=== clock_set_ctrl ===
clock_set_ctrl/closeup.png
Scale bar: 10 um. Region (20, 20) to (50, 50) um. Cells in gray, sequential cells in the stronger gray; small squares are vias.
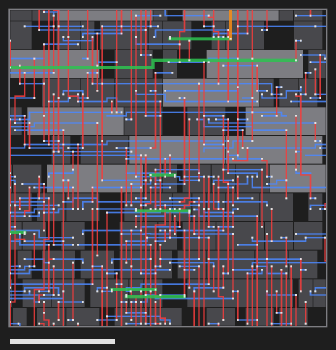
`src/rtl/clock_set_ctrl.sv`:
```
// Mode/sequencing controller for the digital clock: cascaded count enables in RUN,
// single-cycle Load/D strobes to step the hours or minutes field in the SET modes.
`timescale 1ns/100ps
module clock_set_ctrl #(
  parameter logic [7:0] HOUR_MAX    = 8'h23,
  parameter logic [7:0] MIN_MAX     = 8'h59,
  parameter int         BLINK_TICKS = 1
) (
  input  logic       CP,
  input  logic       nCLR,
  input  logic       tick,
  input  logic       mode_btn,
  input  logic       inc_btn,
  input  logic [7:0] sec_q,
  input  logic [7:0] min_q,
  input  logic [7:0] hour_q,
  output logic       sec_en,
  output logic       min_en,
  output logic       hour_en,
  output logic       sec_load,
  output logic       min_load,
  output logic       hour_load,
  output logic [7:0] load_d,
  output logic [1:0] mode,
  output logic       blink
);

  typedef enum logic [1:0] {
    RUN     = 2'd0,
    SET_HR  = 2'd1,
    SET_MIN = 2'd2
  } state_t;

  localparam logic [3:0] BLINK_LAST = 4'(BLINK_TICKS - 1);

  state_t     state;
  state_t     next_state;
  logic [3:0] blink_cnt;
  logic       load_pending;
  logic       run_tick;

  // BCD +1 with wrap at max; anything malformed or out of range restarts at 00.
  function automatic logic [7:0] bcd_inc(input logic [7:0] v, input logic [7:0] max);
    if (v[3:0] > 4'd9 || v[7:4] > 4'd9 || v >= max)
      return 8'h00;
    if (v[3:0] == 4'd9)
      return {v[7:4] + 4'd1, 4'd0};
    return v + 8'd1;
  endfunction

  assign load_pending = sec_load | min_load | hour_load;
  assign mode         = state;

  always_comb begin
    next_state = RUN;
    case (state)
      RUN:     next_state = SET_HR;
      SET_HR:  next_state = SET_MIN;
      default: next_state = RUN;
    endcase
  end

  // Enables are gated by nCLR so the counters stay frozen while reset is held.
  always_comb begin
    run_tick = nCLR & (state == RUN) & tick;
    sec_en   = run_tick;
    min_en   = run_tick & (sec_q == MIN_MAX);
    hour_en  = min_en & (min_q == MIN_MAX);
  end

  always_ff @(posedge CP or negedge nCLR) begin
    if (!nCLR) begin
      state     <= RUN;
      sec_load  <= 1'b0;
      min_load  <= 1'b0;
      hour_load <= 1'b0;
      load_d    <= 8'h00;
      blink     <= 1'b0;
      blink_cnt <= 4'd0;
    end else begin
      sec_load  <= 1'b0;
      min_load  <= 1'b0;
      hour_load <= 1'b0;
      if (mode_btn) begin
        // Mode change outranks a same-cycle increment; leaving SET_MIN zeroes seconds.
        state     <= next_state;
        blink     <= 1'b0;
        blink_cnt <= 4'd0;
        if (state == SET_MIN) begin
          sec_load <= 1'b1;
          load_d   <= 8'h00;
        end
      end else begin
        if (inc_btn && !load_pending) begin
          case (state)
            SET_HR: begin
              hour_load <= 1'b1;
              load_d    <= bcd_inc(hour_q, HOUR_MAX);
            end
            SET_MIN: begin
              min_load <= 1'b1;
              load_d   <= bcd_inc(min_q, MIN_MAX);
            end
            default: ;
          endcase
        end
        if (state != RUN && tick) begin
          if (blink_cnt == BLINK_LAST) begin
            blink_cnt <= 4'd0;
            blink     <= ~blink;
          end else begin
            blink_cnt <= blink_cnt + 4'd1;
          end
        end
      end
    end
  end

endmodule

```
`config.mk`:
```
export PLATFORM = sky130hd
export DESIGN_NAME = clock_set_ctrl
export DESIGN_NICKNAME = d
export VERILOG_FILES = /design/src/rtl/clock_set_ctrl.sv
export SDC_FILE = /design/constraint.sdc
export NUM_CORES = 1
export LEC_CHECK = 0
export CAP_MARGIN = 20
export CORE_MARGIN = 8
export CORE_UTILIZATION = 49
export DETAILED_ROUTE_END_ITERATION = 7
export PLACE_DENSITY = 0.85
export SYNTH_ARGS = -nofsm -noshare
export SYNTH_HDL_FRONTEND = slang
export SYNTH_SLANG_ARGS = --single-unit
export TNS_END_PERCENT = 10
```
`constraint.sdc`:
```
create_clock -name CP -period 3.6 [get_ports CP]
set_input_delay 1.08 -clock CP [delete_from_list [all_inputs] [get_ports CP]]
set_output_delay 1.08 -clock CP [all_outputs]
set_load 0.01 [all_outputs]
```
==> metrics.cfg <==
[run]
warnings=36
cap_viol_max_count=0

[power_and_ir_drop]
totalPowerFinal_uw=680
pwr-share-clk_pct=18.5

[clocking]
clockBufferDepth=2
htree_levels=1

[cells_and_area]
finish.cell_count_without_fillers=238
seqAreaFraction_pct=22.7
dominant-cell-class=multi-input combinational cells

[floorplanning]
fp.dieH_um=69.1

[worst_setup_path]
crit_path_start_kind=primary input
critical_path_buf_inv_count=2

[logic_synthesis]
netlist_area_sq_mm=0.00138
enable_flop_cells=0
post_synth_fa_ha_maj_area_fraction_pct=10.9
simple_gate_area_share_of_the_yosys_netlist_pct=25.6

[status]
run_status=finished clean

[grt]
grt_max_degree=19

[detailed_routing]
wl_um=3600

About clock_set_ctrl/closeup.png:
- M2: red
- M3: green
- M1: blue
- M4: orange
- netlist names of flops here include: load_d (4), blink_cnt (2), mode (2)
- sequential cells in the window: 9
- cells with their middle in the window: 81
- most frequent: dfrtp_1 (9), nand2_1 (7), buf_4 (7)


=== misr_reg ===
misr_reg/m1.png
Supply wires on this layer in gray.
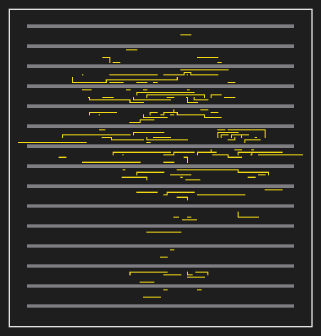
misr_reg/port_trees.png
Scale bar: 10 um.
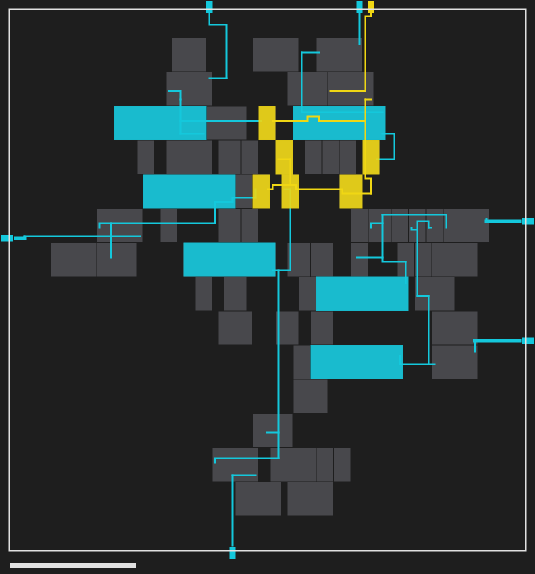
==> src/rtl/compactor_misr_checker_misr_reg.sv <==
// Multiple-input signature register: load forces SEED, en folds one word in.
// Updates on the clock edge; load takes priority over en.
module misr_reg #(
    parameter int           W    = 6,
    parameter logic [W-1:0] POLY = 6'b000010,
    parameter logic [W-1:0] SEED = '0
) (
    input  logic         clk,
    input  logic         rst_n,
    input  logic         load,
    input  logic         en,
    input  logic [W-1:0] d,
    output logic [W-1:0] q
);

    logic [W-1:0] q_q;
    logic [W-1:0] q_d;
    logic [W-1:0] fb;

    always_comb begin
        // Stage 0 always takes the top bit, regardless of POLY[0].
        fb  = {W{q_q[W-1]}} & {POLY[W-1:1], 1'b1};
        q_d = q_q;
        if (load) begin
            q_d = SEED;
        end else if (en) begin
            q_d = {q_q[W-2:0], 1'b0} ^ fb ^ d;
        end
    end

    always_ff @(posedge clk) begin
        if (!rst_n) begin
            q_q <= SEED;
        end else begin
            q_q <= q_d;
        end
    end

    assign q = q_q;

endmodule

==> config.mk <==
export PLATFORM = sky130hd
export DESIGN_NAME = misr_reg
export DESIGN_NICKNAME = d
export VERILOG_FILES = /design/src/rtl/compactor_misr_checker_misr_reg.sv
export SDC_FILE = /design/constraint.sdc
export NUM_CORES = 1
export LEC_CHECK = 0
export ABC_AREA = 1
export CORE_AREA = 2 2 39 41
export DETAILED_ROUTE_END_ITERATION = 6
export DIE_AREA = 0 0 41 43
export PLACE_DENSITY_LB_ADDON = 0.25
export SYNTH_ARGS = -nofsm -noshare
export SYNTH_HDL_FRONTEND = slang
export SYNTH_SLANG_ARGS = --single-unit
==> constraint.sdc <==
create_clock -name clk -period 1.8 [get_ports clk]
set_clock_uncertainty 0.2 [all_clocks]
set_input_delay 0.18 -clock clk [delete_from_list [all_inputs] [get_ports clk]]
set_output_delay 0.18 -clock clk [all_outputs]
set_load 0.01 [all_outputs]
==> metrics.cfg <==
[worst_setup_path]
path_delay_family=buffers and inverters
end_of_the_worst_register_to_register_path=q[1]$_SDFFE_PP0P_
critPathCapture=q[5]
worst_setup_path_startpoint=q[5]$_SDFFE_PP0P_
cpMaxStageDelayCell=clkdlybuf4s50_1

[status]
run_status=finished clean

[cells_and_area]
comb_area_sq_um=141
post_layout_nets=75
final_common_cell=clkdlybuf4s50_1
insertedDiodeCount=0
dominant-cell-class=buffers

[detailed_routing]
dr.pass1.iters=4
detail-route-antenna-nets=0

[power_and_ir_drop]
powerComb_uw=64.3
totalPowerFinal_uw=337
ir_drop_worst_case_vdd_mv=0.194

[logic_synthesis]
synth_stat.cells=45
yosys_register_bits=6
share_of_flip_flops_with_an_asynchronous_set_or_reset_after_synthesis_pct=0
xor_and_xnor_fraction_of_the_mapped_netlist_area_pct=14.5

[clocking]
cts_root_buf=clkbuf_4

[grt]
gr-total-overflow=0
grt_max_degree=8

[run]
warnings=26
cap_viol_max_count=0

[placed_design]
dp_slack_ns=0.387

About misr_reg/m1.png:
- nets with wire on the layer: 63
- longest straight run: 9.70 um

About misr_reg/port_trees.png:
- q: cyan (bits 6; direction output; end cells 6; buffers 6; wire 147 um)
- en: yellow (bits 1; direction input; end cells 6; buffers 1; wire 38.1 um)
Port Buffer Count: 15
number of top-level design ports: 16


=== de2_sram_arbiter ===
`src/rtl/de2_sram_pkg.sv`:
```
// Shared types for the DE2 asynchronous SRAM: sequencer states, bus widths and the
// registered pin bundle that the DE2 top level also uses.
package de2_sram_pkg;

    localparam int SRAM_AW = 12;
    localparam int SRAM_DW = 16;

    typedef enum logic [1:0] {
        IDLE,
        SETUP,
        ACCESS,
        DONE
    } sram_state_e;

    typedef struct packed {
        logic               ce_n;
        logic               oe_n;
        logic               we_n;
        logic [1:0]         be_n;
        logic [SRAM_AW-1:0] addr;
        logic [SRAM_DW-1:0] dq;
        logic               dqe;
    } de2_sram_out_t;

    localparam de2_sram_out_t SRAM_OUT_RESET = '{
        ce_n: 1'b1,
        oe_n: 1'b1,
        we_n: 1'b1,
        be_n: 2'b11,
        addr: '0,
        dq:   '0,
        dqe:  1'b0
    };

endpackage

```
`src/rtl/de2_sram_rr_grant.sv`:
```
// Combinational two-way grant selector for the SRAM arbiter.
// DE2_SRAM_ARBITER_ROUND_ROBIN_EN selects round-robin; otherwise port 0 has fixed priority.
module de2_sram_rr_grant (
    input  logic req0_valid,
    input  logic req1_valid,
    input  logic last_grant,
    output logic grant_valid,
    output logic grant
);

`ifdef DE2_SRAM_ARBITER_ROUND_ROBIN_EN
    always_comb begin
        grant_valid = req0_valid | req1_valid;
        grant       = 1'b0;
        if (req0_valid && req1_valid) begin
            grant = ~last_grant;
        end else begin
            grant = req1_valid;
        end
    end
`else
    // last_grant is still tracked by the parent but plays no part in fixed priority.
    logic unused_last_grant;
    assign unused_last_grant = last_grant;

    always_comb begin
        grant_valid = req0_valid | req1_valid;
        grant       = ~req0_valid & req1_valid;
    end
`endif

endmodule

```
`src/rtl/de2_sram_arbiter.sv`:
```
// Two-port arbiter and setup/access/done cycle sequencer for the DE2 asynchronous SRAM.
// Grant policy is set inside de2_sram_rr_grant by DE2_SRAM_ARBITER_ROUND_ROBIN_EN.
module de2_sram_arbiter
    import de2_sram_pkg::*;
#(
    parameter int ACCESS_CYCLES = 2
) (
    input  logic               clk,
    input  logic               reset,
    input  logic               req0_valid,
    input  logic               req0_write,
    input  logic [SRAM_AW-1:0] req0_addr,
    input  logic [1:0]         req0_be_n,
    input  logic [SRAM_DW-1:0] req0_wdata,
    output logic               req0_ack,
    input  logic               req1_valid,
    input  logic               req1_write,
    input  logic [SRAM_AW-1:0] req1_addr,
    input  logic [1:0]         req1_be_n,
    input  logic [SRAM_DW-1:0] req1_wdata,
    output logic               req1_ack,
    output logic [SRAM_DW-1:0] rdata,
    input  logic [SRAM_DW-1:0] de2_sram_in__dq,
    output logic               de2_sram_out__ce_n,
    output logic               de2_sram_out__oe_n,
    output logic               de2_sram_out__we_n,
    output logic [1:0]         de2_sram_out__be_n,
    output logic [SRAM_AW-1:0] de2_sram_out__addr,
    output logic [SRAM_DW-1:0] de2_sram_out__dq,
    output logic               de2_sram_out__dqe
);

    localparam logic [3:0] CNT_LOAD = 4'(ACCESS_CYCLES - 1);

    sram_state_e        state_q, state_d;
    logic [3:0]         cnt_q, cnt_d;
    de2_sram_out_t      pins_q, pins_d;
    logic               write_q, write_d;
    logic               last_grant_q, last_grant_d;
    logic               req0_ack_q, req0_ack_d;
    logic               req1_ack_q, req1_ack_d;
    logic [SRAM_DW-1:0] rdata_q, rdata_d;

    logic               grant_valid;
    logic               grant;
    logic               sel_write;
    logic [SRAM_AW-1:0] sel_addr;
    logic [1:0]         sel_be_n;
    logic [SRAM_DW-1:0] sel_wdata;

    de2_sram_rr_grant u_grant (
        .req0_valid  (req0_valid),
        .req1_valid  (req1_valid),
        .last_grant  (last_grant_q),
        .grant_valid (grant_valid),
        .grant       (grant)
    );

    assign sel_write = grant ? req1_write : req0_write;
    assign sel_addr  = grant ? req1_addr  : req0_addr;
    assign sel_be_n  = grant ? req1_be_n  : req0_be_n;
    assign sel_wdata = grant ? req1_wdata : req0_wdata;

    always_comb begin
        state_d      = state_q;
        cnt_d        = cnt_q;
        pins_d       = pins_q;
        write_d      = write_q;
        last_grant_d = last_grant_q;
        rdata_d      = rdata_q;
        req0_ack_d   = 1'b0;
        req1_ack_d   = 1'b0;

        unique case (state_q)
            IDLE: begin
                if (grant_valid) begin
                    state_d      = SETUP;
                    last_grant_d = grant;
                    write_d      = sel_write;
                    pins_d.ce_n  = 1'b0;
                    pins_d.oe_n  = sel_write;
                    pins_d.we_n  = 1'b1;
                    pins_d.be_n  = sel_be_n;
                    pins_d.addr  = sel_addr;
                    pins_d.dqe   = sel_write;
                    if (sel_write) begin
                        pins_d.dq = sel_wdata;
                    end
                end
            end
            SETUP: begin
                // Address and data have had one cycle to settle before the write strobe.
                state_d     = ACCESS;
                cnt_d       = CNT_LOAD;
                pins_d.we_n = ~write_q;
            end
            ACCESS: begin
                if (cnt_q == 4'd0) begin
                    state_d     = DONE;
                    pins_d.we_n = 1'b1;
                    pins_d.oe_n = 1'b1;
                    req0_ack_d  = ~last_grant_q;
                    req1_ack_d  = last_grant_q;
                    if (!write_q) begin
                        rdata_d = de2_sram_in__dq;
                    end
                end else begin
                    cnt_d = cnt_q - 4'd1;
                end
            end
            DONE: begin
                // Data and address were held through DONE; release the bus now.
                state_d     = IDLE;
                pins_d.ce_n = 1'b1;
                pins_d.be_n = 2'b11;
                pins_d.dqe  = 1'b0;
            end
            default: begin
                state_d = IDLE;
            end
        endcase
    end

    always_ff @(posedge clk) begin
        if (reset) begin
            state_q      <= IDLE;
            cnt_q        <= '0;
            pins_q       <= SRAM_OUT_RESET;
            write_q      <= 1'b0;
            last_grant_q <= 1'b1;
            req0_ack_q   <= 1'b0;
            req1_ack_q   <= 1'b0;
            rdata_q      <= '0;
        end else begin
            state_q      <= state_d;
            cnt_q        <= cnt_d;
            pins_q       <= pins_d;
            write_q      <= write_d;
            last_grant_q <= last_grant_d;
            req0_ack_q   <= req0_ack_d;
            req1_ack_q   <= req1_ack_d;
            rdata_q      <= rdata_d;
        end
    end

    assign req0_ack           = req0_ack_q;
    assign req1_ack           = req1_ack_q;
    assign rdata              = rdata_q;
    assign de2_sram_out__ce_n = pins_q.ce_n;
    assign de2_sram_out__oe_n = pins_q.oe_n;
    assign de2_sram_out__we_n = pins_q.we_n;
    assign de2_sram_out__be_n = pins_q.be_n;
    assign de2_sram_out__addr = pins_q.addr;
    assign de2_sram_out__dq   = pins_q.dq;
    assign de2_sram_out__dqe  = pins_q.dqe;

endmodule

```
`config.mk`:
```
export PLATFORM = sky130hd
export DESIGN_NAME = de2_sram_arbiter
export DESIGN_NICKNAME = d
export VERILOG_FILES = /design/src/rtl/de2_sram_pkg.sv /design/src/rtl/de2_sram_rr_grant.sv /design/src/rtl/de2_sram_arbiter.sv
export SDC_FILE = /design/constraint.sdc
export NUM_CORES = 1
export LEC_CHECK = 0
export CORE_UTILIZATION = 40
export DETAILED_ROUTE_END_ITERATION = 10
export GPL_ROUTABILITY_DRIVEN = 0
export PLACE_DENSITY_LB_ADDON = 0.05
export SYNTH_ARGS = -nofsm -noshare
export SYNTH_HDL_FRONTEND = slang
export SYNTH_SLANG_ARGS = --single-unit
```
`constraint.sdc`:
```
create_clock -name clk -period 1.89 [get_ports clk]
set_input_delay 0.378 -clock clk [delete_from_list [all_inputs] [get_ports clk]]
set_output_delay 0.378 -clock clk [all_outputs]
set_load 0.01 [all_outputs]
```
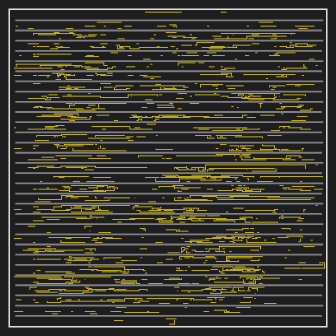
de2_sram_arbiter/m1.png
Supply wires on this layer in gray.
- share of all routed wire: 42%
- wire length on this layer: 2,730 um

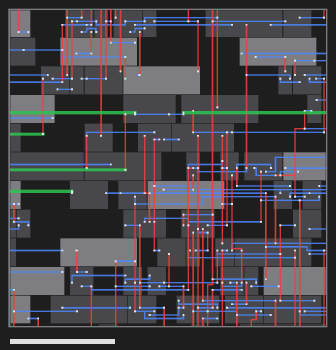
de2_sram_arbiter/closeup.png
Scale bar: 10 um. Region (27, 27) to (57, 57) um. Cells in gray, sequential cells in the stronger gray; small squares are vias.
- M1: blue
- M2: red
- M3: green
- most frequent: dfxtp_1 (9), nor2_1 (7), buf_4 (5)
- sequential cells in the window: 9
- netlist names of flops here include: de2_sram_out__dq (3)
- cells with their middle in the window: 54

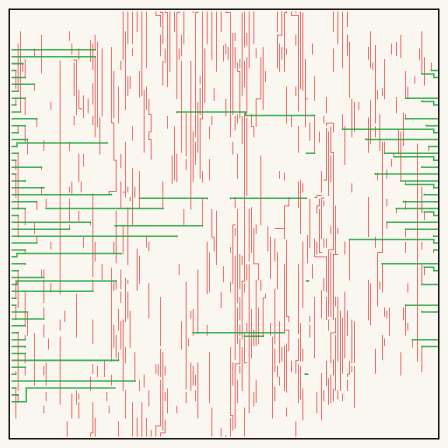
de2_sram_arbiter/layers.png
Two of the layers only.
- M3: green (wire length 671 um)
- M2: red (wire length 3,000 um)

==> metrics.cfg <==
[grt]
gr-total-overflow=0

[detailed_routing]
route.met3.wl_um=671
drc=8
wl_met2_um=3000

[cells_and_area]
post_route_cells_drive_above_1_share_pct=9.62
area_growth_pct=61.6
comb_area_sq_mm=0.00135

[worst_setup_path]
required_time_worst_endpoint_ns=2.10

[power_and_ir_drop]
power_switching_share_pct=30.9
powerComb_uw=2190

[status]
run_status=complete, but fails checks
violations=DRC

[logic_synthesis]
average_footprint_of_a_synthesized_cell_sq_um=9.83
simple_gate_area_share_of_the_yosys_netlist_pct=14.2
synth.logic.top_family=multiplexers
enable_flop_cells=0


=== xy_sequence_fsm ===
--- src/rtl/xy_sequence_fsm.sv ---
// Moore sequence detector: Z strobes for one cycle when a Y event follows an X
// event within WINDOW clock cycles.
module xy_sequence_fsm #(
  parameter int unsigned WINDOW = 4
) (
  input  logic CLK,
  input  logic RST_N,
  input  logic X,
  input  logic Y,
  output logic Z
);

  localparam int unsigned CW = $clog2(WINDOW + 1);
  localparam logic [CW-1:0] CNT_LAST = CW'(WINDOW - 1);

  typedef enum logic [1:0] {
    IDLE  = 2'b00,
    ARMED = 2'b01,
    MATCH = 2'b10
  } state_t;

  state_t        state_q, state_d;
  logic [CW-1:0] cnt_q, cnt_d;
  logic          z_q, z_d;

  // Y outranks X in ARMED; X restarts the window before the timeout is considered.
  always_comb begin
    state_d = IDLE;
    cnt_d   = '0;
    unique case (state_q)
      IDLE: begin
        if (X && !Y) begin
          state_d = ARMED;
        end
      end
      ARMED: begin
        if (Y) begin
          state_d = MATCH;
        end else if (X) begin
          state_d = ARMED;
        end else if (cnt_q == CNT_LAST) begin
          state_d = IDLE;
        end else begin
          state_d = ARMED;
          cnt_d   = cnt_q + 1'b1;
        end
      end
      MATCH: begin
        if (X && !Y) begin
          state_d = ARMED;
        end
      end
      default: begin
        state_d = IDLE;
      end
    endcase
    z_d = (state_d == MATCH);
  end

  always_ff @(posedge CLK or negedge RST_N) begin
    if (!RST_N) begin
      state_q <= IDLE;
      cnt_q   <= '0;
      z_q     <= 1'b0;
    end else begin
      state_q <= state_d;
      cnt_q   <= cnt_d;
      z_q     <= z_d;
    end
  end

  assign Z = z_q;

endmodule

--- config.mk ---
export PLATFORM = sky130hd
export DESIGN_NAME = xy_sequence_fsm
export DESIGN_NICKNAME = d
export VERILOG_FILES = /design/src/rtl/xy_sequence_fsm.sv
export SDC_FILE = /design/constraint.sdc
export NUM_CORES = 1
export LEC_CHECK = 0
export CAP_MARGIN = 20
export CORE_AREA = 2 2 39 41
export CTS_BUF_LIST = sky130_fd_sc_hd__clkbuf_2 sky130_fd_sc_hd__clkbuf_4 sky130_fd_sc_hd__clkbuf_8
export DETAILED_ROUTE_END_ITERATION = 10
export DIE_AREA = 0 0 41 43
export SETUP_SLACK_MARGIN = 0.05
export SKIP_LAST_GASP = 1
export SYNTH_ARGS = -nofsm -noshare
export SYNTH_HDL_FRONTEND = slang
export SYNTH_SLANG_ARGS = --single-unit
--- constraint.sdc ---
create_clock -name CLK -period 1.1 [get_ports CLK]
set_clock_uncertainty 0.1 [all_clocks]
set_input_delay 0.33 -clock CLK [delete_from_list [all_inputs] [get_ports CLK]]
set_output_delay 0.33 -clock CLK [all_outputs]
set_load 0.05 [all_outputs]
==> metrics.cfg <==
[status]
run_status=complete, but fails checks
violations=setup timing

[clocking]
clkLatencyLatePin_ns=0.24
cts_root_buf=clkbuf_4
cts.hold.buffers_added=0
htree_levels=1

[logic_synthesis]
yosysMostFrequentCell=dfrtp_1
yosys_register_bits=6
synth.area.top_cells=dfrtp_1, nor3b_2, ha_1, nand2b_1, nor2_1
synth_top_area_share_pct=61.9
synth.logic.top_family=simple AND/OR/NAND/NOR gates
ff_type=dfrtp_1

[cells_and_area]
fill_cells=151
dominant-cell-class=registers
largest_register_ffs=3
seqCellArea_sq_um=150

[detailed_routing]
wl_met2_um=241
dr.pass1.iters=1
top_layer=met4

[worst_setup_path]
timing.critical_path.depth=3
crit_path_start_kind=flop
critPathCapture=cnt_q[2]$_DFF_PN0_

[power_and_ir_drop]
seq_power_share_pct=47.7

[placed_design]
dp_slack_ns=-0.459

[floorplanning]
fp.dieH_um=43

[timing]
rsz_0062_raised_after_global_routing=yes
final_setup_violation_count=5
postLayoutSetupSlackWorst_ns=-0.156

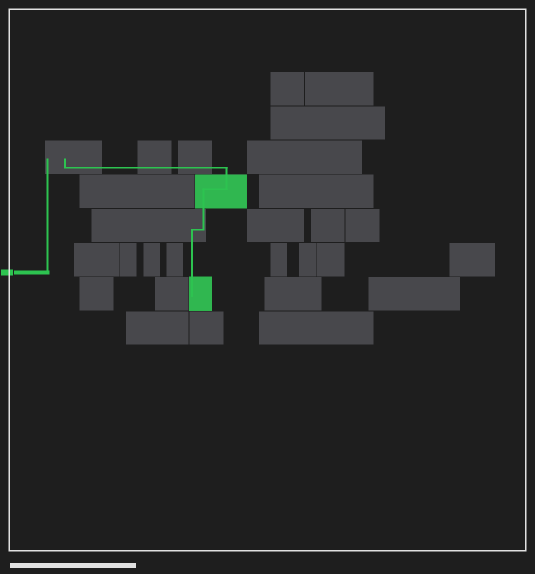
xy_sequence_fsm/port_trees.png
Scale bar: 10 um.
- X: green (bits 1; direction input; end cells 2; buffers 1; wire 38.1 um)


=== serial_packet_receiver_44b ===
`src/rtl/serial_pkt_pkg.sv`:
```
// Shared types for the serial packet receiver: field widths,
// bit-counter width and the framing FSM states.
package serial_pkt_pkg;

  localparam int PKT_W  = 44;
  localparam int ADDR_W = 12;
  localparam int DATA_W = 32;
  localparam int CNT_W  = 6;

  localparam logic [CNT_W-1:0] LAST_BIT = CNT_W'(PKT_W - 1);

  typedef enum logic [1:0] {
    IDLE,
    SHIFT,
    HOLD
  } state_t;

endpackage

```
`src/rtl/serial_packet_receiver_44b_sipo.sv`:
```
// Serial-in/parallel-out shift register, MSB arrives first.
// Ports: clk, rst (sync, active-high), en, sin -> q[W-1:0].
module serial_packet_receiver_44b_sipo
  import serial_pkt_pkg::*;
#(
  parameter int W = PKT_W
) (
  input  logic         clk,
  input  logic         rst,
  input  logic         en,
  input  logic         sin,
  output logic [W-1:0] q
);

  always_ff @(posedge clk) begin
    if (rst) begin
      q <= '0;
    end else if (en) begin
      q <= {q[W-2:0], sin};
    end
  end

endmodule

```
`src/rtl/serial_packet_receiver_44b.sv`:
```
// Frames a serial bit stream into 44-bit {addr,data} packets.
// Ports: clk, rst, frame/bit_val/bit_in in; pkt val/rdy/addr/data,
// busy, short_err, overrun out.
module serial_packet_receiver_44b
  import serial_pkt_pkg::*;
(
  input  logic              clk,
  input  logic              rst,
  input  logic              frame,
  input  logic              bit_val,
  input  logic              bit_in,
  output logic              pkt_val,
  input  logic              pkt_rdy,
  output logic [ADDR_W-1:0] pkt_addr,
  output logic [DATA_W-1:0] pkt_data,
  output logic              busy,
  output logic              short_err,
  output logic              overrun
);

  state_t           state_q;
  state_t           state_d;
  logic [CNT_W-1:0] cnt_q;
  logic [CNT_W-1:0] cnt_d;
  logic [PKT_W-1:0] sreg;
  logic             accept;
  logic             abort;
  logic             last;
  logic             short_q;
  logic             ovr_q;

  assign accept = frame & bit_val & (state_q != HOLD);
  // Frame dropped mid-packet: discard partial bits.
  assign abort  = (state_q == SHIFT) & ~frame;
  assign last   = accept & (cnt_q == LAST_BIT);

  serial_packet_receiver_44b_sipo #(
    .W(PKT_W)
  ) u_sipo (
    .clk(clk),
    .rst(rst | abort),
    .en (accept),
    .sin(bit_in),
    .q  (sreg)
  );

  always_comb begin
    state_d = state_q;
    cnt_d   = cnt_q;
    unique case (state_q)
      IDLE: begin
        if (accept) begin
          state_d = SHIFT;
          cnt_d   = CNT_W'(1);
        end
      end
      SHIFT: begin
        if (abort) begin
          state_d = IDLE;
          cnt_d   = '0;
        end else if (last) begin
          state_d = HOLD;
          cnt_d   = '0;
        end else if (accept) begin
          cnt_d = cnt_q + CNT_W'(1);
        end
      end
      HOLD: begin
        if (pkt_rdy) begin
          state_d = IDLE;
        end
      end
      default: begin
        state_d = IDLE;
        cnt_d   = '0;
      end
    endcase
  end

  always_ff @(posedge clk) begin
    if (rst) begin
      state_q <= IDLE;
      cnt_q   <= '0;
      short_q <= 1'b0;
      ovr_q   <= 1'b0;
    end else begin
      state_q <= state_d;
      cnt_q   <= cnt_d;
      short_q <= abort;
      // Bits offered while a packet is held are lost.
      ovr_q   <= ovr_q | ((state_q == HOLD) & frame & bit_val);
    end
  end

  assign pkt_val   = (state_q == HOLD);
  assign busy      = (state_q == SHIFT);
  assign short_err = short_q;
  assign overrun   = ovr_q;
  assign pkt_addr  = sreg[PKT_W-1 -: ADDR_W];
  assign pkt_data  = sreg[DATA_W-1:0];

endmodule

```
`config.mk`:
```
export PLATFORM = sky130hd
export DESIGN_NAME = serial_packet_receiver_44b
export DESIGN_NICKNAME = d
export VERILOG_FILES = /design/src/rtl/serial_pkt_pkg.sv /design/src/rtl/serial_packet_receiver_44b_sipo.sv /design/src/rtl/serial_packet_receiver_44b.sv
export SDC_FILE = /design/constraint.sdc
export NUM_CORES = 1
export LEC_CHECK = 0
export CORE_MARGIN = 2
export CORE_UTILIZATION = 51
export CTS_CLUSTER_DIAMETER = 200
export DETAILED_ROUTE_END_ITERATION = 6
export GPL_TIMING_DRIVEN = 0
export PLACE_DENSITY = 0.83
export SLEW_MARGIN = 20
export SYNTH_ARGS = -nofsm -noshare
export SYNTH_HDL_FRONTEND = slang
export SYNTH_SLANG_ARGS = --single-unit
```
`constraint.sdc`:
```
create_clock -name clk -period 3.8 [get_ports clk]
set_input_delay 0.95 -clock clk [delete_from_list [all_inputs] [get_ports clk]]
set_output_delay 0.95 -clock clk [all_outputs]
set_load 0.03 [all_outputs]
```
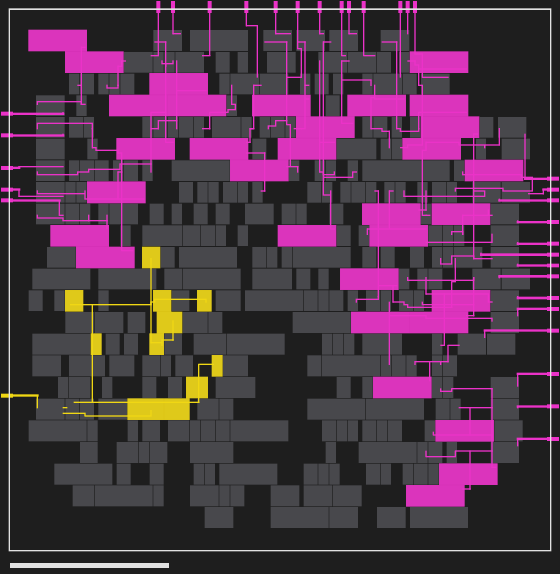
serial_packet_receiver_44b/port_trees.png
Scale bar: 20 um.
- pkt_data: magenta (bits 32; direction output; end cells 32; buffers 32; wire 792 um)
- bit_val: yellow (bits 1; direction input; end cells 11; buffers 2; wire 85.9 um)
number of top-level design ports: 54
Port Buffer Count: 52

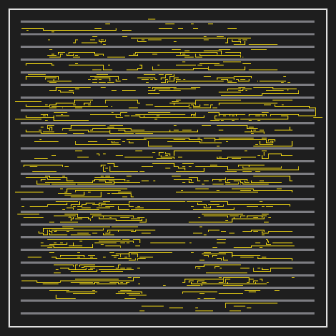
serial_packet_receiver_44b/m1.png
Supply wires on this layer in gray.
- share of all routed wire: 46%
- main direction: horizontal
- longest straight run: 20.2 um
met1 Use GR: 28.2%
total vias in the final route: 1,899

==> metrics.cfg <==
[cells_and_area]
area_share_clock_buf_inv_pct=4.07
post_layout_instance_area_sq_mm=0.00277
clockBufferCount=5

[detailed_routing]
avgViaCountPerCell=5.12
dr.pass1.iters=4
drtIter0Drc=140

[clocking]
tritoncts=built

[logic_synthesis]
enable_flop_cells=0
synth_top_area_share_pct=52.1
netlist_area_sq_mm=0.00207

[power_and_ir_drop]
powerComb_uw=59.2
pwr-share-clk_pct=37.7

[grt]
grt_max_degree=18
gr-total-overflow=0

[worst_setup_path]
path_cells=buf_2 > nand2b_2 > inv_2 > clkdlybuf4s50_1
path_delay_family=buffers and inverters
worstSetupPathType=reg -> out

[timing]
worst_clock_skew_ns=0.00486
worst_slew_margin_rel_pct=66.5
final_setup_violation_count=0

[floorplanning]
die_area_sq_mm=0.00459
tap-cell-count=50

[status]
run_status=finished clean


=== gf2_poly_div ===
gf2_poly_div/layers.png
Two of the layers only.
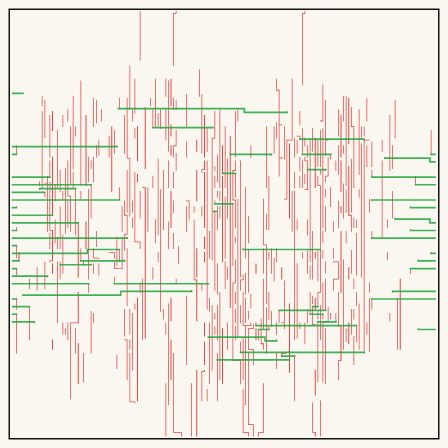
--- src/rtl/gf2_poly_div.sv ---
// gf2_poly_div: bit-serial GF(2) polynomial long divider.
// Divides a (2N-1)-bit carry-less product by a monic degree-(N-1) divisor.
// Produces an N-bit quotient and an (N-1)-bit remainder over N RUN cycles.
// Handshakes on both sides (valid/ready); one job in flight at a time.
// Optional feature macro: GF2_DIV_MONIC_CHECK_EN. When it is defined, a
// divisor whose leading bit is 0 is rejected and reported through err.
module gf2_poly_div #(
  parameter int N = 9
) (
  input  logic             clk,
  input  logic             rst_n,
  input  logic             in_valid,
  output logic             in_ready,
  input  logic [2*N-2:0]   dividend,
  input  logic [N-1:0]     divisor,
  output logic             out_valid,
  input  logic             out_ready,
  output logic [N-1:0]     quotient,
  output logic [N-2:0]     remainder,
  output logic             err
);

  localparam int CNT_W = $clog2(N + 1);

  typedef enum logic [1:0] {
    S_IDLE,
    S_RUN,
    S_DONE
  } state_t;

  state_t           state_q;
  logic             in_ready_q;
  logic             out_valid_q;
  logic [CNT_W-1:0] cnt_q;
  logic [N-2:0]     r_q;
  logic [N-2:0]     r_d;
  logic [N-1:0]     sh_q;
  logic [N-2:0]     dvs_q;
  logic [N-1:0]     quot_q;
  logic [N-1:0]     quot_d;
  logic [N-2:0]     rem_q;
  logic [N-1:0]     t;
  logic             qbit;
  logic             accept;
  logic             reject;
  logic             last;

`ifdef GF2_DIV_MONIC_CHECK_EN
  logic             err_q;
`else
  // The leading divisor bit is implied to be 1 in this build.
  logic             unused_divisor_msb;
  assign unused_divisor_msb = divisor[N-1];
`endif

  // One long-division step: bring down the next dividend bit, subtract (XOR)
  // the divisor when the leading coefficient is set.
  always_comb begin
    t      = {r_q, sh_q[N-1]};
    qbit   = t[N-1];
    r_d    = t[N-2:0] ^ (qbit ? dvs_q : '0);
    quot_d = {quot_q[N-2:0], qbit};
    accept = in_valid && in_ready_q;
    last   = (cnt_q == CNT_W'(N - 1));
`ifdef GF2_DIV_MONIC_CHECK_EN
    reject = ~divisor[N-1];
`else
    reject = 1'b0;
`endif
  end

  // Control FSM plus the shift/remainder datapath it sequences.
  always_ff @(posedge clk) begin
    if (!rst_n) begin
      state_q     <= S_IDLE;
      in_ready_q  <= 1'b1;
      out_valid_q <= 1'b0;
      cnt_q       <= '0;
      r_q         <= '0;
      quot_q      <= '0;
      rem_q       <= '0;
`ifdef GF2_DIV_MONIC_CHECK_EN
      err_q       <= 1'b0;
`endif
    end else begin
      case (state_q)
        S_IDLE: begin
          if (accept) begin
            in_ready_q <= 1'b0;
            if (reject) begin
              // Non-monic divisor: skip the division and report the error.
              state_q     <= S_DONE;
              out_valid_q <= 1'b1;
              quot_q      <= '0;
              rem_q       <= '0;
`ifdef GF2_DIV_MONIC_CHECK_EN
              err_q       <= 1'b1;
`endif
            end else begin
              state_q <= S_RUN;
              r_q     <= dividend[2*N-2:N];
              sh_q    <= dividend[N-1:0];
              dvs_q   <= divisor[N-2:0];
              cnt_q   <= '0;
            end
          end
        end
        S_RUN: begin
          r_q    <= r_d;
          sh_q   <= {sh_q[N-2:0], 1'b0};
          quot_q <= quot_d;
          cnt_q  <= cnt_q + CNT_W'(1);
          if (last) begin
            rem_q       <= r_d;
            out_valid_q <= 1'b1;
            state_q     <= S_DONE;
          end
        end
        S_DONE: begin
          if (out_ready) begin
            out_valid_q <= 1'b0;
            in_ready_q  <= 1'b1;
            state_q     <= S_IDLE;
`ifdef GF2_DIV_MONIC_CHECK_EN
            err_q       <= 1'b0;
`endif
          end
        end
        default: begin
          state_q     <= S_IDLE;
          in_ready_q  <= 1'b1;
          out_valid_q <= 1'b0;
        end
      endcase
    end
  end

  assign in_ready  = in_ready_q;
  assign out_valid = out_valid_q;
  assign quotient  = quot_q;
  assign remainder = rem_q;
`ifdef GF2_DIV_MONIC_CHECK_EN
  assign err       = err_q;
`else
  assign err       = 1'b0;
`endif

endmodule

--- config.mk ---
export PLATFORM = sky130hd
export DESIGN_NAME = gf2_poly_div
export DESIGN_NICKNAME = d
export VERILOG_FILES = /design/src/rtl/gf2_poly_div.sv
export SDC_FILE = /design/constraint.sdc
export NUM_CORES = 1
export LEC_CHECK = 0
export ABC_AREA = 1
export ABC_CLOCK_PERIOD_IN_PS = 2100
export CORE_MARGIN = 3
export CORE_UTILIZATION = 45
export DETAILED_ROUTE_END_ITERATION = 8
export HOLD_SLACK_MARGIN = 0.02
export PLACE_DENSITY = 0.87
export SLEW_MARGIN = 20
export SYNTH_ARGS = -nofsm -noshare
export SYNTH_HDL_FRONTEND = slang
export SYNTH_SLANG_ARGS = --single-unit
--- constraint.sdc ---
create_clock -name clk -period 2.1 [get_ports clk]
set_clock_uncertainty 0.05 [all_clocks]
set_input_delay 0.63 -clock clk [delete_from_list [all_inputs] [get_ports clk]]
set_output_delay 0.63 -clock clk [all_outputs]
set_load 0.01 [all_outputs]
==> metrics.cfg <==
[worst_setup_path]
timing.critical_path.arrival_ns=1.27
crit_path_start_kind=flop

[hold_path]
timing.hold.worst.class=reg -> reg

[timing]
postLayoutSetupSlackWorst_ns=0.153
fmax_mhz=514
rsz_0062_raised_after_global_routing=no

[cells_and_area]
post_route_cells_drive_above_1_share_pct=7.25
final.signal_buffer_count=53

[power_and_ir_drop]
power_frac_comb_pct=20.0

[clocking]
post_cts_resize_count=0
cts_setup_buffers=0
clockBufferDepth=2
cts_root_buf=clkbuf_8

[floorplanning]
design.portCount=50

[detailed_routing]
dr.pass1.iters=4
detailroute.via_count=2005
drc=0

[grt]
antenna_found_initial=0

[status]
run_status=finished clean

[placed_design]
finalWeightedCongestion=0.797
post-place-cells=388

[logic_synthesis]
ys_warn_count=0
average_footprint_of_a_synthesized_cell_sq_um=7.92

About gf2_poly_div/layers.png:
- M3: green (wire length 492 um)
- M2: red (wire length 2,480 um)


=== multi_cycle_ctrl ===
multi_cycle_ctrl/m4.png
Supply wires on this layer in gray.
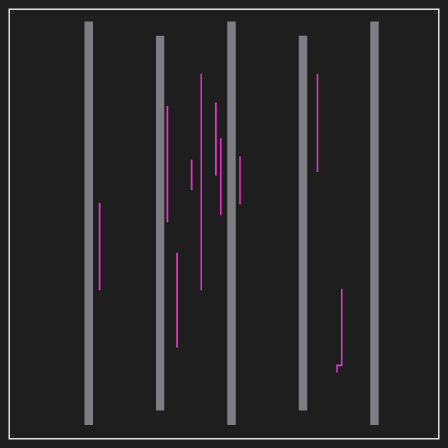
[src/rtl/multi_cycle_ctrl.sv]
// Multi-cycle MIPS main controller: sequences FETCH/DECODE/EXEC/MEM/WB and
// drives the ALU one-hot controls plus every datapath enable and mux select.
module multi_cycle_ctrl #(
    parameter logic [2:0] RESET_STATE = 3'd0
) (
    input  logic        clk,
    input  logic        reset,
    input  logic [31:0] instr,
    input  logic        zero,
    output logic        pc_we,
    output logic [1:0]  pc_src,
    output logic        ir_we,
    output logic        reg_we,
    output logic        regdst_rd,
    output logic        memtoreg,
    output logic        mem_we,
    output logic        alusrc_imm,
    output logic        zext,
    output logic        cin,
    output logic        aluop,
    output logic        lui,
    output logic        add,
    output logic [2:0]  state,
    output logic        illegal,
    output logic [31:0] retired
);

    // state | meaning
    // FETCH | IR write, PC += 4, latch opcode/funct
    // DECODE| jump, illegal trap, or proceed to EXEC
    // EXEC  | ALU operation; beq resolves here
    // MEM   | data-memory access (lw/sw)
    // WB    | register-file write
    localparam logic [2:0] S_FETCH  = 3'd0;
    localparam logic [2:0] S_DECODE = 3'd1;
    localparam logic [2:0] S_EXEC   = 3'd2;
    localparam logic [2:0] S_MEM    = 3'd3;
    localparam logic [2:0] S_WB     = 3'd4;

    localparam logic [5:0] OP_RTYPE = 6'b000000;
    localparam logic [5:0] OP_ORI   = 6'b001101;
    localparam logic [5:0] OP_LUI   = 6'b001111;
    localparam logic [5:0] OP_LW    = 6'b100011;
    localparam logic [5:0] OP_SW    = 6'b101011;
    localparam logic [5:0] OP_BEQ   = 6'b000100;
    localparam logic [5:0] OP_J     = 6'b000010;
    localparam logic [5:0] FN_ADDU  = 6'b100001;
    localparam logic [5:0] FN_SUBU  = 6'b100011;

    logic [2:0]  state_q, state_d;
    logic [5:0]  op_q, op_d;
    logic [5:0]  funct_q, funct_d;
    logic [31:0] retired_q, retired_d;

    logic is_r, is_addu, is_subu, is_ori, is_lui, is_lw, is_sw, is_beq, is_j, legal;
    logic retire;
    logic pc_we_c, ir_we_c, reg_we_c, regdst_c, memtoreg_c, mem_we_c;
    logic alusrc_c, zext_c, cin_c, aluop_c, lui_c, add_c, illegal_c;
    logic [1:0] pc_src_c;

    assign is_r    = (op_q == OP_RTYPE);
    assign is_addu = is_r && (funct_q == FN_ADDU);
    assign is_subu = is_r && (funct_q == FN_SUBU);
    assign is_ori  = (op_q == OP_ORI);
    assign is_lui  = (op_q == OP_LUI);
    assign is_lw   = (op_q == OP_LW);
    assign is_sw   = (op_q == OP_SW);
    assign is_beq  = (op_q == OP_BEQ);
    assign is_j    = (op_q == OP_J);
    assign legal   = is_addu | is_subu | is_ori | is_lui | is_lw | is_sw | is_beq | is_j;

    always_comb begin
        state_d    = S_FETCH;
        op_d       = op_q;
        funct_d    = funct_q;
        retire     = 1'b0;
        pc_we_c    = 1'b0;
        pc_src_c   = 2'b00;
        ir_we_c    = 1'b0;
        reg_we_c   = 1'b0;
        regdst_c   = 1'b0;
        memtoreg_c = 1'b0;
        mem_we_c   = 1'b0;
        alusrc_c   = 1'b0;
        zext_c     = 1'b0;
        cin_c      = 1'b0;
        aluop_c    = 1'b0;
        lui_c      = 1'b0;
        add_c      = 1'b1;
        illegal_c  = 1'b0;
        case (state_q)
            S_FETCH: begin
                ir_we_c = 1'b1;
                pc_we_c = 1'b1;
                op_d    = instr[31:26];
                funct_d = instr[5:0];
                state_d = S_DECODE;
            end
            S_DECODE: begin
                if (is_j) begin
                    pc_we_c  = 1'b1;
                    pc_src_c = 2'b10;
                    retire   = 1'b1;
                end else if (!legal) begin
                    illegal_c = 1'b1;
                end else begin
                    state_d = S_EXEC;
                end
            end
            S_EXEC: begin
                if (is_addu) begin
                    state_d = S_WB;
                end else if (is_subu) begin
                    add_c   = 1'b0;
                    cin_c   = 1'b1;
                    state_d = S_WB;
                end else if (is_ori) begin
                    add_c    = 1'b0;
                    aluop_c  = 1'b1;
                    alusrc_c = 1'b1;
                    zext_c   = 1'b1;
                    state_d  = S_WB;
                end else if (is_lui) begin
                    add_c    = 1'b0;
                    lui_c    = 1'b1;
                    alusrc_c = 1'b1;
                    state_d  = S_WB;
                end else if (is_lw || is_sw) begin
                    alusrc_c = 1'b1;
                    state_d  = S_MEM;
                end else if (is_beq) begin
                    // the only Mealy output: branch taken when operands compare equal
                    add_c    = 1'b0;
                    cin_c    = 1'b1;
                    pc_src_c = 2'b01;
                    pc_we_c  = zero;
                    retire   = 1'b1;
                end
            end
            S_MEM: begin
                if (is_sw) begin
                    mem_we_c = 1'b1;
                    retire   = 1'b1;
                end else if (is_lw) begin
                    state_d = S_WB;
                end
            end
            S_WB: begin
                reg_we_c   = 1'b1;
                regdst_c   = is_r;
                memtoreg_c = is_lw;
                retire     = 1'b1;
            end
            default: state_d = S_FETCH;
        endcase
        retired_d = retired_q + {31'd0, retire};
    end

    always_ff @(posedge clk or negedge reset) begin
        if (!reset) begin
            state_q   <= RESET_STATE;
            op_q      <= 6'd0;
            funct_q   <= 6'd0;
            retired_q <= 32'd0;
        end else begin
            state_q   <= state_d;
            op_q      <= op_d;
            funct_q   <= funct_d;
            retired_q <= retired_d;
        end
    end

    // Reset sits in FETCH; gate outputs so nothing writes while reset is held.
    assign pc_we      = reset & pc_we_c;
    assign pc_src     = reset ? pc_src_c : 2'b00;
    assign ir_we      = reset & ir_we_c;
    assign reg_we     = reset & reg_we_c;
    assign regdst_rd  = reset & regdst_c;
    assign memtoreg   = reset & memtoreg_c;
    assign mem_we     = reset & mem_we_c;
    assign alusrc_imm = reset & alusrc_c;
    assign zext       = reset & zext_c;
    assign cin        = reset & cin_c;
    assign aluop      = reset & aluop_c;
    assign lui        = reset & lui_c;
    assign add        = ~reset | add_c;
    assign illegal    = reset & illegal_c;
    assign state      = state_q;
    assign retired    = retired_q;

endmodule

[config.mk]
export PLATFORM = sky130hd
export DESIGN_NAME = multi_cycle_ctrl
export DESIGN_NICKNAME = d
export VERILOG_FILES = /design/src/rtl/multi_cycle_ctrl.sv
export SDC_FILE = /design/constraint.sdc
export NUM_CORES = 1
export LEC_CHECK = 0
export ABC_AREA = 1
export CAP_MARGIN = 20
export CORE_UTILIZATION = 42
export DETAILED_ROUTE_END_ITERATION = 8
export GPL_TIMING_DRIVEN = 0
export PLACE_DENSITY = 0.8
export SLEW_MARGIN = 0
export SYNTH_ARGS = -nofsm -noshare
export SYNTH_HDL_FRONTEND = slang
export SYNTH_SLANG_ARGS = --single-unit
[constraint.sdc]
create_clock -name clk -period 2 [get_ports clk]
set_input_delay 0.2 -clock clk [delete_from_list [all_inputs] [get_ports clk]]
set_output_delay 0.2 -clock clk [all_outputs]
set_load 0.05 [all_outputs]
==> metrics.cfg <==
[logic_synthesis]
enable_flop_cells=0
share_of_flip_flops_with_an_asynchronous_set_or_reset_after_synthesis_pct=100
xor_and_xnor_fraction_of_the_mapped_netlist_area_pct=5.59
netlist_area_sq_mm=0.00264
synth.area.top_cells=dfrtp_1, nand2_1, nor2_1, inv_1, nand3_1
post_synth_fa_ha_maj_area_fraction_pct=0.947
simple_gate_area_share_of_the_yosys_netlist_pct=38.2

[timing]
fmax_mhz=420
final_setup_violation_count=30
totalNegativeSetupSlack_ns=-7.53
finalHoldViolCount=0
final_layout_worst_hold_slack_ns=0.434
postLayoutSetupSlackWorst_ns=-0.379

[power_and_ir_drop]
power.density_cell_area_mw_per_mm2=836

[clocking]
clkLatencyLatePin_ns=0.31
post_cts_resize_count=88

[status]
run_status=complete, but fails checks
violations=setup timing

[grt]
gr-total-overflow=0
grtUsageTotal_pct=23.6
global_route.usage.met3_pct=3.93

[floorplanning]
fp.dieH_um=81.3
tap-cell-count=75

[worst_setup_path]
ff2ff_setup_slack_ns=-0.38
critical_path.reg2reg.startpoint=op_q[1]$_DFFE_PN0P_

[detailed_routing]
dr.pass1.iters=4
avgViaCountPerCell=5.10
top_layer=met4

Notes on multi_cycle_ctrl/m4.png above:
- share of all routed wire: 2.2%
- longest straight run: 40.8 um
- main direction: vertical
- wire length on this layer: 174 um


=== spi_master ===
spi_master/port_trees.png
Scale bar: 20 um.
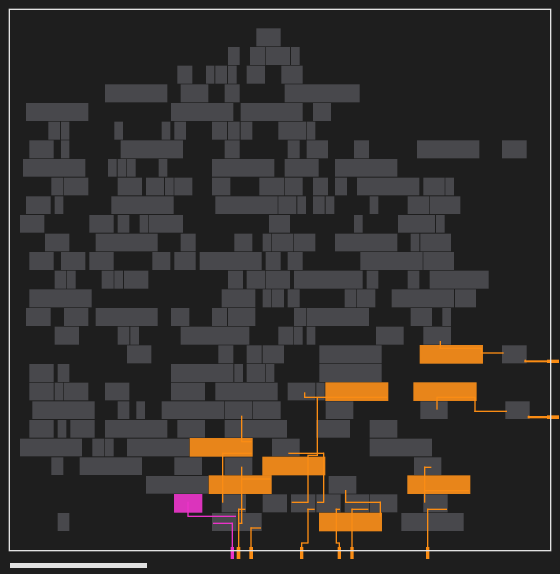
spi_master/closeup.png
Scale bar: 10 um. Region (24, 24) to (54, 54) um. Cells in gray, sequential cells in the stronger gray; small squares are vias.
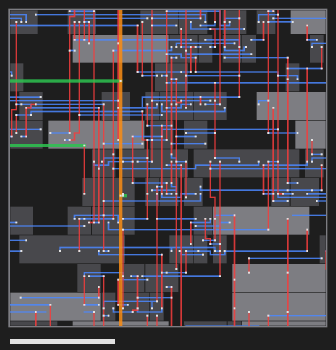
<file path="config.mk">
export PLATFORM = sky130hd
export DESIGN_NAME = spi_master
export DESIGN_NICKNAME = d
export VERILOG_FILES = /design/src/rtl/spi_pkg.sv /design/src/rtl/spi_sclk_gen.sv /design/src/rtl/spi_master.sv
export SDC_FILE = /design/constraint.sdc
export NUM_CORES = 1
export LEC_CHECK = 0
export CAP_MARGIN = 20
export CORE_UTILIZATION = 35
export DETAILED_ROUTE_END_ITERATION = 7
export GPL_TIMING_DRIVEN = 1
export SKIP_CTS_REPAIR_TIMING = 1
export SYNTH_ARGS = -nofsm -noshare
export SYNTH_HDL_FRONTEND = slang
export SYNTH_SLANG_ARGS = --single-unit
</file>
<file path="constraint.sdc">
create_clock -name clk -period 2.9 [get_ports clk]
set_input_delay 0.435 -clock clk [delete_from_list [all_inputs] [get_ports clk]]
set_output_delay 0.435 -clock clk [all_outputs]
set_load 0.005 [all_outputs]
</file>
<file path="src/rtl/spi_pkg.sv">
// Shared definitions for the SPI initiator: command codes, frame sizes, FSM states.
package spi_pkg;

    localparam logic [1:0] CMD_WR_ADDR = 2'b00;
    localparam logic [1:0] CMD_WR_DATA = 2'b01;
    localparam logic [1:0] CMD_RD_ADDR = 2'b10;
    localparam logic [1:0] CMD_RD_DATA = 2'b11;

    localparam int FRAME_W   = 10;
    localparam int DATA_W    = 8;
    localparam int BIT_CNT_W = 5;

    typedef enum logic [2:0] {
        IDLE,
        SETUP,
        SHIFT_TX,
        TURNAROUND,
        SHIFT_RX,
        HOLD,
        GAP
    } spi_state_e;

    // States in which SCLK is allowed to run.
    function automatic logic sclk_active(input spi_state_e s);
        return (s == SHIFT_TX) || (s == TURNAROUND) || (s == SHIFT_RX);
    endfunction

endpackage

</file>
<file path="src/rtl/spi_sclk_gen.sv">
// SCLK divider: high half-period first, then low; strobes mark the phase points
// the master acts on. Held low with the divider cleared while disabled.
module spi_sclk_gen #(
    parameter int CLK_DIV = 2
) (
    input  logic clk,
    input  logic rst_n,
    input  logic en,
    output logic sclk,
    output logic rise_stb,    // first cycle of a high half
    output logic fall_stb,    // last cycle of a high half (SCLK falls after it)
    output logic period_stb   // last cycle of a low half (end of one SCLK period)
);

    localparam int              DIV_W    = $clog2(CLK_DIV) + 1;
    localparam logic [DIV_W-1:0] DIV_LAST = DIV_W'(CLK_DIV - 1);

    logic [DIV_W-1:0] div_q, div_d;
    logic             half_q, half_d;   // 0: high half, 1: low half
    logic             wrap;

    // Divider and half-period phase next-state.
    always_comb begin
        wrap   = (div_q == DIV_LAST);
        div_d  = div_q;
        half_d = half_q;
        if (!en) begin
            div_d  = '0;
            half_d = 1'b0;
        end else if (wrap) begin
            div_d  = '0;
            half_d = ~half_q;
        end else begin
            div_d = div_q + 1'b1;
        end
    end

    // Divider registers.
    always_ff @(posedge clk or negedge rst_n) begin
        if (!rst_n) begin
            div_q  <= '0;
            half_q <= 1'b0;
        end else begin
            div_q  <= div_d;
            half_q <= half_d;
        end
    end

    assign sclk       = en & ~half_q;
    assign rise_stb   = en & ~half_q & (div_q == '0);
    assign fall_stb   = en & ~half_q & wrap;
    assign period_stb = en &  half_q & wrap;

endmodule

</file>
<file path="src/rtl/spi_master.sv">
// SPI mode-0 initiator: sends {cmd,din} MSB first and, for read-data, collects
// one response byte after a turnaround gap.
//
// state      | meaning
// IDLE       | waiting for start; SS_n high
// SETUP      | SS_n low, MOSI = frame MSB, CLK_DIV cycles before first SCLK
// SHIFT_TX   | 10 SCLK periods shifting the frame out
// TURNAROUND | TA_BITS idle SCLK periods before the response (read-data only)
// SHIFT_RX   | 8 SCLK periods sampling MISO
// HOLD       | SCLK low, SS_n still low, CLK_DIV cycles
// GAP        | SS_n high, busy high, CLK_DIV cycles
module spi_master
    import spi_pkg::*;
#(
    parameter int CLK_DIV = 2,
    parameter int TA_BITS = 2
) (
    input  logic              clk,
    input  logic              rst,
    input  logic              start,
    input  logic [1:0]        cmd,
    input  logic [DATA_W-1:0] din,
    output logic              busy,
    output logic              done,
    output logic [DATA_W-1:0] rd_data,
    output logic              SCLK,
    output logic              SS_n,
    output logic              MOSI,
    input  logic              MISO
);

    localparam int                   DIV_W    = $clog2(CLK_DIV) + 1;
    localparam logic [DIV_W-1:0]     DIV_LAST = DIV_W'(CLK_DIV - 1);
    localparam logic [BIT_CNT_W-1:0] TX_LAST  = BIT_CNT_W'(FRAME_W - 1);
    localparam logic [BIT_CNT_W-1:0] TA_LAST  = BIT_CNT_W'(TA_BITS - 1);
    localparam logic [BIT_CNT_W-1:0] RX_LAST  = BIT_CNT_W'(DATA_W - 1);

    spi_state_e           state_q, state_d;
    logic [FRAME_W-1:0]   shift_q, shift_d;
    logic [DATA_W-1:0]    rx_q, rx_d;
    logic [DATA_W-1:0]    rd_q, rd_d;
    logic [1:0]           cmd_q, cmd_d;
    logic [BIT_CNT_W-1:0] bit_q, bit_d;
    logic [DIV_W-1:0]     wait_q, wait_d;
    logic                 done_q, done_d;

    logic sclk_en, rise_stb, fall_stb, period_stb, last_period;

    assign sclk_en     = sclk_active(state_q);
    assign last_period = period_stb && (bit_q == '0);

    spi_sclk_gen #(
        .CLK_DIV (CLK_DIV)
    ) u_sclk_gen (
        .clk        (clk),
        .rst_n      (rst),
        .en         (sclk_en),
        .sclk       (SCLK),
        .rise_stb   (rise_stb),
        .fall_stb   (fall_stb),
        .period_stb (period_stb)
    );

    // State and datapath registers.
    always_ff @(posedge clk or negedge rst) begin
        if (!rst) begin
            state_q <= IDLE;
            shift_q <= '0;
            rx_q    <= '0;
            rd_q    <= '0;
            cmd_q   <= '0;
            bit_q   <= '0;
            wait_q  <= '0;
            done_q  <= 1'b0;
        end else begin
            state_q <= state_d;
            shift_q <= shift_d;
            rx_q    <= rx_d;
            rd_q    <= rd_d;
            cmd_q   <= cmd_d;
            bit_q   <= bit_d;
            wait_q  <= wait_d;
            done_q  <= done_d;
        end
    end

    // Next-state logic.
    always_comb begin
        state_d = state_q;
        case (state_q)
            IDLE:       if (start) state_d = SETUP;
            SETUP:      if (wait_q == '0) state_d = SHIFT_TX;
            SHIFT_TX: begin
                if (last_period) begin
                    if (cmd_q != CMD_RD_DATA) state_d = HOLD;
                    else if (TA_BITS == 0)    state_d = SHIFT_RX;
                    else                      state_d = TURNAROUND;
                end
            end
            TURNAROUND: if (last_period) state_d = SHIFT_RX;
            SHIFT_RX:   if (last_period) state_d = HOLD;
            HOLD:       if (wait_q == '0) state_d = GAP;
            GAP:        if (wait_q == '0) state_d = IDLE;
            default:    state_d = IDLE;
        endcase
    end

    // Shift registers, down-counters and the done pulse.
    always_comb begin
        shift_d = shift_q;
        rx_d    = rx_q;
        rd_d    = rd_q;
        cmd_d   = cmd_q;
        bit_d   = bit_q;
        wait_d  = wait_q;
        done_d  = 1'b0;
        if (wait_q != '0) wait_d = wait_q - 1'b1;
        if (period_stb && (bit_q != '0)) bit_d = bit_q - 1'b1;
        case (state_q)
            IDLE: begin
                if (start) begin
                    shift_d = {cmd, din};
                    cmd_d   = cmd;
                    wait_d  = DIV_LAST;
                end
            end
            SETUP: begin
                if (wait_q == '0) bit_d = TX_LAST;
            end
            SHIFT_TX: begin
                if (fall_stb) shift_d = {shift_q[FRAME_W-2:0], 1'b0};
                if (state_d == TURNAROUND)    bit_d  = TA_LAST;
                else if (state_d == SHIFT_RX) bit_d  = RX_LAST;
                else if (state_d == HOLD)     wait_d = DIV_LAST;
            end
            TURNAROUND: begin
                if (state_d == SHIFT_RX) bit_d = RX_LAST;
            end
            SHIFT_RX: begin
                if (rise_stb) rx_d = {rx_q[DATA_W-2:0], MISO};
                // The last sample lands in the high half, so rx_q is complete here.
                if (state_d == HOLD) begin
                    rd_d   = rx_q;
                    wait_d = DIV_LAST;
                end
            end
            HOLD: begin
                if (wait_q == '0) begin
                    wait_d = DIV_LAST;
                    done_d = 1'b1;
                end
            end
            default: ;
        endcase
    end

    // Pin-level outputs decoded from state.
    always_comb begin
        busy = (state_q != IDLE);
        SS_n = (state_q == IDLE) || (state_q == GAP);
        MOSI = ((state_q == SETUP) || (state_q == SHIFT_TX)) ? shift_q[FRAME_W-1] : 1'b0;
    end

    assign done    = done_q;
    assign rd_data = rd_q;

endmodule

</file>
==> metrics.cfg <==
[status]
run_status=finished clean

[floorplanning]
tap-cell-count=72

[detailed_routing]
detailroute.via_count=1396
avgRoutedWirePerCell_um=13.6
detail-route-antenna-nets=0
wl_um=3840
drtIter0Drc=51

[clocking]
htree_levels=2
clockBufferDepth=2

[power_and_ir_drop]
power.density_cell_area_mw_per_mm2=911
ir_drop_worst_case_vdd_mv=0.401
power.static_leakage_uw=0.00107

[worst_setup_path]
critPathCapture=SCLK

[placed_design]
dp_slack_ns=0.648
hpwlAfterDp_um=2700

[logic_synthesis]
synth-area-yosys_sq_mm=0.00206
synth_stat.cells=183
synthDistinctLibCells=44
synth_top_area_share_pct=50.9
simple_gate_area_share_of_the_yosys_netlist_pct=16.8
synth.yosys.seq_area_share_pct=50.9
average_footprint_of_a_synthesized_cell_sq_um=11.3
xor_and_xnor_fraction_of_the_mapped_netlist_area_pct=2.55

[timing]
postLayoutSetupSlackWorst_ns=0.433
drv_slew=0
min_period_over_period_pct=85.1

[cells_and_area]
post_layout_nets=226
finish.cell_count_without_fillers=283
layout.cells.most_common_list=dfrtp_1, clkdlybuf4s50_1, nor2_1

[grt]
grt_max_degree=43

## Picture notes: spi_master/port_trees.png
- rd_data: orange (bits 8; direction output; end cells 8; buffers 8; wire 167 um)
- MISO: magenta (bits 1; direction input; end cells 1; buffers 1; wire 15.3 um)
Port Buffer Count: 26
number of top-level design ports: 27

## Picture notes: spi_master/closeup.png
- M3: green
- M4: orange
- M2: red
- M1: blue
- cells with their middle in the window: 53
- sequential cells in the window: 7
- netlist names of flops here include: rx_q (2), state_q (2)
- most frequent: dfrtp_1 (7), nor2_1 (6), nand2b_1 (4)


=== interface_framer_in ===
interface_framer_in/clock_nets.png
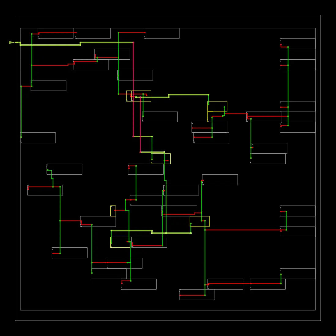
interface_framer_in/closeup.png
Scale bar: 10 um. Region (25, 25) to (55, 55) um. Cells in gray, sequential cells in the stronger gray; small squares are vias.
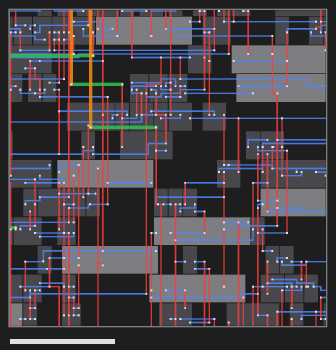
`src/rtl/interface_framer_in.sv`:
```
// Host ingress framer: turns connect/disconnect/send commands and a payload
// stream into header/length/payload words for the downstream ingress FIFO.
module interface_framer_in #(
    parameter int DATA_WIDTH      = 8,
    parameter int HOST_ADDR_WIDTH = 4,
    parameter int LEN_WIDTH       = 8,
    parameter int LEN_OFFSET      = 21
) (
    input  logic                       clk,
    input  logic                       rst_n,
    input  logic                       full_i,
    input  logic                       connect_req_i,
    input  logic [HOST_ADDR_WIDTH-1:0] connect_host_addr_i,
    input  logic                       disconnect_req_i,
    input  logic [HOST_ADDR_WIDTH-1:0] disconnect_addr_i,
    input  logic                       send_req_i,
    input  logic [HOST_ADDR_WIDTH-1:0] send_addr_i,
    input  logic [LEN_WIDTH-1:0]       send_len_i,
    output logic                       cmd_ready_o,
    input  logic [DATA_WIDTH-1:0]      msg_data_i,
    input  logic                       msg_valid_i,
    output logic                       msg_ready_o,
    output logic [DATA_WIDTH-1:0]      data_o,
    output logic                       writereq_o,
    output logic                       len_ovf_o,
    output logic [15:0]                frame_cnt_o
);

    localparam int SUM_W = DATA_WIDTH + 32;

    typedef enum logic [1:0] {
        IDLE,
        LEN,
        PAYLOAD
    } state_t;

    state_t                  state;
    state_t                  state_next;
    logic [LEN_WIDTH-1:0]    remaining;
    logic [LEN_WIDTH-1:0]    remaining_next;
    logic                    active;
    logic                    out_free;
    logic                    load;
    logic [DATA_WIDTH-1:0]   load_data;
    logic                    ovf_next;
    logic                    frame_inc;
    logic [SUM_W-1:0]        len_sum;

    assign out_free = !writereq_o || !full_i;
    assign len_sum  = SUM_W'(remaining) + SUM_W'(LEN_OFFSET);

    always_comb begin
        state_next     = state;
        remaining_next = remaining;
        load           = 1'b0;
        load_data      = '0;
        ovf_next       = 1'b0;
        frame_inc      = 1'b0;
        cmd_ready_o    = 1'b0;
        msg_ready_o    = 1'b0;
        case (state)
            IDLE: begin
                // active keeps cmd_ready_o low until the first edge after reset release
                cmd_ready_o = active && out_free;
                if (cmd_ready_o) begin
                    if (connect_req_i) begin
                        load      = 1'b1;
                        load_data = DATA_WIDTH'({connect_host_addr_i, 3'b000});
                        frame_inc = 1'b1;
                    end else if (disconnect_req_i) begin
                        load      = 1'b1;
                        load_data = DATA_WIDTH'({disconnect_addr_i, 3'b001});
                        frame_inc = 1'b1;
                    end else if (send_req_i) begin
                        load           = 1'b1;
                        load_data      = DATA_WIDTH'({send_addr_i, 3'b010});
                        remaining_next = send_len_i;
                        state_next     = LEN;
                    end
                end
            end
            LEN: begin
                if (out_free) begin
                    load      = 1'b1;
                    load_data = len_sum[DATA_WIDTH-1:0];
                    ovf_next  = |len_sum[SUM_W-1:DATA_WIDTH];
                    if (remaining != '0) begin
                        state_next = PAYLOAD;
                    end else begin
                        state_next = IDLE;
                        frame_inc  = 1'b1;
                    end
                end
            end
            PAYLOAD: begin
                msg_ready_o = out_free;
                if (msg_valid_i && out_free) begin
                    load           = 1'b1;
                    load_data      = msg_data_i;
                    remaining_next = remaining - LEN_WIDTH'(1);
                    if (remaining == LEN_WIDTH'(1)) begin
                        state_next = IDLE;
                        frame_inc  = 1'b1;
                    end
                end
            end
            default: state_next = IDLE;
        endcase
    end

    // The output register only changes when free, so a full FIFO holds the word in place
    always_ff @(posedge clk or negedge rst_n) begin
        if (!rst_n) begin
            state       <= IDLE;
            remaining   <= '0;
            active      <= 1'b0;
            data_o      <= '0;
            writereq_o  <= 1'b0;
            len_ovf_o   <= 1'b0;
            frame_cnt_o <= '0;
        end else begin
            active    <= 1'b1;
            state     <= state_next;
            remaining <= remaining_next;
            len_ovf_o <= ovf_next;
            if (frame_inc) begin
                frame_cnt_o <= frame_cnt_o + 16'd1;
            end
            if (out_free) begin
                writereq_o <= load;
                if (load) begin
                    data_o <= load_data;
                end
            end
        end
    end

endmodule

```
`config.mk`:
```
export PLATFORM = sky130hd
export DESIGN_NAME = interface_framer_in
export DESIGN_NICKNAME = d
export VERILOG_FILES = /design/src/rtl/interface_framer_in.sv
export SDC_FILE = /design/constraint.sdc
export NUM_CORES = 1
export LEC_CHECK = 0
export ABC_AREA = 1
export CORE_MARGIN = 1
export CORE_UTILIZATION = 43
export DETAILED_ROUTE_END_ITERATION = 8
export DONT_BUFFER_PORTS = 1
export MAX_ROUTING_LAYER = met4
export PLACE_DENSITY_LB_ADDON = 0.1
export SLEW_MARGIN = 20
export SYNTH_ARGS = -nofsm -noshare
export SYNTH_HDL_FRONTEND = slang
export SYNTH_SLANG_ARGS = --single-unit
```
`constraint.sdc`:
```
create_clock -name clk -period 3.1 [get_ports clk]
set_input_delay 0.93 -clock clk [delete_from_list [all_inputs] [get_ports clk]]
set_output_delay 0.93 -clock clk [all_outputs]
set_load 0.01 [all_outputs]
```
==> metrics.cfg <==
[logic_synthesis]
synth-area-yosys_sq_mm=0.00259
muxShareOfSynthArea_pct=0
synth.logic.top_family=simple AND/OR/NAND/NOR gates
average_footprint_of_a_synthesized_cell_sq_um=7.15
common_cells=nand2_1, nor2_1, dfrtp_1, inv_1, nand3_1
enable_flop_cells=0

[clocking]
cts_root_buf=clkbuf_8
clkLatencyLatePin_ns=0.29
cts.hold.buffers_added=0

[cells_and_area]
comb_area_sq_mm=0.00143
finish.cell_count_without_fillers=436

[worst_setup_path]
timing.critical_path.arrival_ns=1.36
crit_fanout=9

[power_and_ir_drop]
power_frac_comb_pct=43.0

[status]
run_status=finished clean

Notes on interface_framer_in/clock_nets.png above:
clk_buf instances: 8
clock network power: 329 uW
number of clock sinks: 37

Notes on interface_framer_in/closeup.png above:
- M4: orange
- M2: red
- M1: blue
- M3: green
- cells with their middle in the window: 60
- most frequent: nand2_1 (16), dfrtp_1 (8), o21ai_0 (5)
- sequential cells in the window: 8
- netlist names of flops here include: frame_cnt_o (3), remaining (2), state (2)


=== serial_adder ===
serial_adder/clock_nets.png
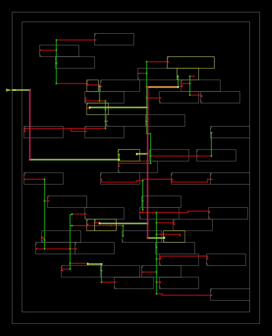
[config.mk]
export PLATFORM = sky130hd
export DESIGN_NAME = serial_adder
export DESIGN_NICKNAME = d
export VERILOG_FILES = /design/src/rtl/serial_adder.sv
export SDC_FILE = /design/constraint.sdc
export NUM_CORES = 1
export LEC_CHECK = 0
export CAP_MARGIN = 20
export CORE_AREA = 2 2 56 71
export DETAILED_ROUTE_END_ITERATION = 10
export DIE_AREA = 0 0 58 73
export PLACE_DENSITY = 0.8
export SYNTH_ARGS = -nofsm -noshare
export SYNTH_HDL_FRONTEND = slang
export SYNTH_SLANG_ARGS = --single-unit
[constraint.sdc]
create_clock -name clk -period 1.55 [get_ports clk]
set_input_delay 0.31 -clock clk [delete_from_list [all_inputs] [get_ports clk]]
set_output_delay 0.31 -clock clk [all_outputs]
set_load 0.02 [all_outputs]
[src/rtl/serial_adder.sv]
// Bit-serial WIDTH-bit adder: one full-adder slice, LSB first, start/busy/done handshake.
// Optional SERIAL_ADDER_OVF_EN adds a registered two's-complement overflow output Ovf.
module serial_adder #(
  parameter int WIDTH = 8
) (
  input  logic             clk,
  input  logic             rst,
  input  logic             start,
  input  logic [WIDTH-1:0] A,
  input  logic [WIDTH-1:0] B,
  input  logic             Ci,
  output logic [WIDTH-1:0] S,
  output logic             Co,
  output logic             busy,
  output logic             done
`ifdef SERIAL_ADDER_OVF_EN
  ,
  output logic             Ovf
`endif
);

  localparam int CW = (WIDTH > 2) ? $clog2(WIDTH) : 1;
  localparam logic [CW-1:0] LAST = CW'(WIDTH - 1);

  typedef enum logic [1:0] {IDLE, SHIFT, DONE} state_t;

  state_t           state_q;
  logic [WIDTH-1:0] op_a_q;
  logic [WIDTH-1:0] op_b_q;
  logic [WIDTH-1:0] sum_q;
  logic [WIDTH-1:0] sum_d;
  logic             carry_q;
  logic [CW-1:0]    cnt_q;
  logic [WIDTH-1:0] s_q;
  logic             co_q;
  logic             busy_q;
  logic             done_q;
  logic             slice_s;
  logic             slice_co;
`ifdef SERIAL_ADDER_OVF_EN
  logic             ovf_q;
`endif

  assign slice_s  = op_a_q[0] ^ op_b_q[0] ^ carry_q;
  assign slice_co = (op_a_q[0] & op_b_q[0]) | (op_a_q[0] & carry_q) | (op_b_q[0] & carry_q);
  assign sum_d    = {slice_s, sum_q[WIDTH-1:1]};

  always_ff @(posedge clk or posedge rst) begin
    if (rst) begin
      state_q <= IDLE;
      op_a_q  <= '0;
      op_b_q  <= '0;
      sum_q   <= '0;
      carry_q <= 1'b0;
      cnt_q   <= '0;
      s_q     <= '0;
      co_q    <= 1'b0;
      busy_q  <= 1'b0;
      done_q  <= 1'b0;
`ifdef SERIAL_ADDER_OVF_EN
      ovf_q   <= 1'b0;
`endif
    end else begin
      case (state_q)
        // DONE behaves like IDLE so a start there chains straight into the next add
        IDLE, DONE: begin
          done_q <= 1'b0;
          if (start) begin
            op_a_q  <= A;
            op_b_q  <= B;
            carry_q <= Ci;
            cnt_q   <= '0;
            busy_q  <= 1'b1;
            state_q <= SHIFT;
          end else begin
            state_q <= IDLE;
          end
        end
        SHIFT: begin
          op_a_q  <= op_a_q >> 1;
          op_b_q  <= op_b_q >> 1;
          carry_q <= slice_co;
          sum_q   <= sum_d;
          cnt_q   <= cnt_q + 1'b1;
          if (cnt_q == LAST) begin
            s_q     <= sum_d;
            co_q    <= slice_co;
`ifdef SERIAL_ADDER_OVF_EN
            // carry_q here is the carry into the MSB slice
            ovf_q   <= carry_q ^ slice_co;
`endif
            busy_q  <= 1'b0;
            done_q  <= 1'b1;
            state_q <= DONE;
          end
        end
        default: state_q <= IDLE;
      endcase
    end
  end

  assign S    = s_q;
  assign Co   = co_q;
  assign busy = busy_q;
  assign done = done_q;
`ifdef SERIAL_ADDER_OVF_EN
  assign Ovf  = ovf_q;
`endif

endmodule

==> metrics.cfg <==
[detailed_routing]
drtIter0Drc=56
route.layer.met1.wl_um=1490
avgViaCountPerCell=5.52

[clocking]
post_cts_resize_count=11
clkLatencyLatePin_ns=0.30
clockBufferDepth=2

[timing]
final_layout_worst_hold_slack_ns=0.376
totalNegativeSetupSlack_ns=0

[logic_synthesis]
simple_gate_area_share_of_the_yosys_netlist_pct=13.7
yosysMostFrequentCell=dfrtp_1
synthDistinctLibCells=23
post_synth_fa_ha_maj_area_fraction_pct=2.54
synth-area-yosys_sq_mm=0.00178

[cells_and_area]
post_layout_nets=214
insertedDiodeCount=0
final.signal_buffer_count=39
finish.cell_count_without_fillers=232
seqCellArea_sq_mm=0.00100

[worst_setup_path]
end_of_the_worst_register_to_register_path=S[4]$_DFFE_PP0P_
cpMaxStageDelayCell=dfrtp_1
critical_path.reg2reg.startpoint=cnt_q[0]$_DFFE_PP0P_

[power_and_ir_drop]
switching_power_uw=1600
powerComb_uw=1810

[status]
run_status=finished clean

## Picture notes: serial_adder/clock_nets.png
clk_buf instances: 5
number of clock sinks: 40
Num CTS Buffers: 5
final setup skew: 0.00880 ns
clock network power: 844 uW


=== rd73_weight_enum_flat ===
==> config.mk <==
export PLATFORM = sky130hd
export DESIGN_NAME = rd73_weight_enum_flat
export DESIGN_NICKNAME = d
export VERILOG_FILES = /design/src/rtl/rd73_weight_enum_if.sv /design/src/rtl/rd73_weight_enum.sv /design/src/flat_wrapper.sv
export SDC_FILE = /design/constraint.sdc
export NUM_CORES = 1
export LEC_CHECK = 0
export CORE_ASPECT_RATIO = 1.25
export CORE_MARGIN = 4
export CORE_UTILIZATION = 50
export CTS_BUF_LIST = sky130_fd_sc_hd__clkbuf_16
export CTS_CLUSTER_SIZE = 16
export DETAILED_ROUTE_END_ITERATION = 10
export PLACE_DENSITY = 0.75
export SETUP_SLACK_MARGIN = 0.3
export SLEW_MARGIN = 0
export SYNTH_ARGS = -nofsm -noshare
export SYNTH_HDL_FRONTEND = slang
export SYNTH_SLANG_ARGS = --single-unit
==> constraint.sdc <==
create_clock -name clk -period 6.2 [get_ports clk]
set_input_delay 1.86 -clock clk [delete_from_list [all_inputs] [get_ports clk]]
set_output_delay 1.86 -clock clk [all_outputs]
set_load 0.01 [all_outputs]
==> src/rtl/rd73_weight_enum_if.sv <==
// Request / output stream bundle for the rd73 weight enumerator.
interface rd73_weight_enum_if #(
    parameter int unsigned N     = 7,
    parameter int unsigned WW    = 3,
    parameter int unsigned IDX_W = 6
);
    logic             req_valid;
    logic             req_ready;
    logic [WW-1:0]    req_weight;
    logic             out_valid;
    logic             out_ready;
    logic [N-1:0]     out_word;
    logic             out_last;
    logic [IDX_W-1:0] out_index;
    logic [IDX_W-1:0] out_total;
    logic             busy;
    logic             err;

    // Requester / sink side
    modport master (
        output req_valid, req_weight, out_ready,
        input  req_ready, out_valid, out_word, out_last, out_index, out_total, busy, err
    );

    // Enumerator side
    modport slave (
        input  req_valid, req_weight, out_ready,
        output req_ready, out_valid, out_word, out_last, out_index, out_total, busy, err
    );
endinterface

==> src/rtl/rd73_weight_enum.sv <==
// Streams every N-bit word of popcount k in ascending order (inverse of rd73).
module rd73_weight_enum #(
    parameter int unsigned N     = 7,
    parameter int unsigned WW    = 3,
    parameter int unsigned IDX_W = 6
) (
    input  logic                clk,
    input  logic                rst_n,
    rd73_weight_enum_if.slave   bus
);
    localparam int unsigned NP1  = N + 1;
    localparam int unsigned CW   = $clog2(N + 2);
    localparam int unsigned NTAB = 1 << WW;

    localparam logic [0:0]    ST_IDLE = 1'b0;
    localparam logic [0:0]    ST_EMIT = 1'b1;
    localparam logic [WW-1:0] N_W     = WW'(N);

    // Binomial coefficient, evaluated only at elaboration
    function automatic int unsigned f_binom(input int unsigned n, input int unsigned k);
        int unsigned c;
        c = 1;
        if (k > n) return 0;
        for (int unsigned i = 0; i < k; i++) c = c * (n - i) / (i + 1);
        return c;
    endfunction

    logic [0:0]       r_state;
    logic [N-1:0]     r_word;
    logic [IDX_W-1:0] r_index;
    logic [IDX_W-1:0] r_total;
    logic             r_last;
    logic             r_err;
    logic             r_req_ready;
    logic             r_busy;

    logic [0:0]       w_state_nxt;
    logic [N-1:0]     w_word_nxt;
    logic [IDX_W-1:0] w_index_nxt;
    logic [IDX_W-1:0] w_total_nxt;
    logic             w_last_nxt;
    logic             w_err_nxt;

    logic [IDX_W-1:0] w_c_tab [NTAB];
    logic [IDX_W-1:0] w_c_k;
    logic [NP1-1:0]   w_first_ext;
    logic [N-1:0]     w_first;

    logic [NP1-1:0]   w_x;
    logic [NP1-1:0]   w_low;
    logic [NP1-1:0]   w_rip;
    logic [NP1-1:0]   w_diff;
    logic [NP1-1:0]   w_mask;
    logic [CW-1:0]    w_pc;
    logic [CW-1:0]    w_sh;
    logic [N-1:0]     w_succ;

    // C(N,k) lookup; entries beyond N are zero and never selected
    for (genvar g = 0; g < NTAB; g++) begin : g_ctab
        assign w_c_tab[g] = IDX_W'(f_binom(N, g));
    end

    assign w_c_k       = w_c_tab[bus.req_weight];
    assign w_first_ext = (NP1'(1) << bus.req_weight) - NP1'(1);
    assign w_first     = N'(w_first_ext);

    // Next word with same popcount: carry the lowest run up, refill ones at the bottom
    always_comb begin
        w_x    = NP1'(r_word);
        w_low  = w_x & (~w_x + NP1'(1));
        w_rip  = w_x + w_low;
        w_diff = w_x ^ w_rip;
        w_pc   = '0;
        for (int i = 0; i < NP1; i++) w_pc = w_pc + CW'(w_diff[i]);
        w_sh   = (w_pc >= CW'(2)) ? (w_pc - CW'(2)) : '0;
        w_mask = (NP1'(1) << w_sh) - NP1'(1);
        w_succ = N'(w_rip | w_mask);
    end

    // Next-state and next-output decode
    always_comb begin
        w_state_nxt = r_state;
        w_word_nxt  = r_word;
        w_index_nxt = r_index;
        w_total_nxt = r_total;
        w_last_nxt  = r_last;
        w_err_nxt   = r_err;
        case (r_state)
            ST_IDLE: begin
                if (bus.req_valid) begin
                    if (bus.req_weight > N_W) begin
                        w_err_nxt = 1'b1;
                    end else begin
                        w_state_nxt = ST_EMIT;
                        w_word_nxt  = w_first;
                        w_index_nxt = '0;
                        w_total_nxt = w_c_k;
                        w_last_nxt  = (w_c_k == IDX_W'(1));
                    end
                end
            end
            ST_EMIT: begin
                if (bus.out_ready) begin
                    if (r_last) begin
                        w_state_nxt = ST_IDLE;
                    end else begin
                        w_word_nxt  = w_succ;
                        w_index_nxt = r_index + IDX_W'(1);
                        w_last_nxt  = ((r_index + IDX_W'(2)) == r_total);
                    end
                end
            end
            default: w_state_nxt = ST_IDLE;
        endcase
    end

    // State and output registers with synchronous reset
    always_ff @(posedge clk) begin
        if (!rst_n) begin
            r_state     <= ST_IDLE;
            r_word      <= '0;
            r_index     <= '0;
            r_total     <= '0;
            r_last      <= 1'b0;
            r_err       <= 1'b0;
            r_req_ready <= 1'b1;
            r_busy      <= 1'b0;
        end else begin
            r_state     <= w_state_nxt;
            r_word      <= w_word_nxt;
            r_index     <= w_index_nxt;
            r_total     <= w_total_nxt;
            r_last      <= w_last_nxt;
            r_err       <= w_err_nxt;
            r_req_ready <= (w_state_nxt == ST_IDLE);
            r_busy      <= (w_state_nxt == ST_EMIT);
        end
    end

    assign bus.req_ready = r_req_ready;
    assign bus.out_valid = r_busy;
    assign bus.busy      = r_busy;
    assign bus.out_word  = r_word;
    assign bus.out_last  = r_last;
    assign bus.out_index = r_index;
    assign bus.out_total = r_total;
    assign bus.err       = r_err;
endmodule
==> src/flat_wrapper.sv <==
// flat-port wrapper written by rule: the top's interface ports become plain ports
module rd73_weight_enum_flat 
#(
    parameter int unsigned N     = 7,
    parameter int unsigned WW    = 3,
    parameter int unsigned IDX_W = 6
)
  (clk, rst_n, bus_req_valid, bus_req_weight, bus_out_ready, bus_req_ready, bus_out_valid, bus_out_word, bus_out_last, bus_out_index, bus_out_total, bus_busy, bus_err);
  rd73_weight_enum_if #(.N(N), .WW(WW), .IDX_W(IDX_W)) bus_i ();
  input  logic clk;
  input  logic rst_n;
  input wire logic [$bits(bus_i.req_valid)-1:0] bus_req_valid;
  input wire logic [$bits(bus_i.req_weight)-1:0] bus_req_weight;
  input wire logic [$bits(bus_i.out_ready)-1:0] bus_out_ready;
  output wire logic [$bits(bus_i.req_ready)-1:0] bus_req_ready;
  output wire logic [$bits(bus_i.out_valid)-1:0] bus_out_valid;
  output wire logic [$bits(bus_i.out_word)-1:0] bus_out_word;
  output wire logic [$bits(bus_i.out_last)-1:0] bus_out_last;
  output wire logic [$bits(bus_i.out_index)-1:0] bus_out_index;
  output wire logic [$bits(bus_i.out_total)-1:0] bus_out_total;
  output wire logic [$bits(bus_i.busy)-1:0] bus_busy;
  output wire logic [$bits(bus_i.err)-1:0] bus_err;
  assign bus_i.req_valid = bus_req_valid;
  assign bus_i.req_weight = bus_req_weight;
  assign bus_i.out_ready = bus_out_ready;
  assign bus_req_ready = bus_i.req_ready;
  assign bus_out_valid = bus_i.out_valid;
  assign bus_out_word = bus_i.out_word;
  assign bus_out_last = bus_i.out_last;
  assign bus_out_index = bus_i.out_index;
  assign bus_out_total = bus_i.out_total;
  assign bus_busy = bus_i.busy;
  assign bus_err = bus_i.err;
  rd73_weight_enum #(.N(N), .WW(WW), .IDX_W(IDX_W)) u_core (.clk(clk), .rst_n(rst_n), .bus(bus_i));
endmodule
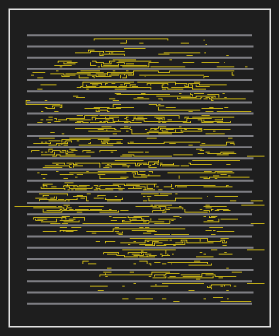
rd73_weight_enum_flat/m1.png
Supply wires on this layer in gray.
- wire length on this layer: 1,900 um
- main direction: horizontal

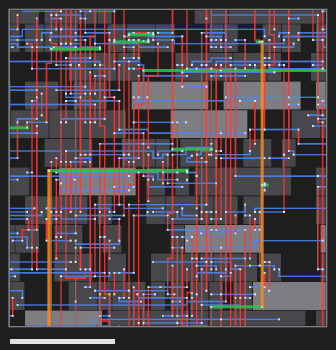
rd73_weight_enum_flat/closeup.png
Scale bar: 10 um. Region (17, 23) to (47, 53) um. Cells in gray, sequential cells in the stronger gray; small squares are vias.
- M3: green
- M2: red
- M4: orange
- M1: blue
- cells with their middle in the window: 75
- sequential cells in the window: 7
- most frequent: nand2_1 (10), a21oi_1 (8), dfxtp_1 (7)
- netlist names of flops here include: u_core.bus.out_word (4), u_core.bus.out_total (2)

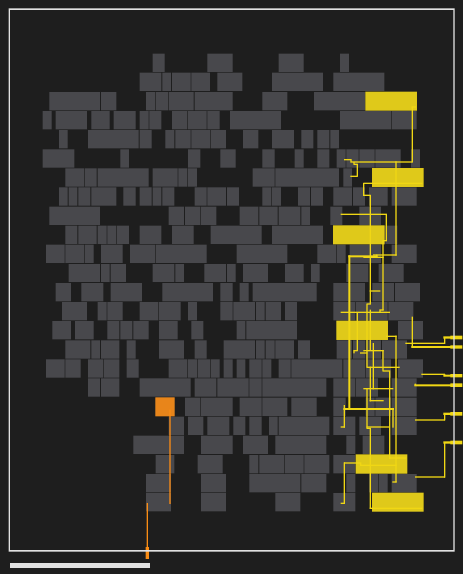
rd73_weight_enum_flat/port_trees.png
Scale bar: 20 um.
- bus_out_index: yellow (bits 6; direction output; end cells 6; buffers 6; wire 308 um)
- bus_req_valid: orange (bits 1; direction input; end cells 1; buffers 1; wire 19.6 um)

==> metrics.cfg <==
[status]
run_status=finished clean

[logic_synthesis]
synth_stat.cells=236
post_synth_inst_count=236

[hold_path]
timing.hold.worst.class=reg -> reg

[grt]
grtUsageTotal_pct=19.4
grt.met1_usage_pct=22.6
first_global_vias=1641

[cells_and_area]
final_common_cell=clkdlybuf4s50_1

[timing]
postLayoutSetupSlackWorst_ns=0.773

[clocking]
cts_setup_buffers=0
tritoncts=built

[worst_setup_path]
worstSetupPathType=reg -> reg

[floorplanning]
rows=24

[detailed_routing]
route.met3.wl_um=158

[placed_design]
dp_slack_ns=0.813
place.port_buffers=29

[power_and_ir_drop]
power.group.top=combinational cells
clockNetworkPower_uw=135


=== sm3_msg_arb_flat ===
sm3_msg_arb_flat/m1.png
Supply wires on this layer in gray.
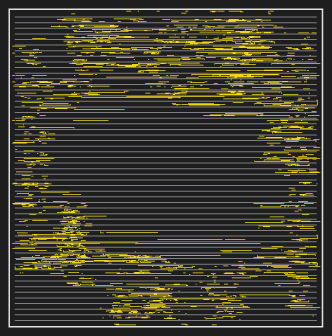
sm3_msg_arb_flat/port_trees.png
Scale bar: 50 um.
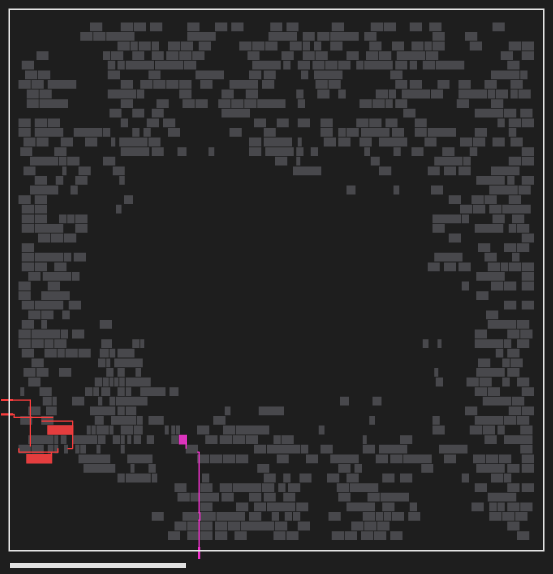
File: src/rtl/sm3_pkg.sv
// sm3_pkg: shared types and bus-width constants for the SM3 message front end.
package sm3_pkg;
`ifdef SM3_INPT_DW_32
    localparam int SM3_INPT_DW = 32;
`else
    localparam int SM3_INPT_DW = 64;
`endif
    localparam int SM3_INPT_BYTE_W = SM3_INPT_DW / 8;
    typedef enum logic [1:0] {IDLE, XFER, WAIT_DONE} sm3_arb_st_e;
endpackage

File: src/rtl/sm3_msg_arb_if.sv
// sm3_msg_arb_if: requester-side and padding-core-side signals of the message arbiter.
interface sm3_msg_arb_if import sm3_pkg::*; #(
    parameter int REQ_NUM = 4,
    parameter int INPT_DW = SM3_INPT_DW,
    parameter int ID_W    = $clog2(REQ_NUM)
);
    logic [REQ_NUM-1:0]           req_vld;
    logic [REQ_NUM-1:0]           req_lst;
    logic [REQ_NUM*INPT_DW-1:0]   req_d;
    logic [REQ_NUM*INPT_DW/8-1:0] req_vld_byte;
    logic [REQ_NUM-1:0]           req_rdy;
    logic [INPT_DW-1:0]           msg_inpt_d;
    logic [INPT_DW/8-1:0]         msg_inpt_vld_byte;
    logic                         msg_inpt_vld;
    logic                         msg_inpt_lst;
    logic                         msg_inpt_rdy;
    logic                         hash_done;
    logic                         done_vld;
    logic [ID_W-1:0]              done_id;
    logic                         busy;
    logic                         err_spur_done;
    modport slave (
        input  req_vld, req_lst, req_d, req_vld_byte, msg_inpt_rdy, hash_done,
        output req_rdy, msg_inpt_d, msg_inpt_vld_byte, msg_inpt_vld, msg_inpt_lst,
               done_vld, done_id, busy, err_spur_done
    );
    modport master (
        output req_vld, req_lst, req_d, req_vld_byte, msg_inpt_rdy, hash_done,
        input  req_rdy, msg_inpt_d, msg_inpt_vld_byte, msg_inpt_vld, msg_inpt_lst,
               done_vld, done_id, busy, err_spur_done
    );
endinterface

File: src/rtl/sm3_rr_pick.sv
// sm3_rr_pick: combinational round-robin picker, search starts just after last_id and wraps.
module sm3_rr_pick #(
    parameter int N    = 4,
    parameter int ID_W = $clog2(N)
) (
    input  logic [N-1:0]    req,
    input  logic [ID_W-1:0] last_id,
    output logic            any,
    output logic [ID_W-1:0] pick_id
);
    logic [ID_W-1:0] w_idx;
    assign any = |req;
    // Walk farthest-to-nearest so the nearest requester after last_id overwrites the rest.
    always_comb begin
        pick_id = '0;
        w_idx   = '0;
        for (int k = N; k >= 1; k--) begin
            w_idx = ID_W'((int'(last_id) + k) % N);
            if (req[w_idx]) pick_id = w_idx;
        end
    end
endmodule

File: src/rtl/sm3_msg_arb.sv
// sm3_msg_arb: grants the SM3 padding-core input to one requester per message and tags its digest.
module sm3_msg_arb import sm3_pkg::*; #(
    parameter int REQ_NUM = 4,
    parameter int INPT_DW = SM3_INPT_DW,
    parameter int ID_W    = $clog2(REQ_NUM)
) (
    input  logic           clk,
    input  logic           rst,
    sm3_msg_arb_if.slave   bus
);
    localparam int BW = INPT_DW / 8;
    sm3_arb_st_e     r_st, w_nxt;
    logic [ID_W-1:0] r_gnt_id, r_last_id, r_done_id, w_pick;
    logic            r_done_vld, r_err, w_any, w_xfer, w_wait, w_acc, w_hd_ok;

    sm3_rr_pick #(.N(REQ_NUM), .ID_W(ID_W)) u_pick (
        .req     (bus.req_vld),
        .last_id (r_last_id),
        .any     (w_any),
        .pick_id (w_pick)
    );

    assign w_xfer  = r_st == XFER;
    assign w_wait  = r_st == WAIT_DONE;
    assign w_acc   = w_xfer & bus.req_vld[r_gnt_id] & bus.msg_inpt_rdy;
    assign w_hd_ok = w_wait & bus.hash_done;

    always_comb begin
        w_nxt = r_st;
        w_nxt = (r_st == IDLE && w_any)          ? XFER      :
                (w_acc && bus.req_lst[r_gnt_id]) ? WAIT_DONE :
                w_hd_ok                          ? IDLE      : r_st;
    end

    always_ff @(posedge clk) begin
        if (rst) begin
            r_st       <= IDLE;
            r_gnt_id   <= '0;
            r_last_id  <= ID_W'(REQ_NUM - 1);
            r_done_vld <= 1'b0;
            r_done_id  <= '0;
            r_err      <= 1'b0;
        end else begin
            r_st       <= w_nxt;
            r_done_vld <= w_hd_ok;
            r_err      <= r_err | (bus.hash_done & ~w_wait);
            if (r_st == IDLE && w_any) r_gnt_id <= w_pick;
            if (w_hd_ok) r_last_id <= r_gnt_id;
            if (w_hd_ok) r_done_id <= r_gnt_id;
        end
    end

    // Only the owner sees ready, and only while its message is streaming.
    assign bus.req_rdy           = w_xfer ? REQ_NUM'(bus.msg_inpt_rdy) << r_gnt_id : '0;
    assign bus.msg_inpt_d        = w_xfer ? bus.req_d[r_gnt_id*INPT_DW +: INPT_DW] : '0;
    assign bus.msg_inpt_vld_byte = w_xfer ? bus.req_vld_byte[r_gnt_id*BW +: BW] : '0;
    assign bus.msg_inpt_vld      = w_xfer & bus.req_vld[r_gnt_id];
    assign bus.msg_inpt_lst      = w_xfer & bus.req_lst[r_gnt_id];
    assign bus.done_vld          = r_done_vld;
    assign bus.done_id           = r_done_id;
    assign bus.busy              = r_st != IDLE;
    assign bus.err_spur_done     = r_err;
endmodule

File: src/flat_wrapper.sv
// flat-port wrapper written by rule: the top's interface ports become plain ports
module sm3_msg_arb_flat import sm3_pkg::*;
#(
    parameter int REQ_NUM = 4,
    parameter int INPT_DW = SM3_INPT_DW,
    parameter int ID_W    = $clog2(REQ_NUM)
)
  (clk, rst, bus_req_vld, bus_req_lst, bus_req_d, bus_req_vld_byte, bus_msg_inpt_rdy, bus_hash_done, bus_req_rdy, bus_msg_inpt_d, bus_msg_inpt_vld_byte, bus_msg_inpt_vld, bus_msg_inpt_lst, bus_done_vld, bus_done_id, bus_busy, bus_err_spur_done);
  sm3_msg_arb_if #(.REQ_NUM(REQ_NUM), .INPT_DW(INPT_DW), .ID_W(ID_W)) bus_i ();
  input  logic clk;
  input  logic rst;
  input wire logic [$bits(bus_i.req_vld)-1:0] bus_req_vld;
  input wire logic [$bits(bus_i.req_lst)-1:0] bus_req_lst;
  input wire logic [$bits(bus_i.req_d)-1:0] bus_req_d;
  input wire logic [$bits(bus_i.req_vld_byte)-1:0] bus_req_vld_byte;
  input wire logic [$bits(bus_i.msg_inpt_rdy)-1:0] bus_msg_inpt_rdy;
  input wire logic [$bits(bus_i.hash_done)-1:0] bus_hash_done;
  output wire logic [$bits(bus_i.req_rdy)-1:0] bus_req_rdy;
  output wire logic [$bits(bus_i.msg_inpt_d)-1:0] bus_msg_inpt_d;
  output wire logic [$bits(bus_i.msg_inpt_vld_byte)-1:0] bus_msg_inpt_vld_byte;
  output wire logic [$bits(bus_i.msg_inpt_vld)-1:0] bus_msg_inpt_vld;
  output wire logic [$bits(bus_i.msg_inpt_lst)-1:0] bus_msg_inpt_lst;
  output wire logic [$bits(bus_i.done_vld)-1:0] bus_done_vld;
  output wire logic [$bits(bus_i.done_id)-1:0] bus_done_id;
  output wire logic [$bits(bus_i.busy)-1:0] bus_busy;
  output wire logic [$bits(bus_i.err_spur_done)-1:0] bus_err_spur_done;
  assign bus_i.req_vld = bus_req_vld;
  assign bus_i.req_lst = bus_req_lst;
  assign bus_i.req_d = bus_req_d;
  assign bus_i.req_vld_byte = bus_req_vld_byte;
  assign bus_i.msg_inpt_rdy = bus_msg_inpt_rdy;
  assign bus_i.hash_done = bus_hash_done;
  assign bus_req_rdy = bus_i.req_rdy;
  assign bus_msg_inpt_d = bus_i.msg_inpt_d;
  assign bus_msg_inpt_vld_byte = bus_i.msg_inpt_vld_byte;
  assign bus_msg_inpt_vld = bus_i.msg_inpt_vld;
  assign bus_msg_inpt_lst = bus_i.msg_inpt_lst;
  assign bus_done_vld = bus_i.done_vld;
  assign bus_done_id = bus_i.done_id;
  assign bus_busy = bus_i.busy;
  assign bus_err_spur_done = bus_i.err_spur_done;
  sm3_msg_arb #(.REQ_NUM(REQ_NUM), .INPT_DW(INPT_DW), .ID_W(ID_W)) u_core (.clk(clk), .rst(rst), .bus(bus_i));
endmodule
File: config.mk
export PLATFORM = sky130hd
export DESIGN_NAME = sm3_msg_arb_flat
export DESIGN_NICKNAME = d
export VERILOG_FILES = /design/src/rtl/sm3_pkg.sv /design/src/rtl/sm3_msg_arb_if.sv /design/src/rtl/sm3_rr_pick.sv /design/src/rtl/sm3_msg_arb.sv /design/src/flat_wrapper.sv
export SDC_FILE = /design/constraint.sdc
export NUM_CORES = 1
export LEC_CHECK = 0
export CAP_MARGIN = 20
export CORE_AREA = 2 2 149 151
export DETAILED_ROUTE_END_ITERATION = 6
export DIE_AREA = 0 0 151 153
export GPL_ROUTABILITY_DRIVEN = 0
export GPL_TIMING_DRIVEN = 0
export PLACE_DENSITY = 0.51
export SYNTH_ARGS = -nofsm -noshare
export SYNTH_HDL_FRONTEND = slang
export SYNTH_SLANG_ARGS = --single-unit
File: constraint.sdc
create_clock -name clk -period 3.9 [get_ports clk]
set_input_delay 0.585 -clock clk [delete_from_list [all_inputs] [get_ports clk]]
set_output_delay 0.585 -clock clk [all_outputs]
set_load 0.01 [all_outputs]
==> metrics.cfg <==
[status]
run_status=finished clean

[worst_setup_path]
worstRegToRegCells=6
cpMaxStageDelayCell=clkdlybuf4s50_1
ff2ff_setup_slack_ns=2.42
critical_path_buf_inv_count=3

[timing]
totalNegativeSetupSlack_ns=0
worst_clock_skew_ns=0.000686
worst_slew_margin_rel_pct=57.4

[power_and_ir_drop]
power_frac_comb_pct=74.6
cell_internal_pwr_uw=892
seq_power_share_pct=9.0

[logic_synthesis]
ys_warn_count=0
post_synth_inst_count=243
synthDominantAreaCellType=mux4_2

[cells_and_area]
number_of_non_clock_inverters=2
final_common_cell=clkdlybuf4s50_1
comb_area_sq_mm=0.00245
area_share_clock_buf_inv_pct=1.26

[floorplanning]
fp.coreArea_sq_mm=0.0215

[detailed_routing]
drc=0

[clocking]
clk_transition_reported_paths_ns=0.04

About sm3_msg_arb_flat/m1.png:
- share of all routed wire: 35%
- nets with wire on the layer: 773
- main direction: horizontal
- wire length on this layer: 6,040 um
overall routed net length: 17,100 um
total vias in the final route: 3,804
met1 Use GR: 14.6%

About sm3_msg_arb_flat/port_trees.png:
- bus_msg_inpt_lst: magenta (bits 1; direction output; end cells 1; buffers 1; wire 30.0 um)
- bus_done_id: red (bits 2; direction output; end cells 2; buffers 2; wire 63.0 um)


=== dcache_refill_engine ===
dcache_refill_engine/layers.png
Two of the layers only.
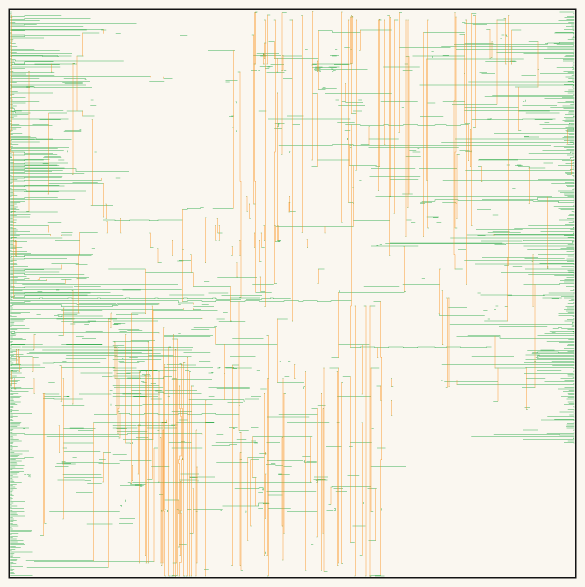
**src/rtl/dcache_refill_engine.sv**
```systemverilog
// Data cache refill engine. On a miss it writes back the dirty victim block,
// then reads the missing block as 8 beats. It returns the assembled block to
// the cache with a one-cycle block write enable. The memory stage stays
// stalled until the refill is complete.
module dcache_refill_engine #(
  parameter int unsigned ADDR_WIDTH  = 64,
  parameter int unsigned DATA_WIDTH  = 64,
  parameter int unsigned BLOCK_WIDTH = 512
) (
  input  logic                   i_clk,
  input  logic                   i_arst,
  input  logic                   i_mem_access,
  input  logic                   i_dcache_hit,
  input  logic                   i_dcache_dirty,
  input  logic [ADDR_WIDTH-1:0]  i_addr,
  input  logic [ADDR_WIDTH-1:0]  i_addr_wb,
  input  logic [BLOCK_WIDTH-1:0] i_victim_block,
  output logic                   o_stall,
  output logic                   o_block_we,
  output logic [BLOCK_WIDTH-1:0] o_data_block,
  output logic                   o_mem_req_valid,
  input  logic                   i_mem_req_ready,
  output logic                   o_mem_req_write,
  output logic [ADDR_WIDTH-1:0]  o_mem_req_addr,
  output logic                   o_mem_wvalid,
  input  logic                   i_mem_wready,
  output logic [DATA_WIDTH-1:0]  o_mem_wdata,
  output logic                   o_mem_wlast,
  input  logic                   i_mem_bvalid,
  output logic                   o_mem_bready,
  input  logic                   i_mem_rvalid,
  input  logic [DATA_WIDTH-1:0]  i_mem_rdata,
  output logic                   o_mem_rready
);

  localparam int unsigned BEATS = BLOCK_WIDTH / DATA_WIDTH;
  localparam int unsigned CNT_W = $clog2(BEATS);
  localparam int unsigned OFF_W = $clog2(BLOCK_WIDTH / 8);
  localparam logic [ADDR_WIDTH-1:0] ALIGN_MASK = {ADDR_WIDTH{1'b1}} << OFF_W;
  localparam logic [CNT_W-1:0] LAST_BEAT = CNT_W'(BEATS - 1);

  typedef enum logic [2:0] {
    StIdle,
    StWbReq,
    StWbData,
    StWbResp,
    StRdReq,
    StRdData,
    StFill
  } state_e;

  state_e                 state_q;
  logic [CNT_W-1:0]       cnt_q;
  logic [ADDR_WIDTH-1:0]  addr_q;
  logic [ADDR_WIDTH-1:0]  addr_wb_q;
  logic [BLOCK_WIDTH-1:0] victim_q;
  logic [BLOCK_WIDTH-1:0] fill_q;
  logic                   miss;

  assign miss = i_mem_access & ~i_dcache_hit;

  // Refill sequencer: state, beat counter, latched request and fill buffer.
  always_ff @(posedge i_clk or posedge i_arst) begin
    if (i_arst) begin
      state_q   <= StIdle;
      cnt_q     <= '0;
      addr_q    <= '0;
      addr_wb_q <= '0;
      victim_q  <= '0;
      fill_q    <= '0;
    end else begin
      unique case (state_q)
        StIdle: begin
          if (miss) begin
            addr_q    <= i_addr & ALIGN_MASK;
            addr_wb_q <= i_addr_wb & ALIGN_MASK;
            victim_q  <= i_victim_block;
            cnt_q     <= '0;
            state_q   <= i_dcache_dirty ? StWbReq : StRdReq;
          end
        end
        StWbReq: begin
          if (i_mem_req_ready) begin
            cnt_q   <= '0;
            state_q <= StWbData;
          end
        end
        StWbData: begin
          if (i_mem_wready) begin
            if (cnt_q == LAST_BEAT) begin
              cnt_q   <= '0;
              state_q <= StWbResp;
            end else begin
              cnt_q <= cnt_q + 1'b1;
            end
          end
        end
        StWbResp: begin
          // Write response status is deliberately ignored.
          if (i_mem_bvalid) state_q <= StRdReq;
        end
        StRdReq: begin
          if (i_mem_req_ready) begin
            cnt_q   <= '0;
            state_q <= StRdData;
          end
        end
        StRdData: begin
          // The beat counter alone decides when the block is complete.
          if (i_mem_rvalid) begin
            fill_q[cnt_q*DATA_WIDTH +: DATA_WIDTH] <= i_mem_rdata;
            if (cnt_q == LAST_BEAT) begin
              cnt_q   <= '0;
              state_q <= StFill;
            end else begin
              cnt_q <= cnt_q + 1'b1;
            end
          end
        end
        StFill: begin
          state_q <= StIdle;
        end
        default: begin
          state_q <= StIdle;
        end
      endcase
    end
  end

  // Outputs decoded from registered state. The stall also covers the miss
  // cycle itself, and reset forces it low.
  always_comb begin
    o_stall         = ~i_arst & (miss | (state_q != StIdle));
    o_block_we      = (state_q == StFill);
    o_data_block    = fill_q;
    o_mem_req_valid = (state_q == StWbReq) | (state_q == StRdReq);
    o_mem_req_write = (state_q == StWbReq);
    o_mem_req_addr  = '0;
    if (state_q == StWbReq) o_mem_req_addr = addr_wb_q;
    if (state_q == StRdReq) o_mem_req_addr = addr_q;
    o_mem_wvalid    = (state_q == StWbData);
    o_mem_wdata     = victim_q[cnt_q*DATA_WIDTH +: DATA_WIDTH];
    o_mem_wlast     = (state_q == StWbData) & (cnt_q == LAST_BEAT);
    o_mem_bready    = (state_q == StWbResp);
    o_mem_rready    = (state_q == StRdData);
  end

endmodule

```
**config.mk**
```make
export PLATFORM = sky130hd
export DESIGN_NAME = dcache_refill_engine
export DESIGN_NICKNAME = d
export VERILOG_FILES = /design/src/rtl/dcache_refill_engine.sv
export SDC_FILE = /design/constraint.sdc
export NUM_CORES = 2
export LEC_CHECK = 0
export ABC_AREA = 1
export CAP_MARGIN = 10
export CELL_PAD_IN_SITES_DETAIL_PLACEMENT = 0
export CELL_PAD_IN_SITES_GLOBAL_PLACEMENT = 1
export CORE_AREA = 2 2 530 532
export DETAILED_ROUTE_END_ITERATION = 7
export DIE_AREA = 0 0 532 534
export GPL_TIMING_DRIVEN = 0
export PLACE_DENSITY = 0.47
export SYNTH_ARGS = -nofsm -noshare
export SYNTH_HDL_FRONTEND = slang
export SYNTH_SLANG_ARGS = --single-unit
export TNS_END_PERCENT = 20
```
**constraint.sdc**
```tcl
create_clock -name i_clk -period 69.1 [get_ports i_clk]
set_input_delay 10.365 -clock i_clk [delete_from_list [all_inputs] [get_ports i_clk]]
set_output_delay 10.365 -clock i_clk [all_outputs]
set_load 0.01 [all_outputs]
```
==> metrics.cfg <==
[cells_and_area]
number_of_non_clock_inverters=308
post_route_cells_drive_above_1_share_pct=6.22
final.signal_buffer_count=1864

[run]
cap_viol_max_count=0

[worst_setup_path]
cpMaxStageDelayCell=clkdlybuf4s50_1
path_cells=clkdlybuf4s50_1 > inv_8 > buf_16 > buf_16 > buf_16 > nand2_1 > inv_1 > clkdlybuf4s50_1

[floorplanning]
tap-cell-count=3724

[detailed_routing]
wl_met2_um=180000

[hold_path]
hold-path-cell-count=2

[logic_synthesis]
post_synth_inst_count=6514
yosys_register_bits=1146

[timing]
period_minus_slack_ns=24.31

[grt]
grt.met1_usage_pct=28.6
first_global_vias=53000

[clocking]
clkLatencyLatePin_ns=0.84

[power_and_ir_drop]
flip_flop_and_latch_power_uw=961
totalPowerFinal_uw=2900

[status]
run_status=finished clean

Notes on dcache_refill_engine/layers.png above:
- M3: green (wire length 25.8 mm)
- M4: orange (wire length 20.8 mm)


=== snake_move_controller ===
$ cat config.mk
export PLATFORM = sky130hd
export DESIGN_NAME = snake_move_controller
export DESIGN_NICKNAME = d
export VERILOG_FILES = /design/src/rtl/snake_pkg.sv /design/src/rtl/snake_step.sv /design/src/rtl/snake_move_controller.sv
export SDC_FILE = /design/constraint.sdc
export NUM_CORES = 1
export LEC_CHECK = 0
export CAP_MARGIN = 20
export CORE_ASPECT_RATIO = 0.5
export CORE_MARGIN = 2
export CORE_UTILIZATION = 45
export CTS_CLUSTER_DIAMETER = 50
export DETAILED_ROUTE_END_ITERATION = 8
export PLACE_DENSITY = 0.66
export SYNTH_ARGS = -nofsm -noshare
export SYNTH_HDL_FRONTEND = slang
export SYNTH_SLANG_ARGS = --single-unit
$ cat constraint.sdc
create_clock -name iVGA_CLK -period 35.9 [get_ports iVGA_CLK]
set_clock_uncertainty 0.2 [all_clocks]
set_input_delay 7.18 -clock iVGA_CLK [delete_from_list [all_inputs] [get_ports iVGA_CLK]]
set_output_delay 7.18 -clock iVGA_CLK [all_outputs]
set_load 0.005 [all_outputs]
$ cat src/rtl/snake_pkg.sv
// Shared definitions for the snake game controller.
// Holds the direction and stage codes, the default board size, and the
// helper that converts a direction into a signed step on the board.
package snake_pkg;

    localparam int BOARD_W_DEFAULT = 40;
    localparam int BOARD_H_DEFAULT = 40;

    localparam logic [1:0] DIR_UP    = 2'd0;
    localparam logic [1:0] DIR_RIGHT = 2'd1;
    localparam logic [1:0] DIR_DOWN  = 2'd2;
    localparam logic [1:0] DIR_LEFT  = 2'd3;

    localparam logic [31:0] STAGE_IDLE = 32'd0;
    localparam logic [31:0] STAGE_PLAY = 32'd2;
    localparam logic [31:0] STAGE_OVER = 32'd3;

    // Board positions are row*board_w + col, so a vertical step is +/- board_w.
    function automatic logic signed [31:0] dir_offset(input logic [1:0] dir,
                                                      input int board_w);
        logic signed [31:0] off;
        case (dir)
            DIR_UP:    off = -board_w;
            DIR_RIGHT: off = 32'sd1;
            DIR_DOWN:  off = board_w;
            default:   off = -32'sd1;
        endcase
        return off;
    endfunction

endpackage

$ cat src/rtl/snake_step.sv
// One board step: next position for a direction plus the wall-hit flag.
// Purely combinational; the controller muxes the head (MOVE) or the body
// walker (CHECK) onto it.
//   pos_i      : current board position
//   dir_i      : direction code
//   next_pos_o : pos_i + offset(dir_i), only meaningful when no wall hit
//   wall_hit_o : the step would leave the board
module snake_step
    import snake_pkg::*;
#(
    parameter int BOARD_W = BOARD_W_DEFAULT,
    parameter int BOARD_H = BOARD_H_DEFAULT
) (
    input  logic [31:0] pos_i,
    input  logic [1:0]  dir_i,
    output logic [31:0] next_pos_o,
    output logic        wall_hit_o
);

    localparam logic [31:0] W_U      = 32'(BOARD_W);
    localparam logic [31:0] LAST_ROW = 32'(BOARD_W * (BOARD_H - 1));

    logic [31:0] col;

    assign col        = pos_i % W_U;
    assign next_pos_o = pos_i + $unsigned(dir_offset(dir_i, BOARD_W));

    // Walls are judged on the current position, so the wrapped sum above is
    // never committed.
    always_comb begin
        case (dir_i)
            DIR_UP:    wall_hit_o = (pos_i < W_U);
            DIR_RIGHT: wall_hit_o = (col == W_U - 32'd1);
            DIR_DOWN:  wall_hit_o = (pos_i >= LAST_ROW);
            default:   wall_hit_o = (col == 32'd0);
        endcase
    end

endmodule

$ cat src/rtl/snake_move_controller.sv
// Snake game move sequencer. Every TICK_FRAMES frames (counted on iVS
// falling edges) it steps the head, walks the body serially for a self
// collision, and commits head/length/direction list within vertical blank.
//   iVGA_CLK, iRST_n : pixel clock, async active-low reset
//   iVS              : vertical sync, active low
//   up/down/left/right : direction keys (level)
//   iStart           : start / restart from IDLE or OVER
//   iApplePos        : apple board position
//   oHead, oLength, oDirs, oStage : published game state
//   oAteApple        : one-cycle pulse when the head lands on the apple
//   oBusy            : update in progress (MOVE/CHECK/COMMIT)
//
// state     | meaning
// ----------+----------------------------------------------------
// S_IDLE    | waiting for iStart, stage 0
// S_WAIT    | counting frames towards the next move tick
// S_MOVE    | compute new head, wall check, apple check
// S_CHECK   | one body segment compared against new head per cycle
// S_COMMIT  | publish new head, shift direction list, grow
// S_OVER    | game over, state frozen until iStart
module snake_move_controller
    import snake_pkg::*;
#(
    parameter int BOARD_W     = BOARD_W_DEFAULT,
    parameter int BOARD_H     = BOARD_H_DEFAULT,
    parameter int MAX_LEN     = 50,
    parameter int TICK_FRAMES = 8,
    parameter int START_POS   = 820,
    parameter int START_LEN   = 3
) (
    input  logic                 iVGA_CLK,
    input  logic                 iRST_n,
    input  logic                 iVS,
    input  logic                 up,
    input  logic                 down,
    input  logic                 left,
    input  logic                 right,
    input  logic                 iStart,
    input  logic [31:0]          iApplePos,
    output logic [31:0]          oHead,
    output logic [31:0]          oLength,
    output logic [2*MAX_LEN-1:0] oDirs,
    output logic [31:0]          oStage,
    output logic                 oAteApple,
    output logic                 oBusy
);

    localparam logic [2:0] S_IDLE   = 3'd0;
    localparam logic [2:0] S_WAIT   = 3'd1;
    localparam logic [2:0] S_MOVE   = 3'd2;
    localparam logic [2:0] S_CHECK  = 3'd3;
    localparam logic [2:0] S_COMMIT = 3'd4;
    localparam logic [2:0] S_OVER   = 3'd5;

    localparam logic [31:0] TICK_LAST   = 32'(TICK_FRAMES - 1);
    localparam logic [31:0] MAX_LEN_U   = 32'(MAX_LEN);
    localparam logic [31:0] START_POS_U = 32'(START_POS);
    localparam logic [31:0] START_LEN_U = 32'(START_LEN);
    localparam logic [2*MAX_LEN-1:0] DIRS_INIT = {MAX_LEN{DIR_DOWN}};

    logic [2:0]           state_q, state_d;
    logic                 vs_q;
    logic [31:0]          frame_cnt_q, frame_cnt_d;
    logic [1:0]           heading_q, heading_d;
    logic [1:0]           move_dir_q, move_dir_d;
    logic [31:0]          head_q, head_d;
    logic [31:0]          len_q, len_d;
    logic [2*MAX_LEN-1:0] dirs_q, dirs_d;
    logic [31:0]          stage_q, stage_d;
    logic [31:0]          new_head_q, new_head_d;
    logic                 eat_q, eat_d;
    logic                 grow_q, grow_d;
    logic [31:0]          walk_pos_q, walk_pos_d;
    logic [31:0]          walk_idx_q, walk_idx_d;
    logic [31:0]          check_last_q, check_last_d;

    logic        vs_fall;
    logic        key_valid;
    logic [1:0]  key_dir;
    logic [1:0]  walk_dir;
    logic [31:0] step_pos;
    logic [1:0]  step_dir;
    logic [31:0] step_next;
    logic        step_wall;
    logic        move_eat;

    assign vs_fall = vs_q & ~iVS;

    always_comb begin
        key_valid = up | right | down | left;
        if (up)         key_dir = DIR_UP;
        else if (right) key_dir = DIR_RIGHT;
        else if (down)  key_dir = DIR_DOWN;
        else            key_dir = DIR_LEFT;
    end

    always_comb begin
        walk_dir = DIR_UP;
        for (int i = 0; i < MAX_LEN; i++) begin
            if (walk_idx_q == 32'(i)) walk_dir = dirs_q[2*i +: 2];
        end
    end

    // One stepper shared by the head step (MOVE) and the body walker (CHECK).
    assign step_pos = (state_q == S_CHECK) ? walk_pos_q : head_q;
    assign step_dir = (state_q == S_CHECK) ? walk_dir   : heading_q;
    assign move_eat = (step_next == iApplePos);

    snake_step #(
        .BOARD_W (BOARD_W),
        .BOARD_H (BOARD_H)
    ) u_step (
        .pos_i      (step_pos),
        .dir_i      (step_dir),
        .next_pos_o (step_next),
        .wall_hit_o (step_wall)
    );

    always_comb begin
        state_d      = state_q;
        frame_cnt_d  = frame_cnt_q;
        heading_d    = heading_q;
        move_dir_d   = move_dir_q;
        head_d       = head_q;
        len_d        = len_q;
        dirs_d       = dirs_q;
        stage_d      = stage_q;
        new_head_d   = new_head_q;
        eat_d        = eat_q;
        grow_d       = grow_q;
        walk_pos_d   = walk_pos_q;
        walk_idx_d   = walk_idx_q;
        check_last_d = check_last_q;

        // Reversal is judged against the latched heading, not the last move.
        if (state_q != S_IDLE && state_q != S_OVER && key_valid &&
            key_dir != (heading_q ^ 2'b10)) begin
            heading_d = key_dir;
        end

        case (state_q)
            S_IDLE, S_OVER: begin
                if (iStart) begin
                    head_d      = START_POS_U;
                    len_d       = START_LEN_U;
                    dirs_d      = DIRS_INIT;
                    heading_d   = DIR_UP;
                    frame_cnt_d = 32'd0;
                    stage_d     = STAGE_PLAY;
                    state_d     = S_WAIT;
                end
            end
            S_WAIT: begin
                if (vs_fall) begin
                    if (frame_cnt_q == TICK_LAST) begin
                        frame_cnt_d = 32'd0;
                        state_d     = S_MOVE;
                    end else begin
                        frame_cnt_d = frame_cnt_q + 32'd1;
                    end
                end
            end
            S_MOVE: begin
                new_head_d = step_next;
                eat_d      = move_eat;
                grow_d     = move_eat && (len_q < MAX_LEN_U);
                // The direction used is frozen here; keys may change heading
                // while the body walk is still running.
                move_dir_d = heading_q;
                walk_pos_d = head_q;
                walk_idx_d = 32'd0;
                // The tail only vacates its cell when the snake does not grow.
                check_last_d = move_eat ? (len_q - 32'd1) : (len_q - 32'd2);
                if (step_wall) begin
                    stage_d = STAGE_OVER;
                    state_d = S_OVER;
                end else if (!move_eat && len_q < 32'd2) begin
                    state_d = S_COMMIT;
                end else begin
                    state_d = S_CHECK;
                end
            end
            S_CHECK: begin
                if (walk_pos_q == new_head_q) begin
                    stage_d = STAGE_OVER;
                    state_d = S_OVER;
                end else if (walk_idx_q == check_last_q) begin
                    state_d = S_COMMIT;
                end else begin
                    walk_pos_d = step_next;
                    walk_idx_d = walk_idx_q + 32'd1;
                end
            end
            S_COMMIT: begin
                head_d = new_head_q;
                dirs_d = {dirs_q[2*MAX_LEN-3:0], move_dir_q ^ 2'b10};
                if (grow_q) len_d = len_q + 32'd1;
                state_d = S_WAIT;
            end
            default: state_d = S_IDLE;
        endcase
    end

    always_ff @(posedge iVGA_CLK or negedge iRST_n) begin
        if (!iRST_n) begin
            state_q      <= S_IDLE;
            vs_q         <= 1'b1;
            frame_cnt_q  <= 32'd0;
            heading_q    <= DIR_UP;
            move_dir_q   <= DIR_UP;
            head_q       <= START_POS_U;
            len_q        <= START_LEN_U;
            dirs_q       <= DIRS_INIT;
            stage_q      <= STAGE_IDLE;
            new_head_q   <= 32'd0;
            eat_q        <= 1'b0;
            grow_q       <= 1'b0;
            walk_pos_q   <= 32'd0;
            walk_idx_q   <= 32'd0;
            check_last_q <= 32'd0;
        end else begin
            state_q      <= state_d;
            vs_q         <= iVS;
            frame_cnt_q  <= frame_cnt_d;
            heading_q    <= heading_d;
            move_dir_q   <= move_dir_d;
            head_q       <= head_d;
            len_q        <= len_d;
            dirs_q       <= dirs_d;
            stage_q      <= stage_d;
            new_head_q   <= new_head_d;
            eat_q        <= eat_d;
            grow_q       <= grow_d;
            walk_pos_q   <= walk_pos_d;
            walk_idx_q   <= walk_idx_d;
            check_last_q <= check_last_d;
        end
    end

    assign oHead     = head_q;
    assign oLength   = len_q;
    assign oDirs     = dirs_q;
    assign oStage    = stage_q;
    assign oAteApple = (state_q == S_COMMIT) && eat_q;
    assign oBusy     = (state_q == S_MOVE) || (state_q == S_CHECK) ||
                       (state_q == S_COMMIT);

endmodule

==> metrics.cfg <==
[cells_and_area]
post_layout_instance_area_sq_mm=0.0269
insertedDiodeCount=1

[hold_path]
timing.hold.worst_endpoint=oDirs[1]$_DFFE_PN1P_

[logic_synthesis]
synthDominantAreaCellType=dfrtp_1
netlist_area_sq_mm=0.0234

[timing]
timing_worst_slew_pin_value_ns=1.05
fmax_mhz=64.5

[detailed_routing]
detail-route-antenna-nets=0
avgViaCountPerCell=5.83

[placed_design]
post-place-cells=3674

[status]
run_status=finished clean

[floorplanning]
die_width_um=326

[clocking]
cts_num_sinks=336

[grt]
grt_max_degree=154
grt.met1_usage_pct=36.6

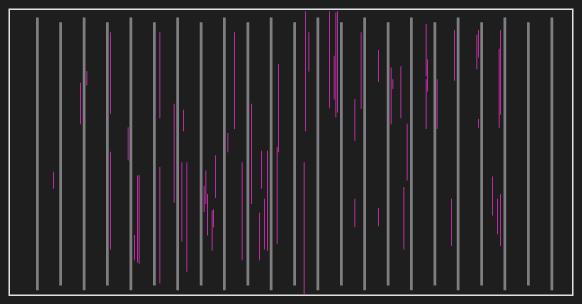
snake_move_controller/m4.png
Supply wires on this layer in gray.
- longest straight run: 76.2 um
- nets with wire on the layer: 53
- wire length on this layer: 2,100 um

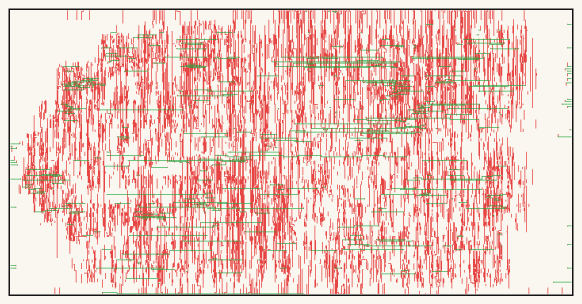
snake_move_controller/layers.png
Two of the layers only.
- M3: green (wire length 4,260 um)
- M2: red (wire length 32.5 mm)


=== cdc_handshake_tx ===
[config.mk]
export PLATFORM = sky130hd
export DESIGN_NAME = cdc_handshake_tx
export DESIGN_NICKNAME = d
export VERILOG_FILES = /design/src/rtl/cdc_handshake_tx.sv
export SDC_FILE = /design/constraint.sdc
export NUM_CORES = 1
export LEC_CHECK = 0
export CELL_PAD_IN_SITES_DETAIL_PLACEMENT = 0
export CELL_PAD_IN_SITES_GLOBAL_PLACEMENT = 1
export CORE_UTILIZATION = 25
export CTS_BUF_LIST = sky130_fd_sc_hd__clkbuf_8
export DETAILED_ROUTE_END_ITERATION = 7
export HOLD_SLACK_MARGIN = 0.05
export PLACE_DENSITY = 0.77
export SLEW_MARGIN = 20
export SYNTH_ARGS = -nofsm -noshare
export SYNTH_HDL_FRONTEND = slang
export SYNTH_SLANG_ARGS = --single-unit
export TNS_END_PERCENT = 50
[constraint.sdc]
create_clock -name i_clk -period 1.1 [get_ports i_clk]
set_clock_uncertainty 0.2 [all_clocks]
set_input_delay 0.165 -clock i_clk [delete_from_list [all_inputs] [get_ports i_clk]]
set_output_delay 0.165 -clock i_clk [all_outputs]
set_load 0.01 [all_outputs]
[src/rtl/cdc_handshake_tx.sv]
// Source-domain half of a two-phase (toggle) req/ack crossing: latches one word,
// toggles o_xfer_req, and waits for the synchronized ack toggle to match.
module cdc_handshake_tx #(
  parameter int C_WIDTH       = 32,
  parameter int C_SYNC_LEVELS = 2,
  parameter int C_TIMEOUT     = 0
) (
  input  logic               i_clk,
  input  logic               i_rst,
  input  logic               i_valid,
  output logic               o_ready,
  input  logic [C_WIDTH-1:0] i_data,
  output logic               o_xfer_req,
  output logic [C_WIDTH-1:0] o_xfer_data,
  input  logic               i_xfer_ack,
  output logic               o_done,
  output logic               o_busy,
  output logic               o_timeout,
  input  logic               i_clr_timeout
);

  typedef enum logic {IDLE = 1'b0, WAIT_ACK = 1'b1} state_t;

  state_t                   state_q, state_d;
  logic                     xfer_req_q, xfer_req_d;
  logic [C_WIDTH-1:0]       xfer_data_q, xfer_data_d;
  logic [C_SYNC_LEVELS-1:0] ack_sync_q, ack_sync_d;
  logic                     done_q, done_d;
  logic                     busy_q, busy_d;
  logic                     ack_sync;
  logic                     accept;

  assign o_ready  = (state_q == IDLE) && !i_rst;
  assign accept   = i_valid && o_ready;
  assign ack_sync = ack_sync_q[C_SYNC_LEVELS-1];

  always_comb begin
    state_d     = state_q;
    xfer_req_d  = xfer_req_q;
    xfer_data_d = xfer_data_q;
    done_d      = 1'b0;
    busy_d      = busy_q;
    // The chain keeps tracking ack even in IDLE, so a stray toggle is absorbed
    // and simply becomes the reference for the next request.
    ack_sync_d  = {ack_sync_q[C_SYNC_LEVELS-2:0], i_xfer_ack};
    case (state_q)
      IDLE: begin
        if (accept) begin
          xfer_data_d = i_data;
          xfer_req_d  = ~xfer_req_q;
          state_d     = WAIT_ACK;
          busy_d      = 1'b1;
        end
      end
      WAIT_ACK: begin
        if (ack_sync == xfer_req_q) begin
          state_d = IDLE;
          busy_d  = 1'b0;
          done_d  = 1'b1;
        end
      end
      default: state_d = IDLE;
    endcase
  end

  always_ff @(posedge i_clk) begin
    if (i_rst) begin
      state_q     <= IDLE;
      xfer_req_q  <= 1'b0;
      xfer_data_q <= '0;
      ack_sync_q  <= '0;
      done_q      <= 1'b0;
      busy_q      <= 1'b0;
    end else begin
      state_q     <= state_d;
      xfer_req_q  <= xfer_req_d;
      xfer_data_q <= xfer_data_d;
      ack_sync_q  <= ack_sync_d;
      done_q      <= done_d;
      busy_q      <= busy_d;
    end
  end

  assign o_xfer_req  = xfer_req_q;
  assign o_xfer_data = xfer_data_q;
  assign o_done      = done_q;
  assign o_busy      = busy_q;

  generate
    if (C_TIMEOUT > 0) begin : g_timeout
      localparam int CW = $clog2(C_TIMEOUT + 1);
      logic [CW-1:0] cnt_q, cnt_d;
      logic          timeout_q, timeout_d;
      logic          timeout_set;

      // Set is an event on the edge the count reaches the limit, so a later
      // clear sticks even while the transfer is still outstanding.
      always_comb begin
        cnt_d = cnt_q;
        if (accept) begin
          cnt_d = '0;
        end else if (state_q == WAIT_ACK && cnt_q != CW'(C_TIMEOUT)) begin
          cnt_d = cnt_q + 1'b1;
        end
        timeout_set = (state_q == WAIT_ACK) && (cnt_q == CW'(C_TIMEOUT - 1));
        timeout_d   = timeout_q;
        if (timeout_set) begin
          timeout_d = 1'b1;
        end else if (i_clr_timeout) begin
          timeout_d = 1'b0;
        end
      end

      always_ff @(posedge i_clk) begin
        if (i_rst) begin
          cnt_q     <= '0;
          timeout_q <= 1'b0;
        end else begin
          cnt_q     <= cnt_d;
          timeout_q <= timeout_d;
        end
      end

      assign o_timeout = timeout_q;
    end else begin : g_no_timeout
      logic unused_clr_timeout;
      assign unused_clr_timeout = i_clr_timeout;
      assign o_timeout          = 1'b0;
    end
  endgenerate

endmodule

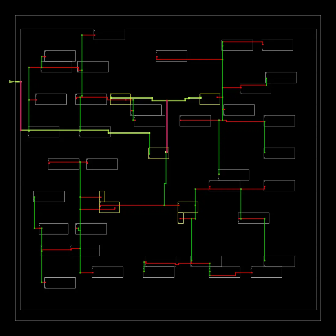
cdc_handshake_tx/clock_nets.png
clk_buf instances: 5
total number of sequential cells: 38
insertion delay of the later-clocked pin in the worst-skew pair: 0.28 ns
number of clock sinks: 38
Num CTS Buffers: 5

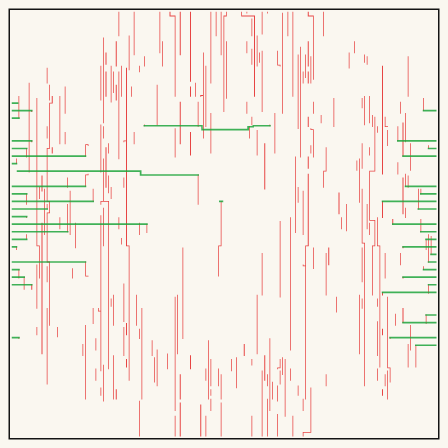
cdc_handshake_tx/layers.png
Two of the layers only.
- M3: green (wire length 275 um)
- M2: red (wire length 1,650 um)
overall routed net length: 3650 um
average wire per standard cell: 11.7 um
overall fraction of global-route tracks in use: 11.5%

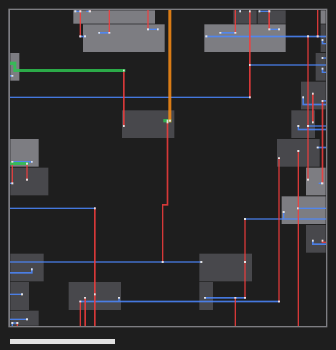
cdc_handshake_tx/closeup.png
Scale bar: 10 um. Region (23, 23) to (53, 53) um. Cells in gray, sequential cells in the stronger gray; small squares are vias.
- M2: red
- M1: blue
- M3: green
- M4: orange
- sequential cells in the window: 3
- netlist names of flops here include: o_xfer_data (3)
- most frequent: clkbuf_8 (3), dfxtp_2 (3), nand2_2 (2)
- cells with their middle in the window: 14

==> metrics.cfg <==
[power_and_ir_drop]
clockNetworkPower_uw=872
pwr-share-clk_pct=28.0
cell_internal_pwr_uw=2320
totalPowerFinal_uw=3110

[hold_path]
timing.hold.worst_endpoint=state_q$_SDFF_PP0_
timing.hold.worst.class=in -> reg

[grt]
first_pass_grt_wire_length_um=5450
grt_max_degree=39

[worst_setup_path]
worst_path_most_repeated_cell=buf_6
path_delay_family=flip-flops

[timing]
drv_slew=0
final_setup_violation_count=38
postLayoutSetupSlackWorst_ns=-0.197

[logic_synthesis]
synthAoiAreaFrac_pct=13.3
muxShareOfSynthArea_pct=0

[status]
violations=setup timing
run_status=complete, but fails checks

[floorplanning]
die_area_sq_mm=0.00591
rows=26



## Gallery

Port wiring.
Scale bar: 20 um.
image #1
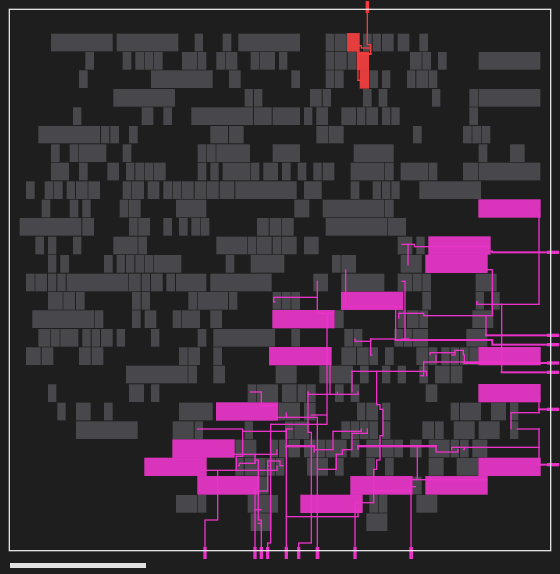
image #2
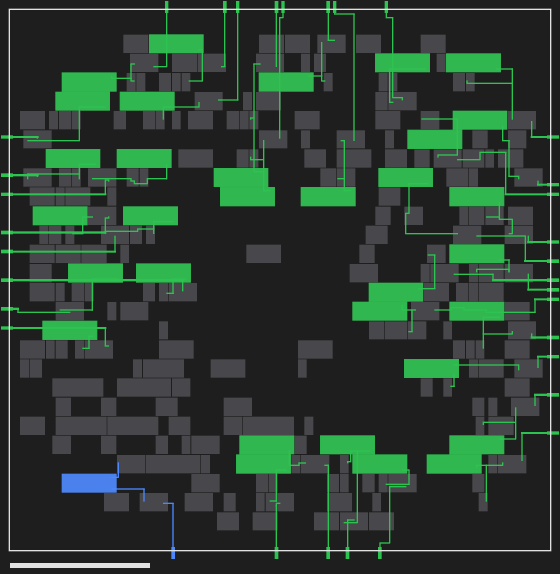
image #3
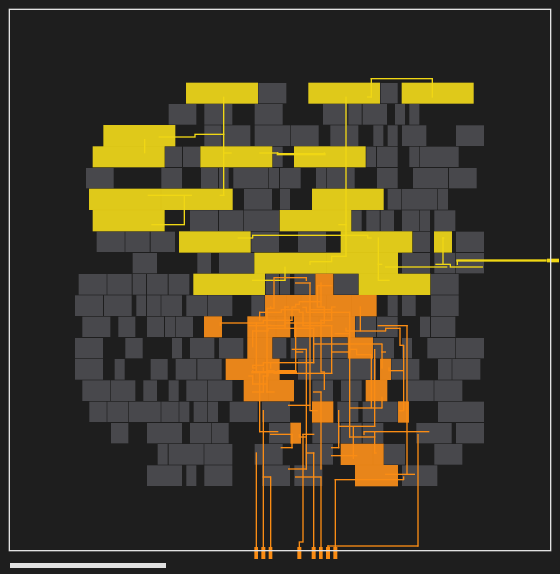
image #4
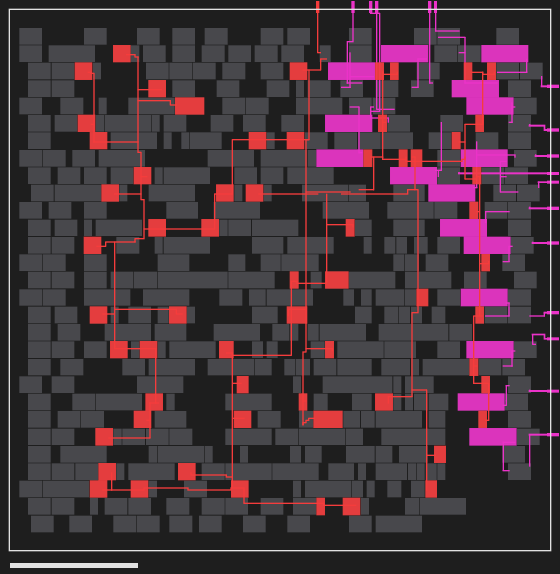
image #5
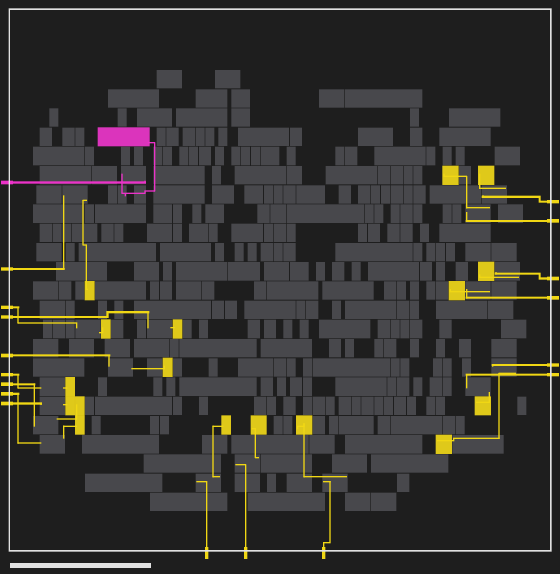
image #6
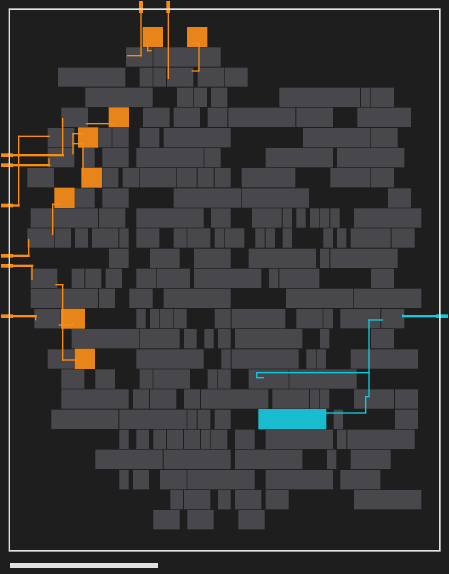
| from | picture |
|---|---|
| de2_sram_arbiter | image #4 |
| clock_set_ctrl | image #3 |
| gf2_poly_div | image #5 |
| serial_adder | image #6 |
| interface_framer_in | image #1 |
| cdc_handshake_tx | image #2 |


==> layout pictures side by side <==
Routed metal, one color a layer.
Two of the layers only.
(a)
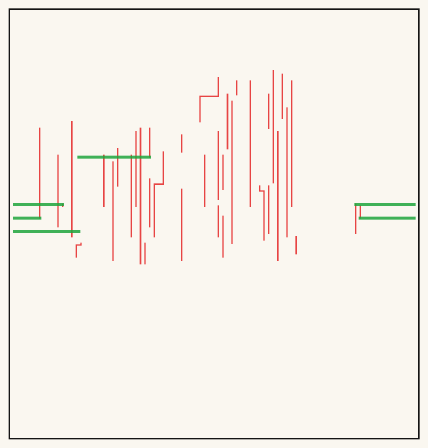
(b)
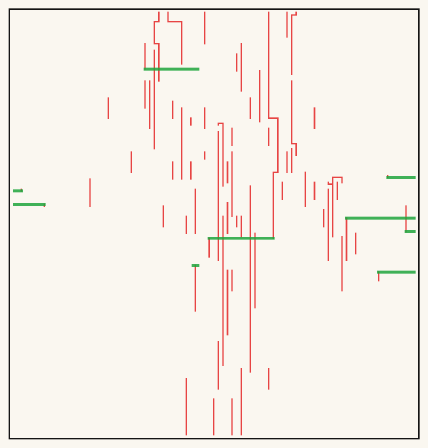
(c)
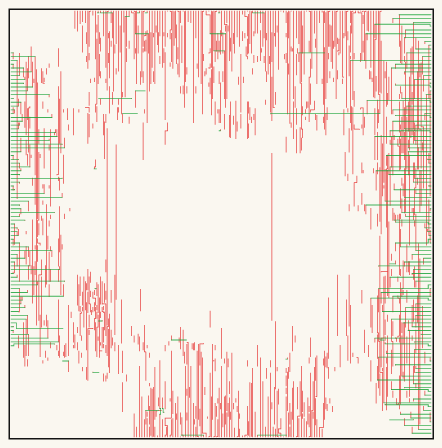
(d)
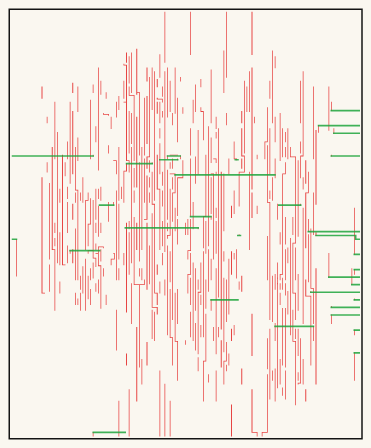
(e)
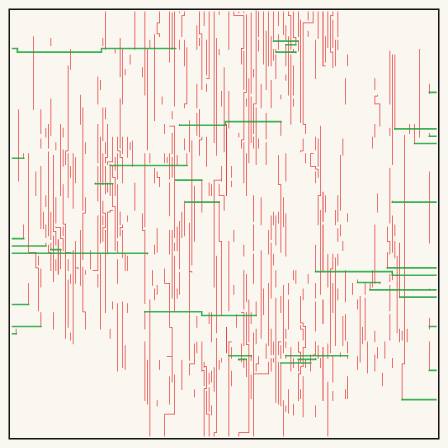
(f)
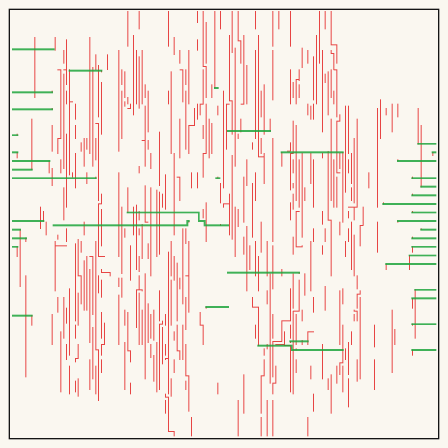
The one with the most wire is (c).
The one with the least wire is (a).
| picture | from |
|---|---|
| (d) | rd73_weight_enum_flat |
| (e) | interface_framer_in |
| (f) | serial_packet_receiver_44b |
| (c) | sm3_msg_arb_flat |
| (a) | xy_sequence_fsm |
| (b) | misr_reg |

Power and IR drop assume default switching activity.
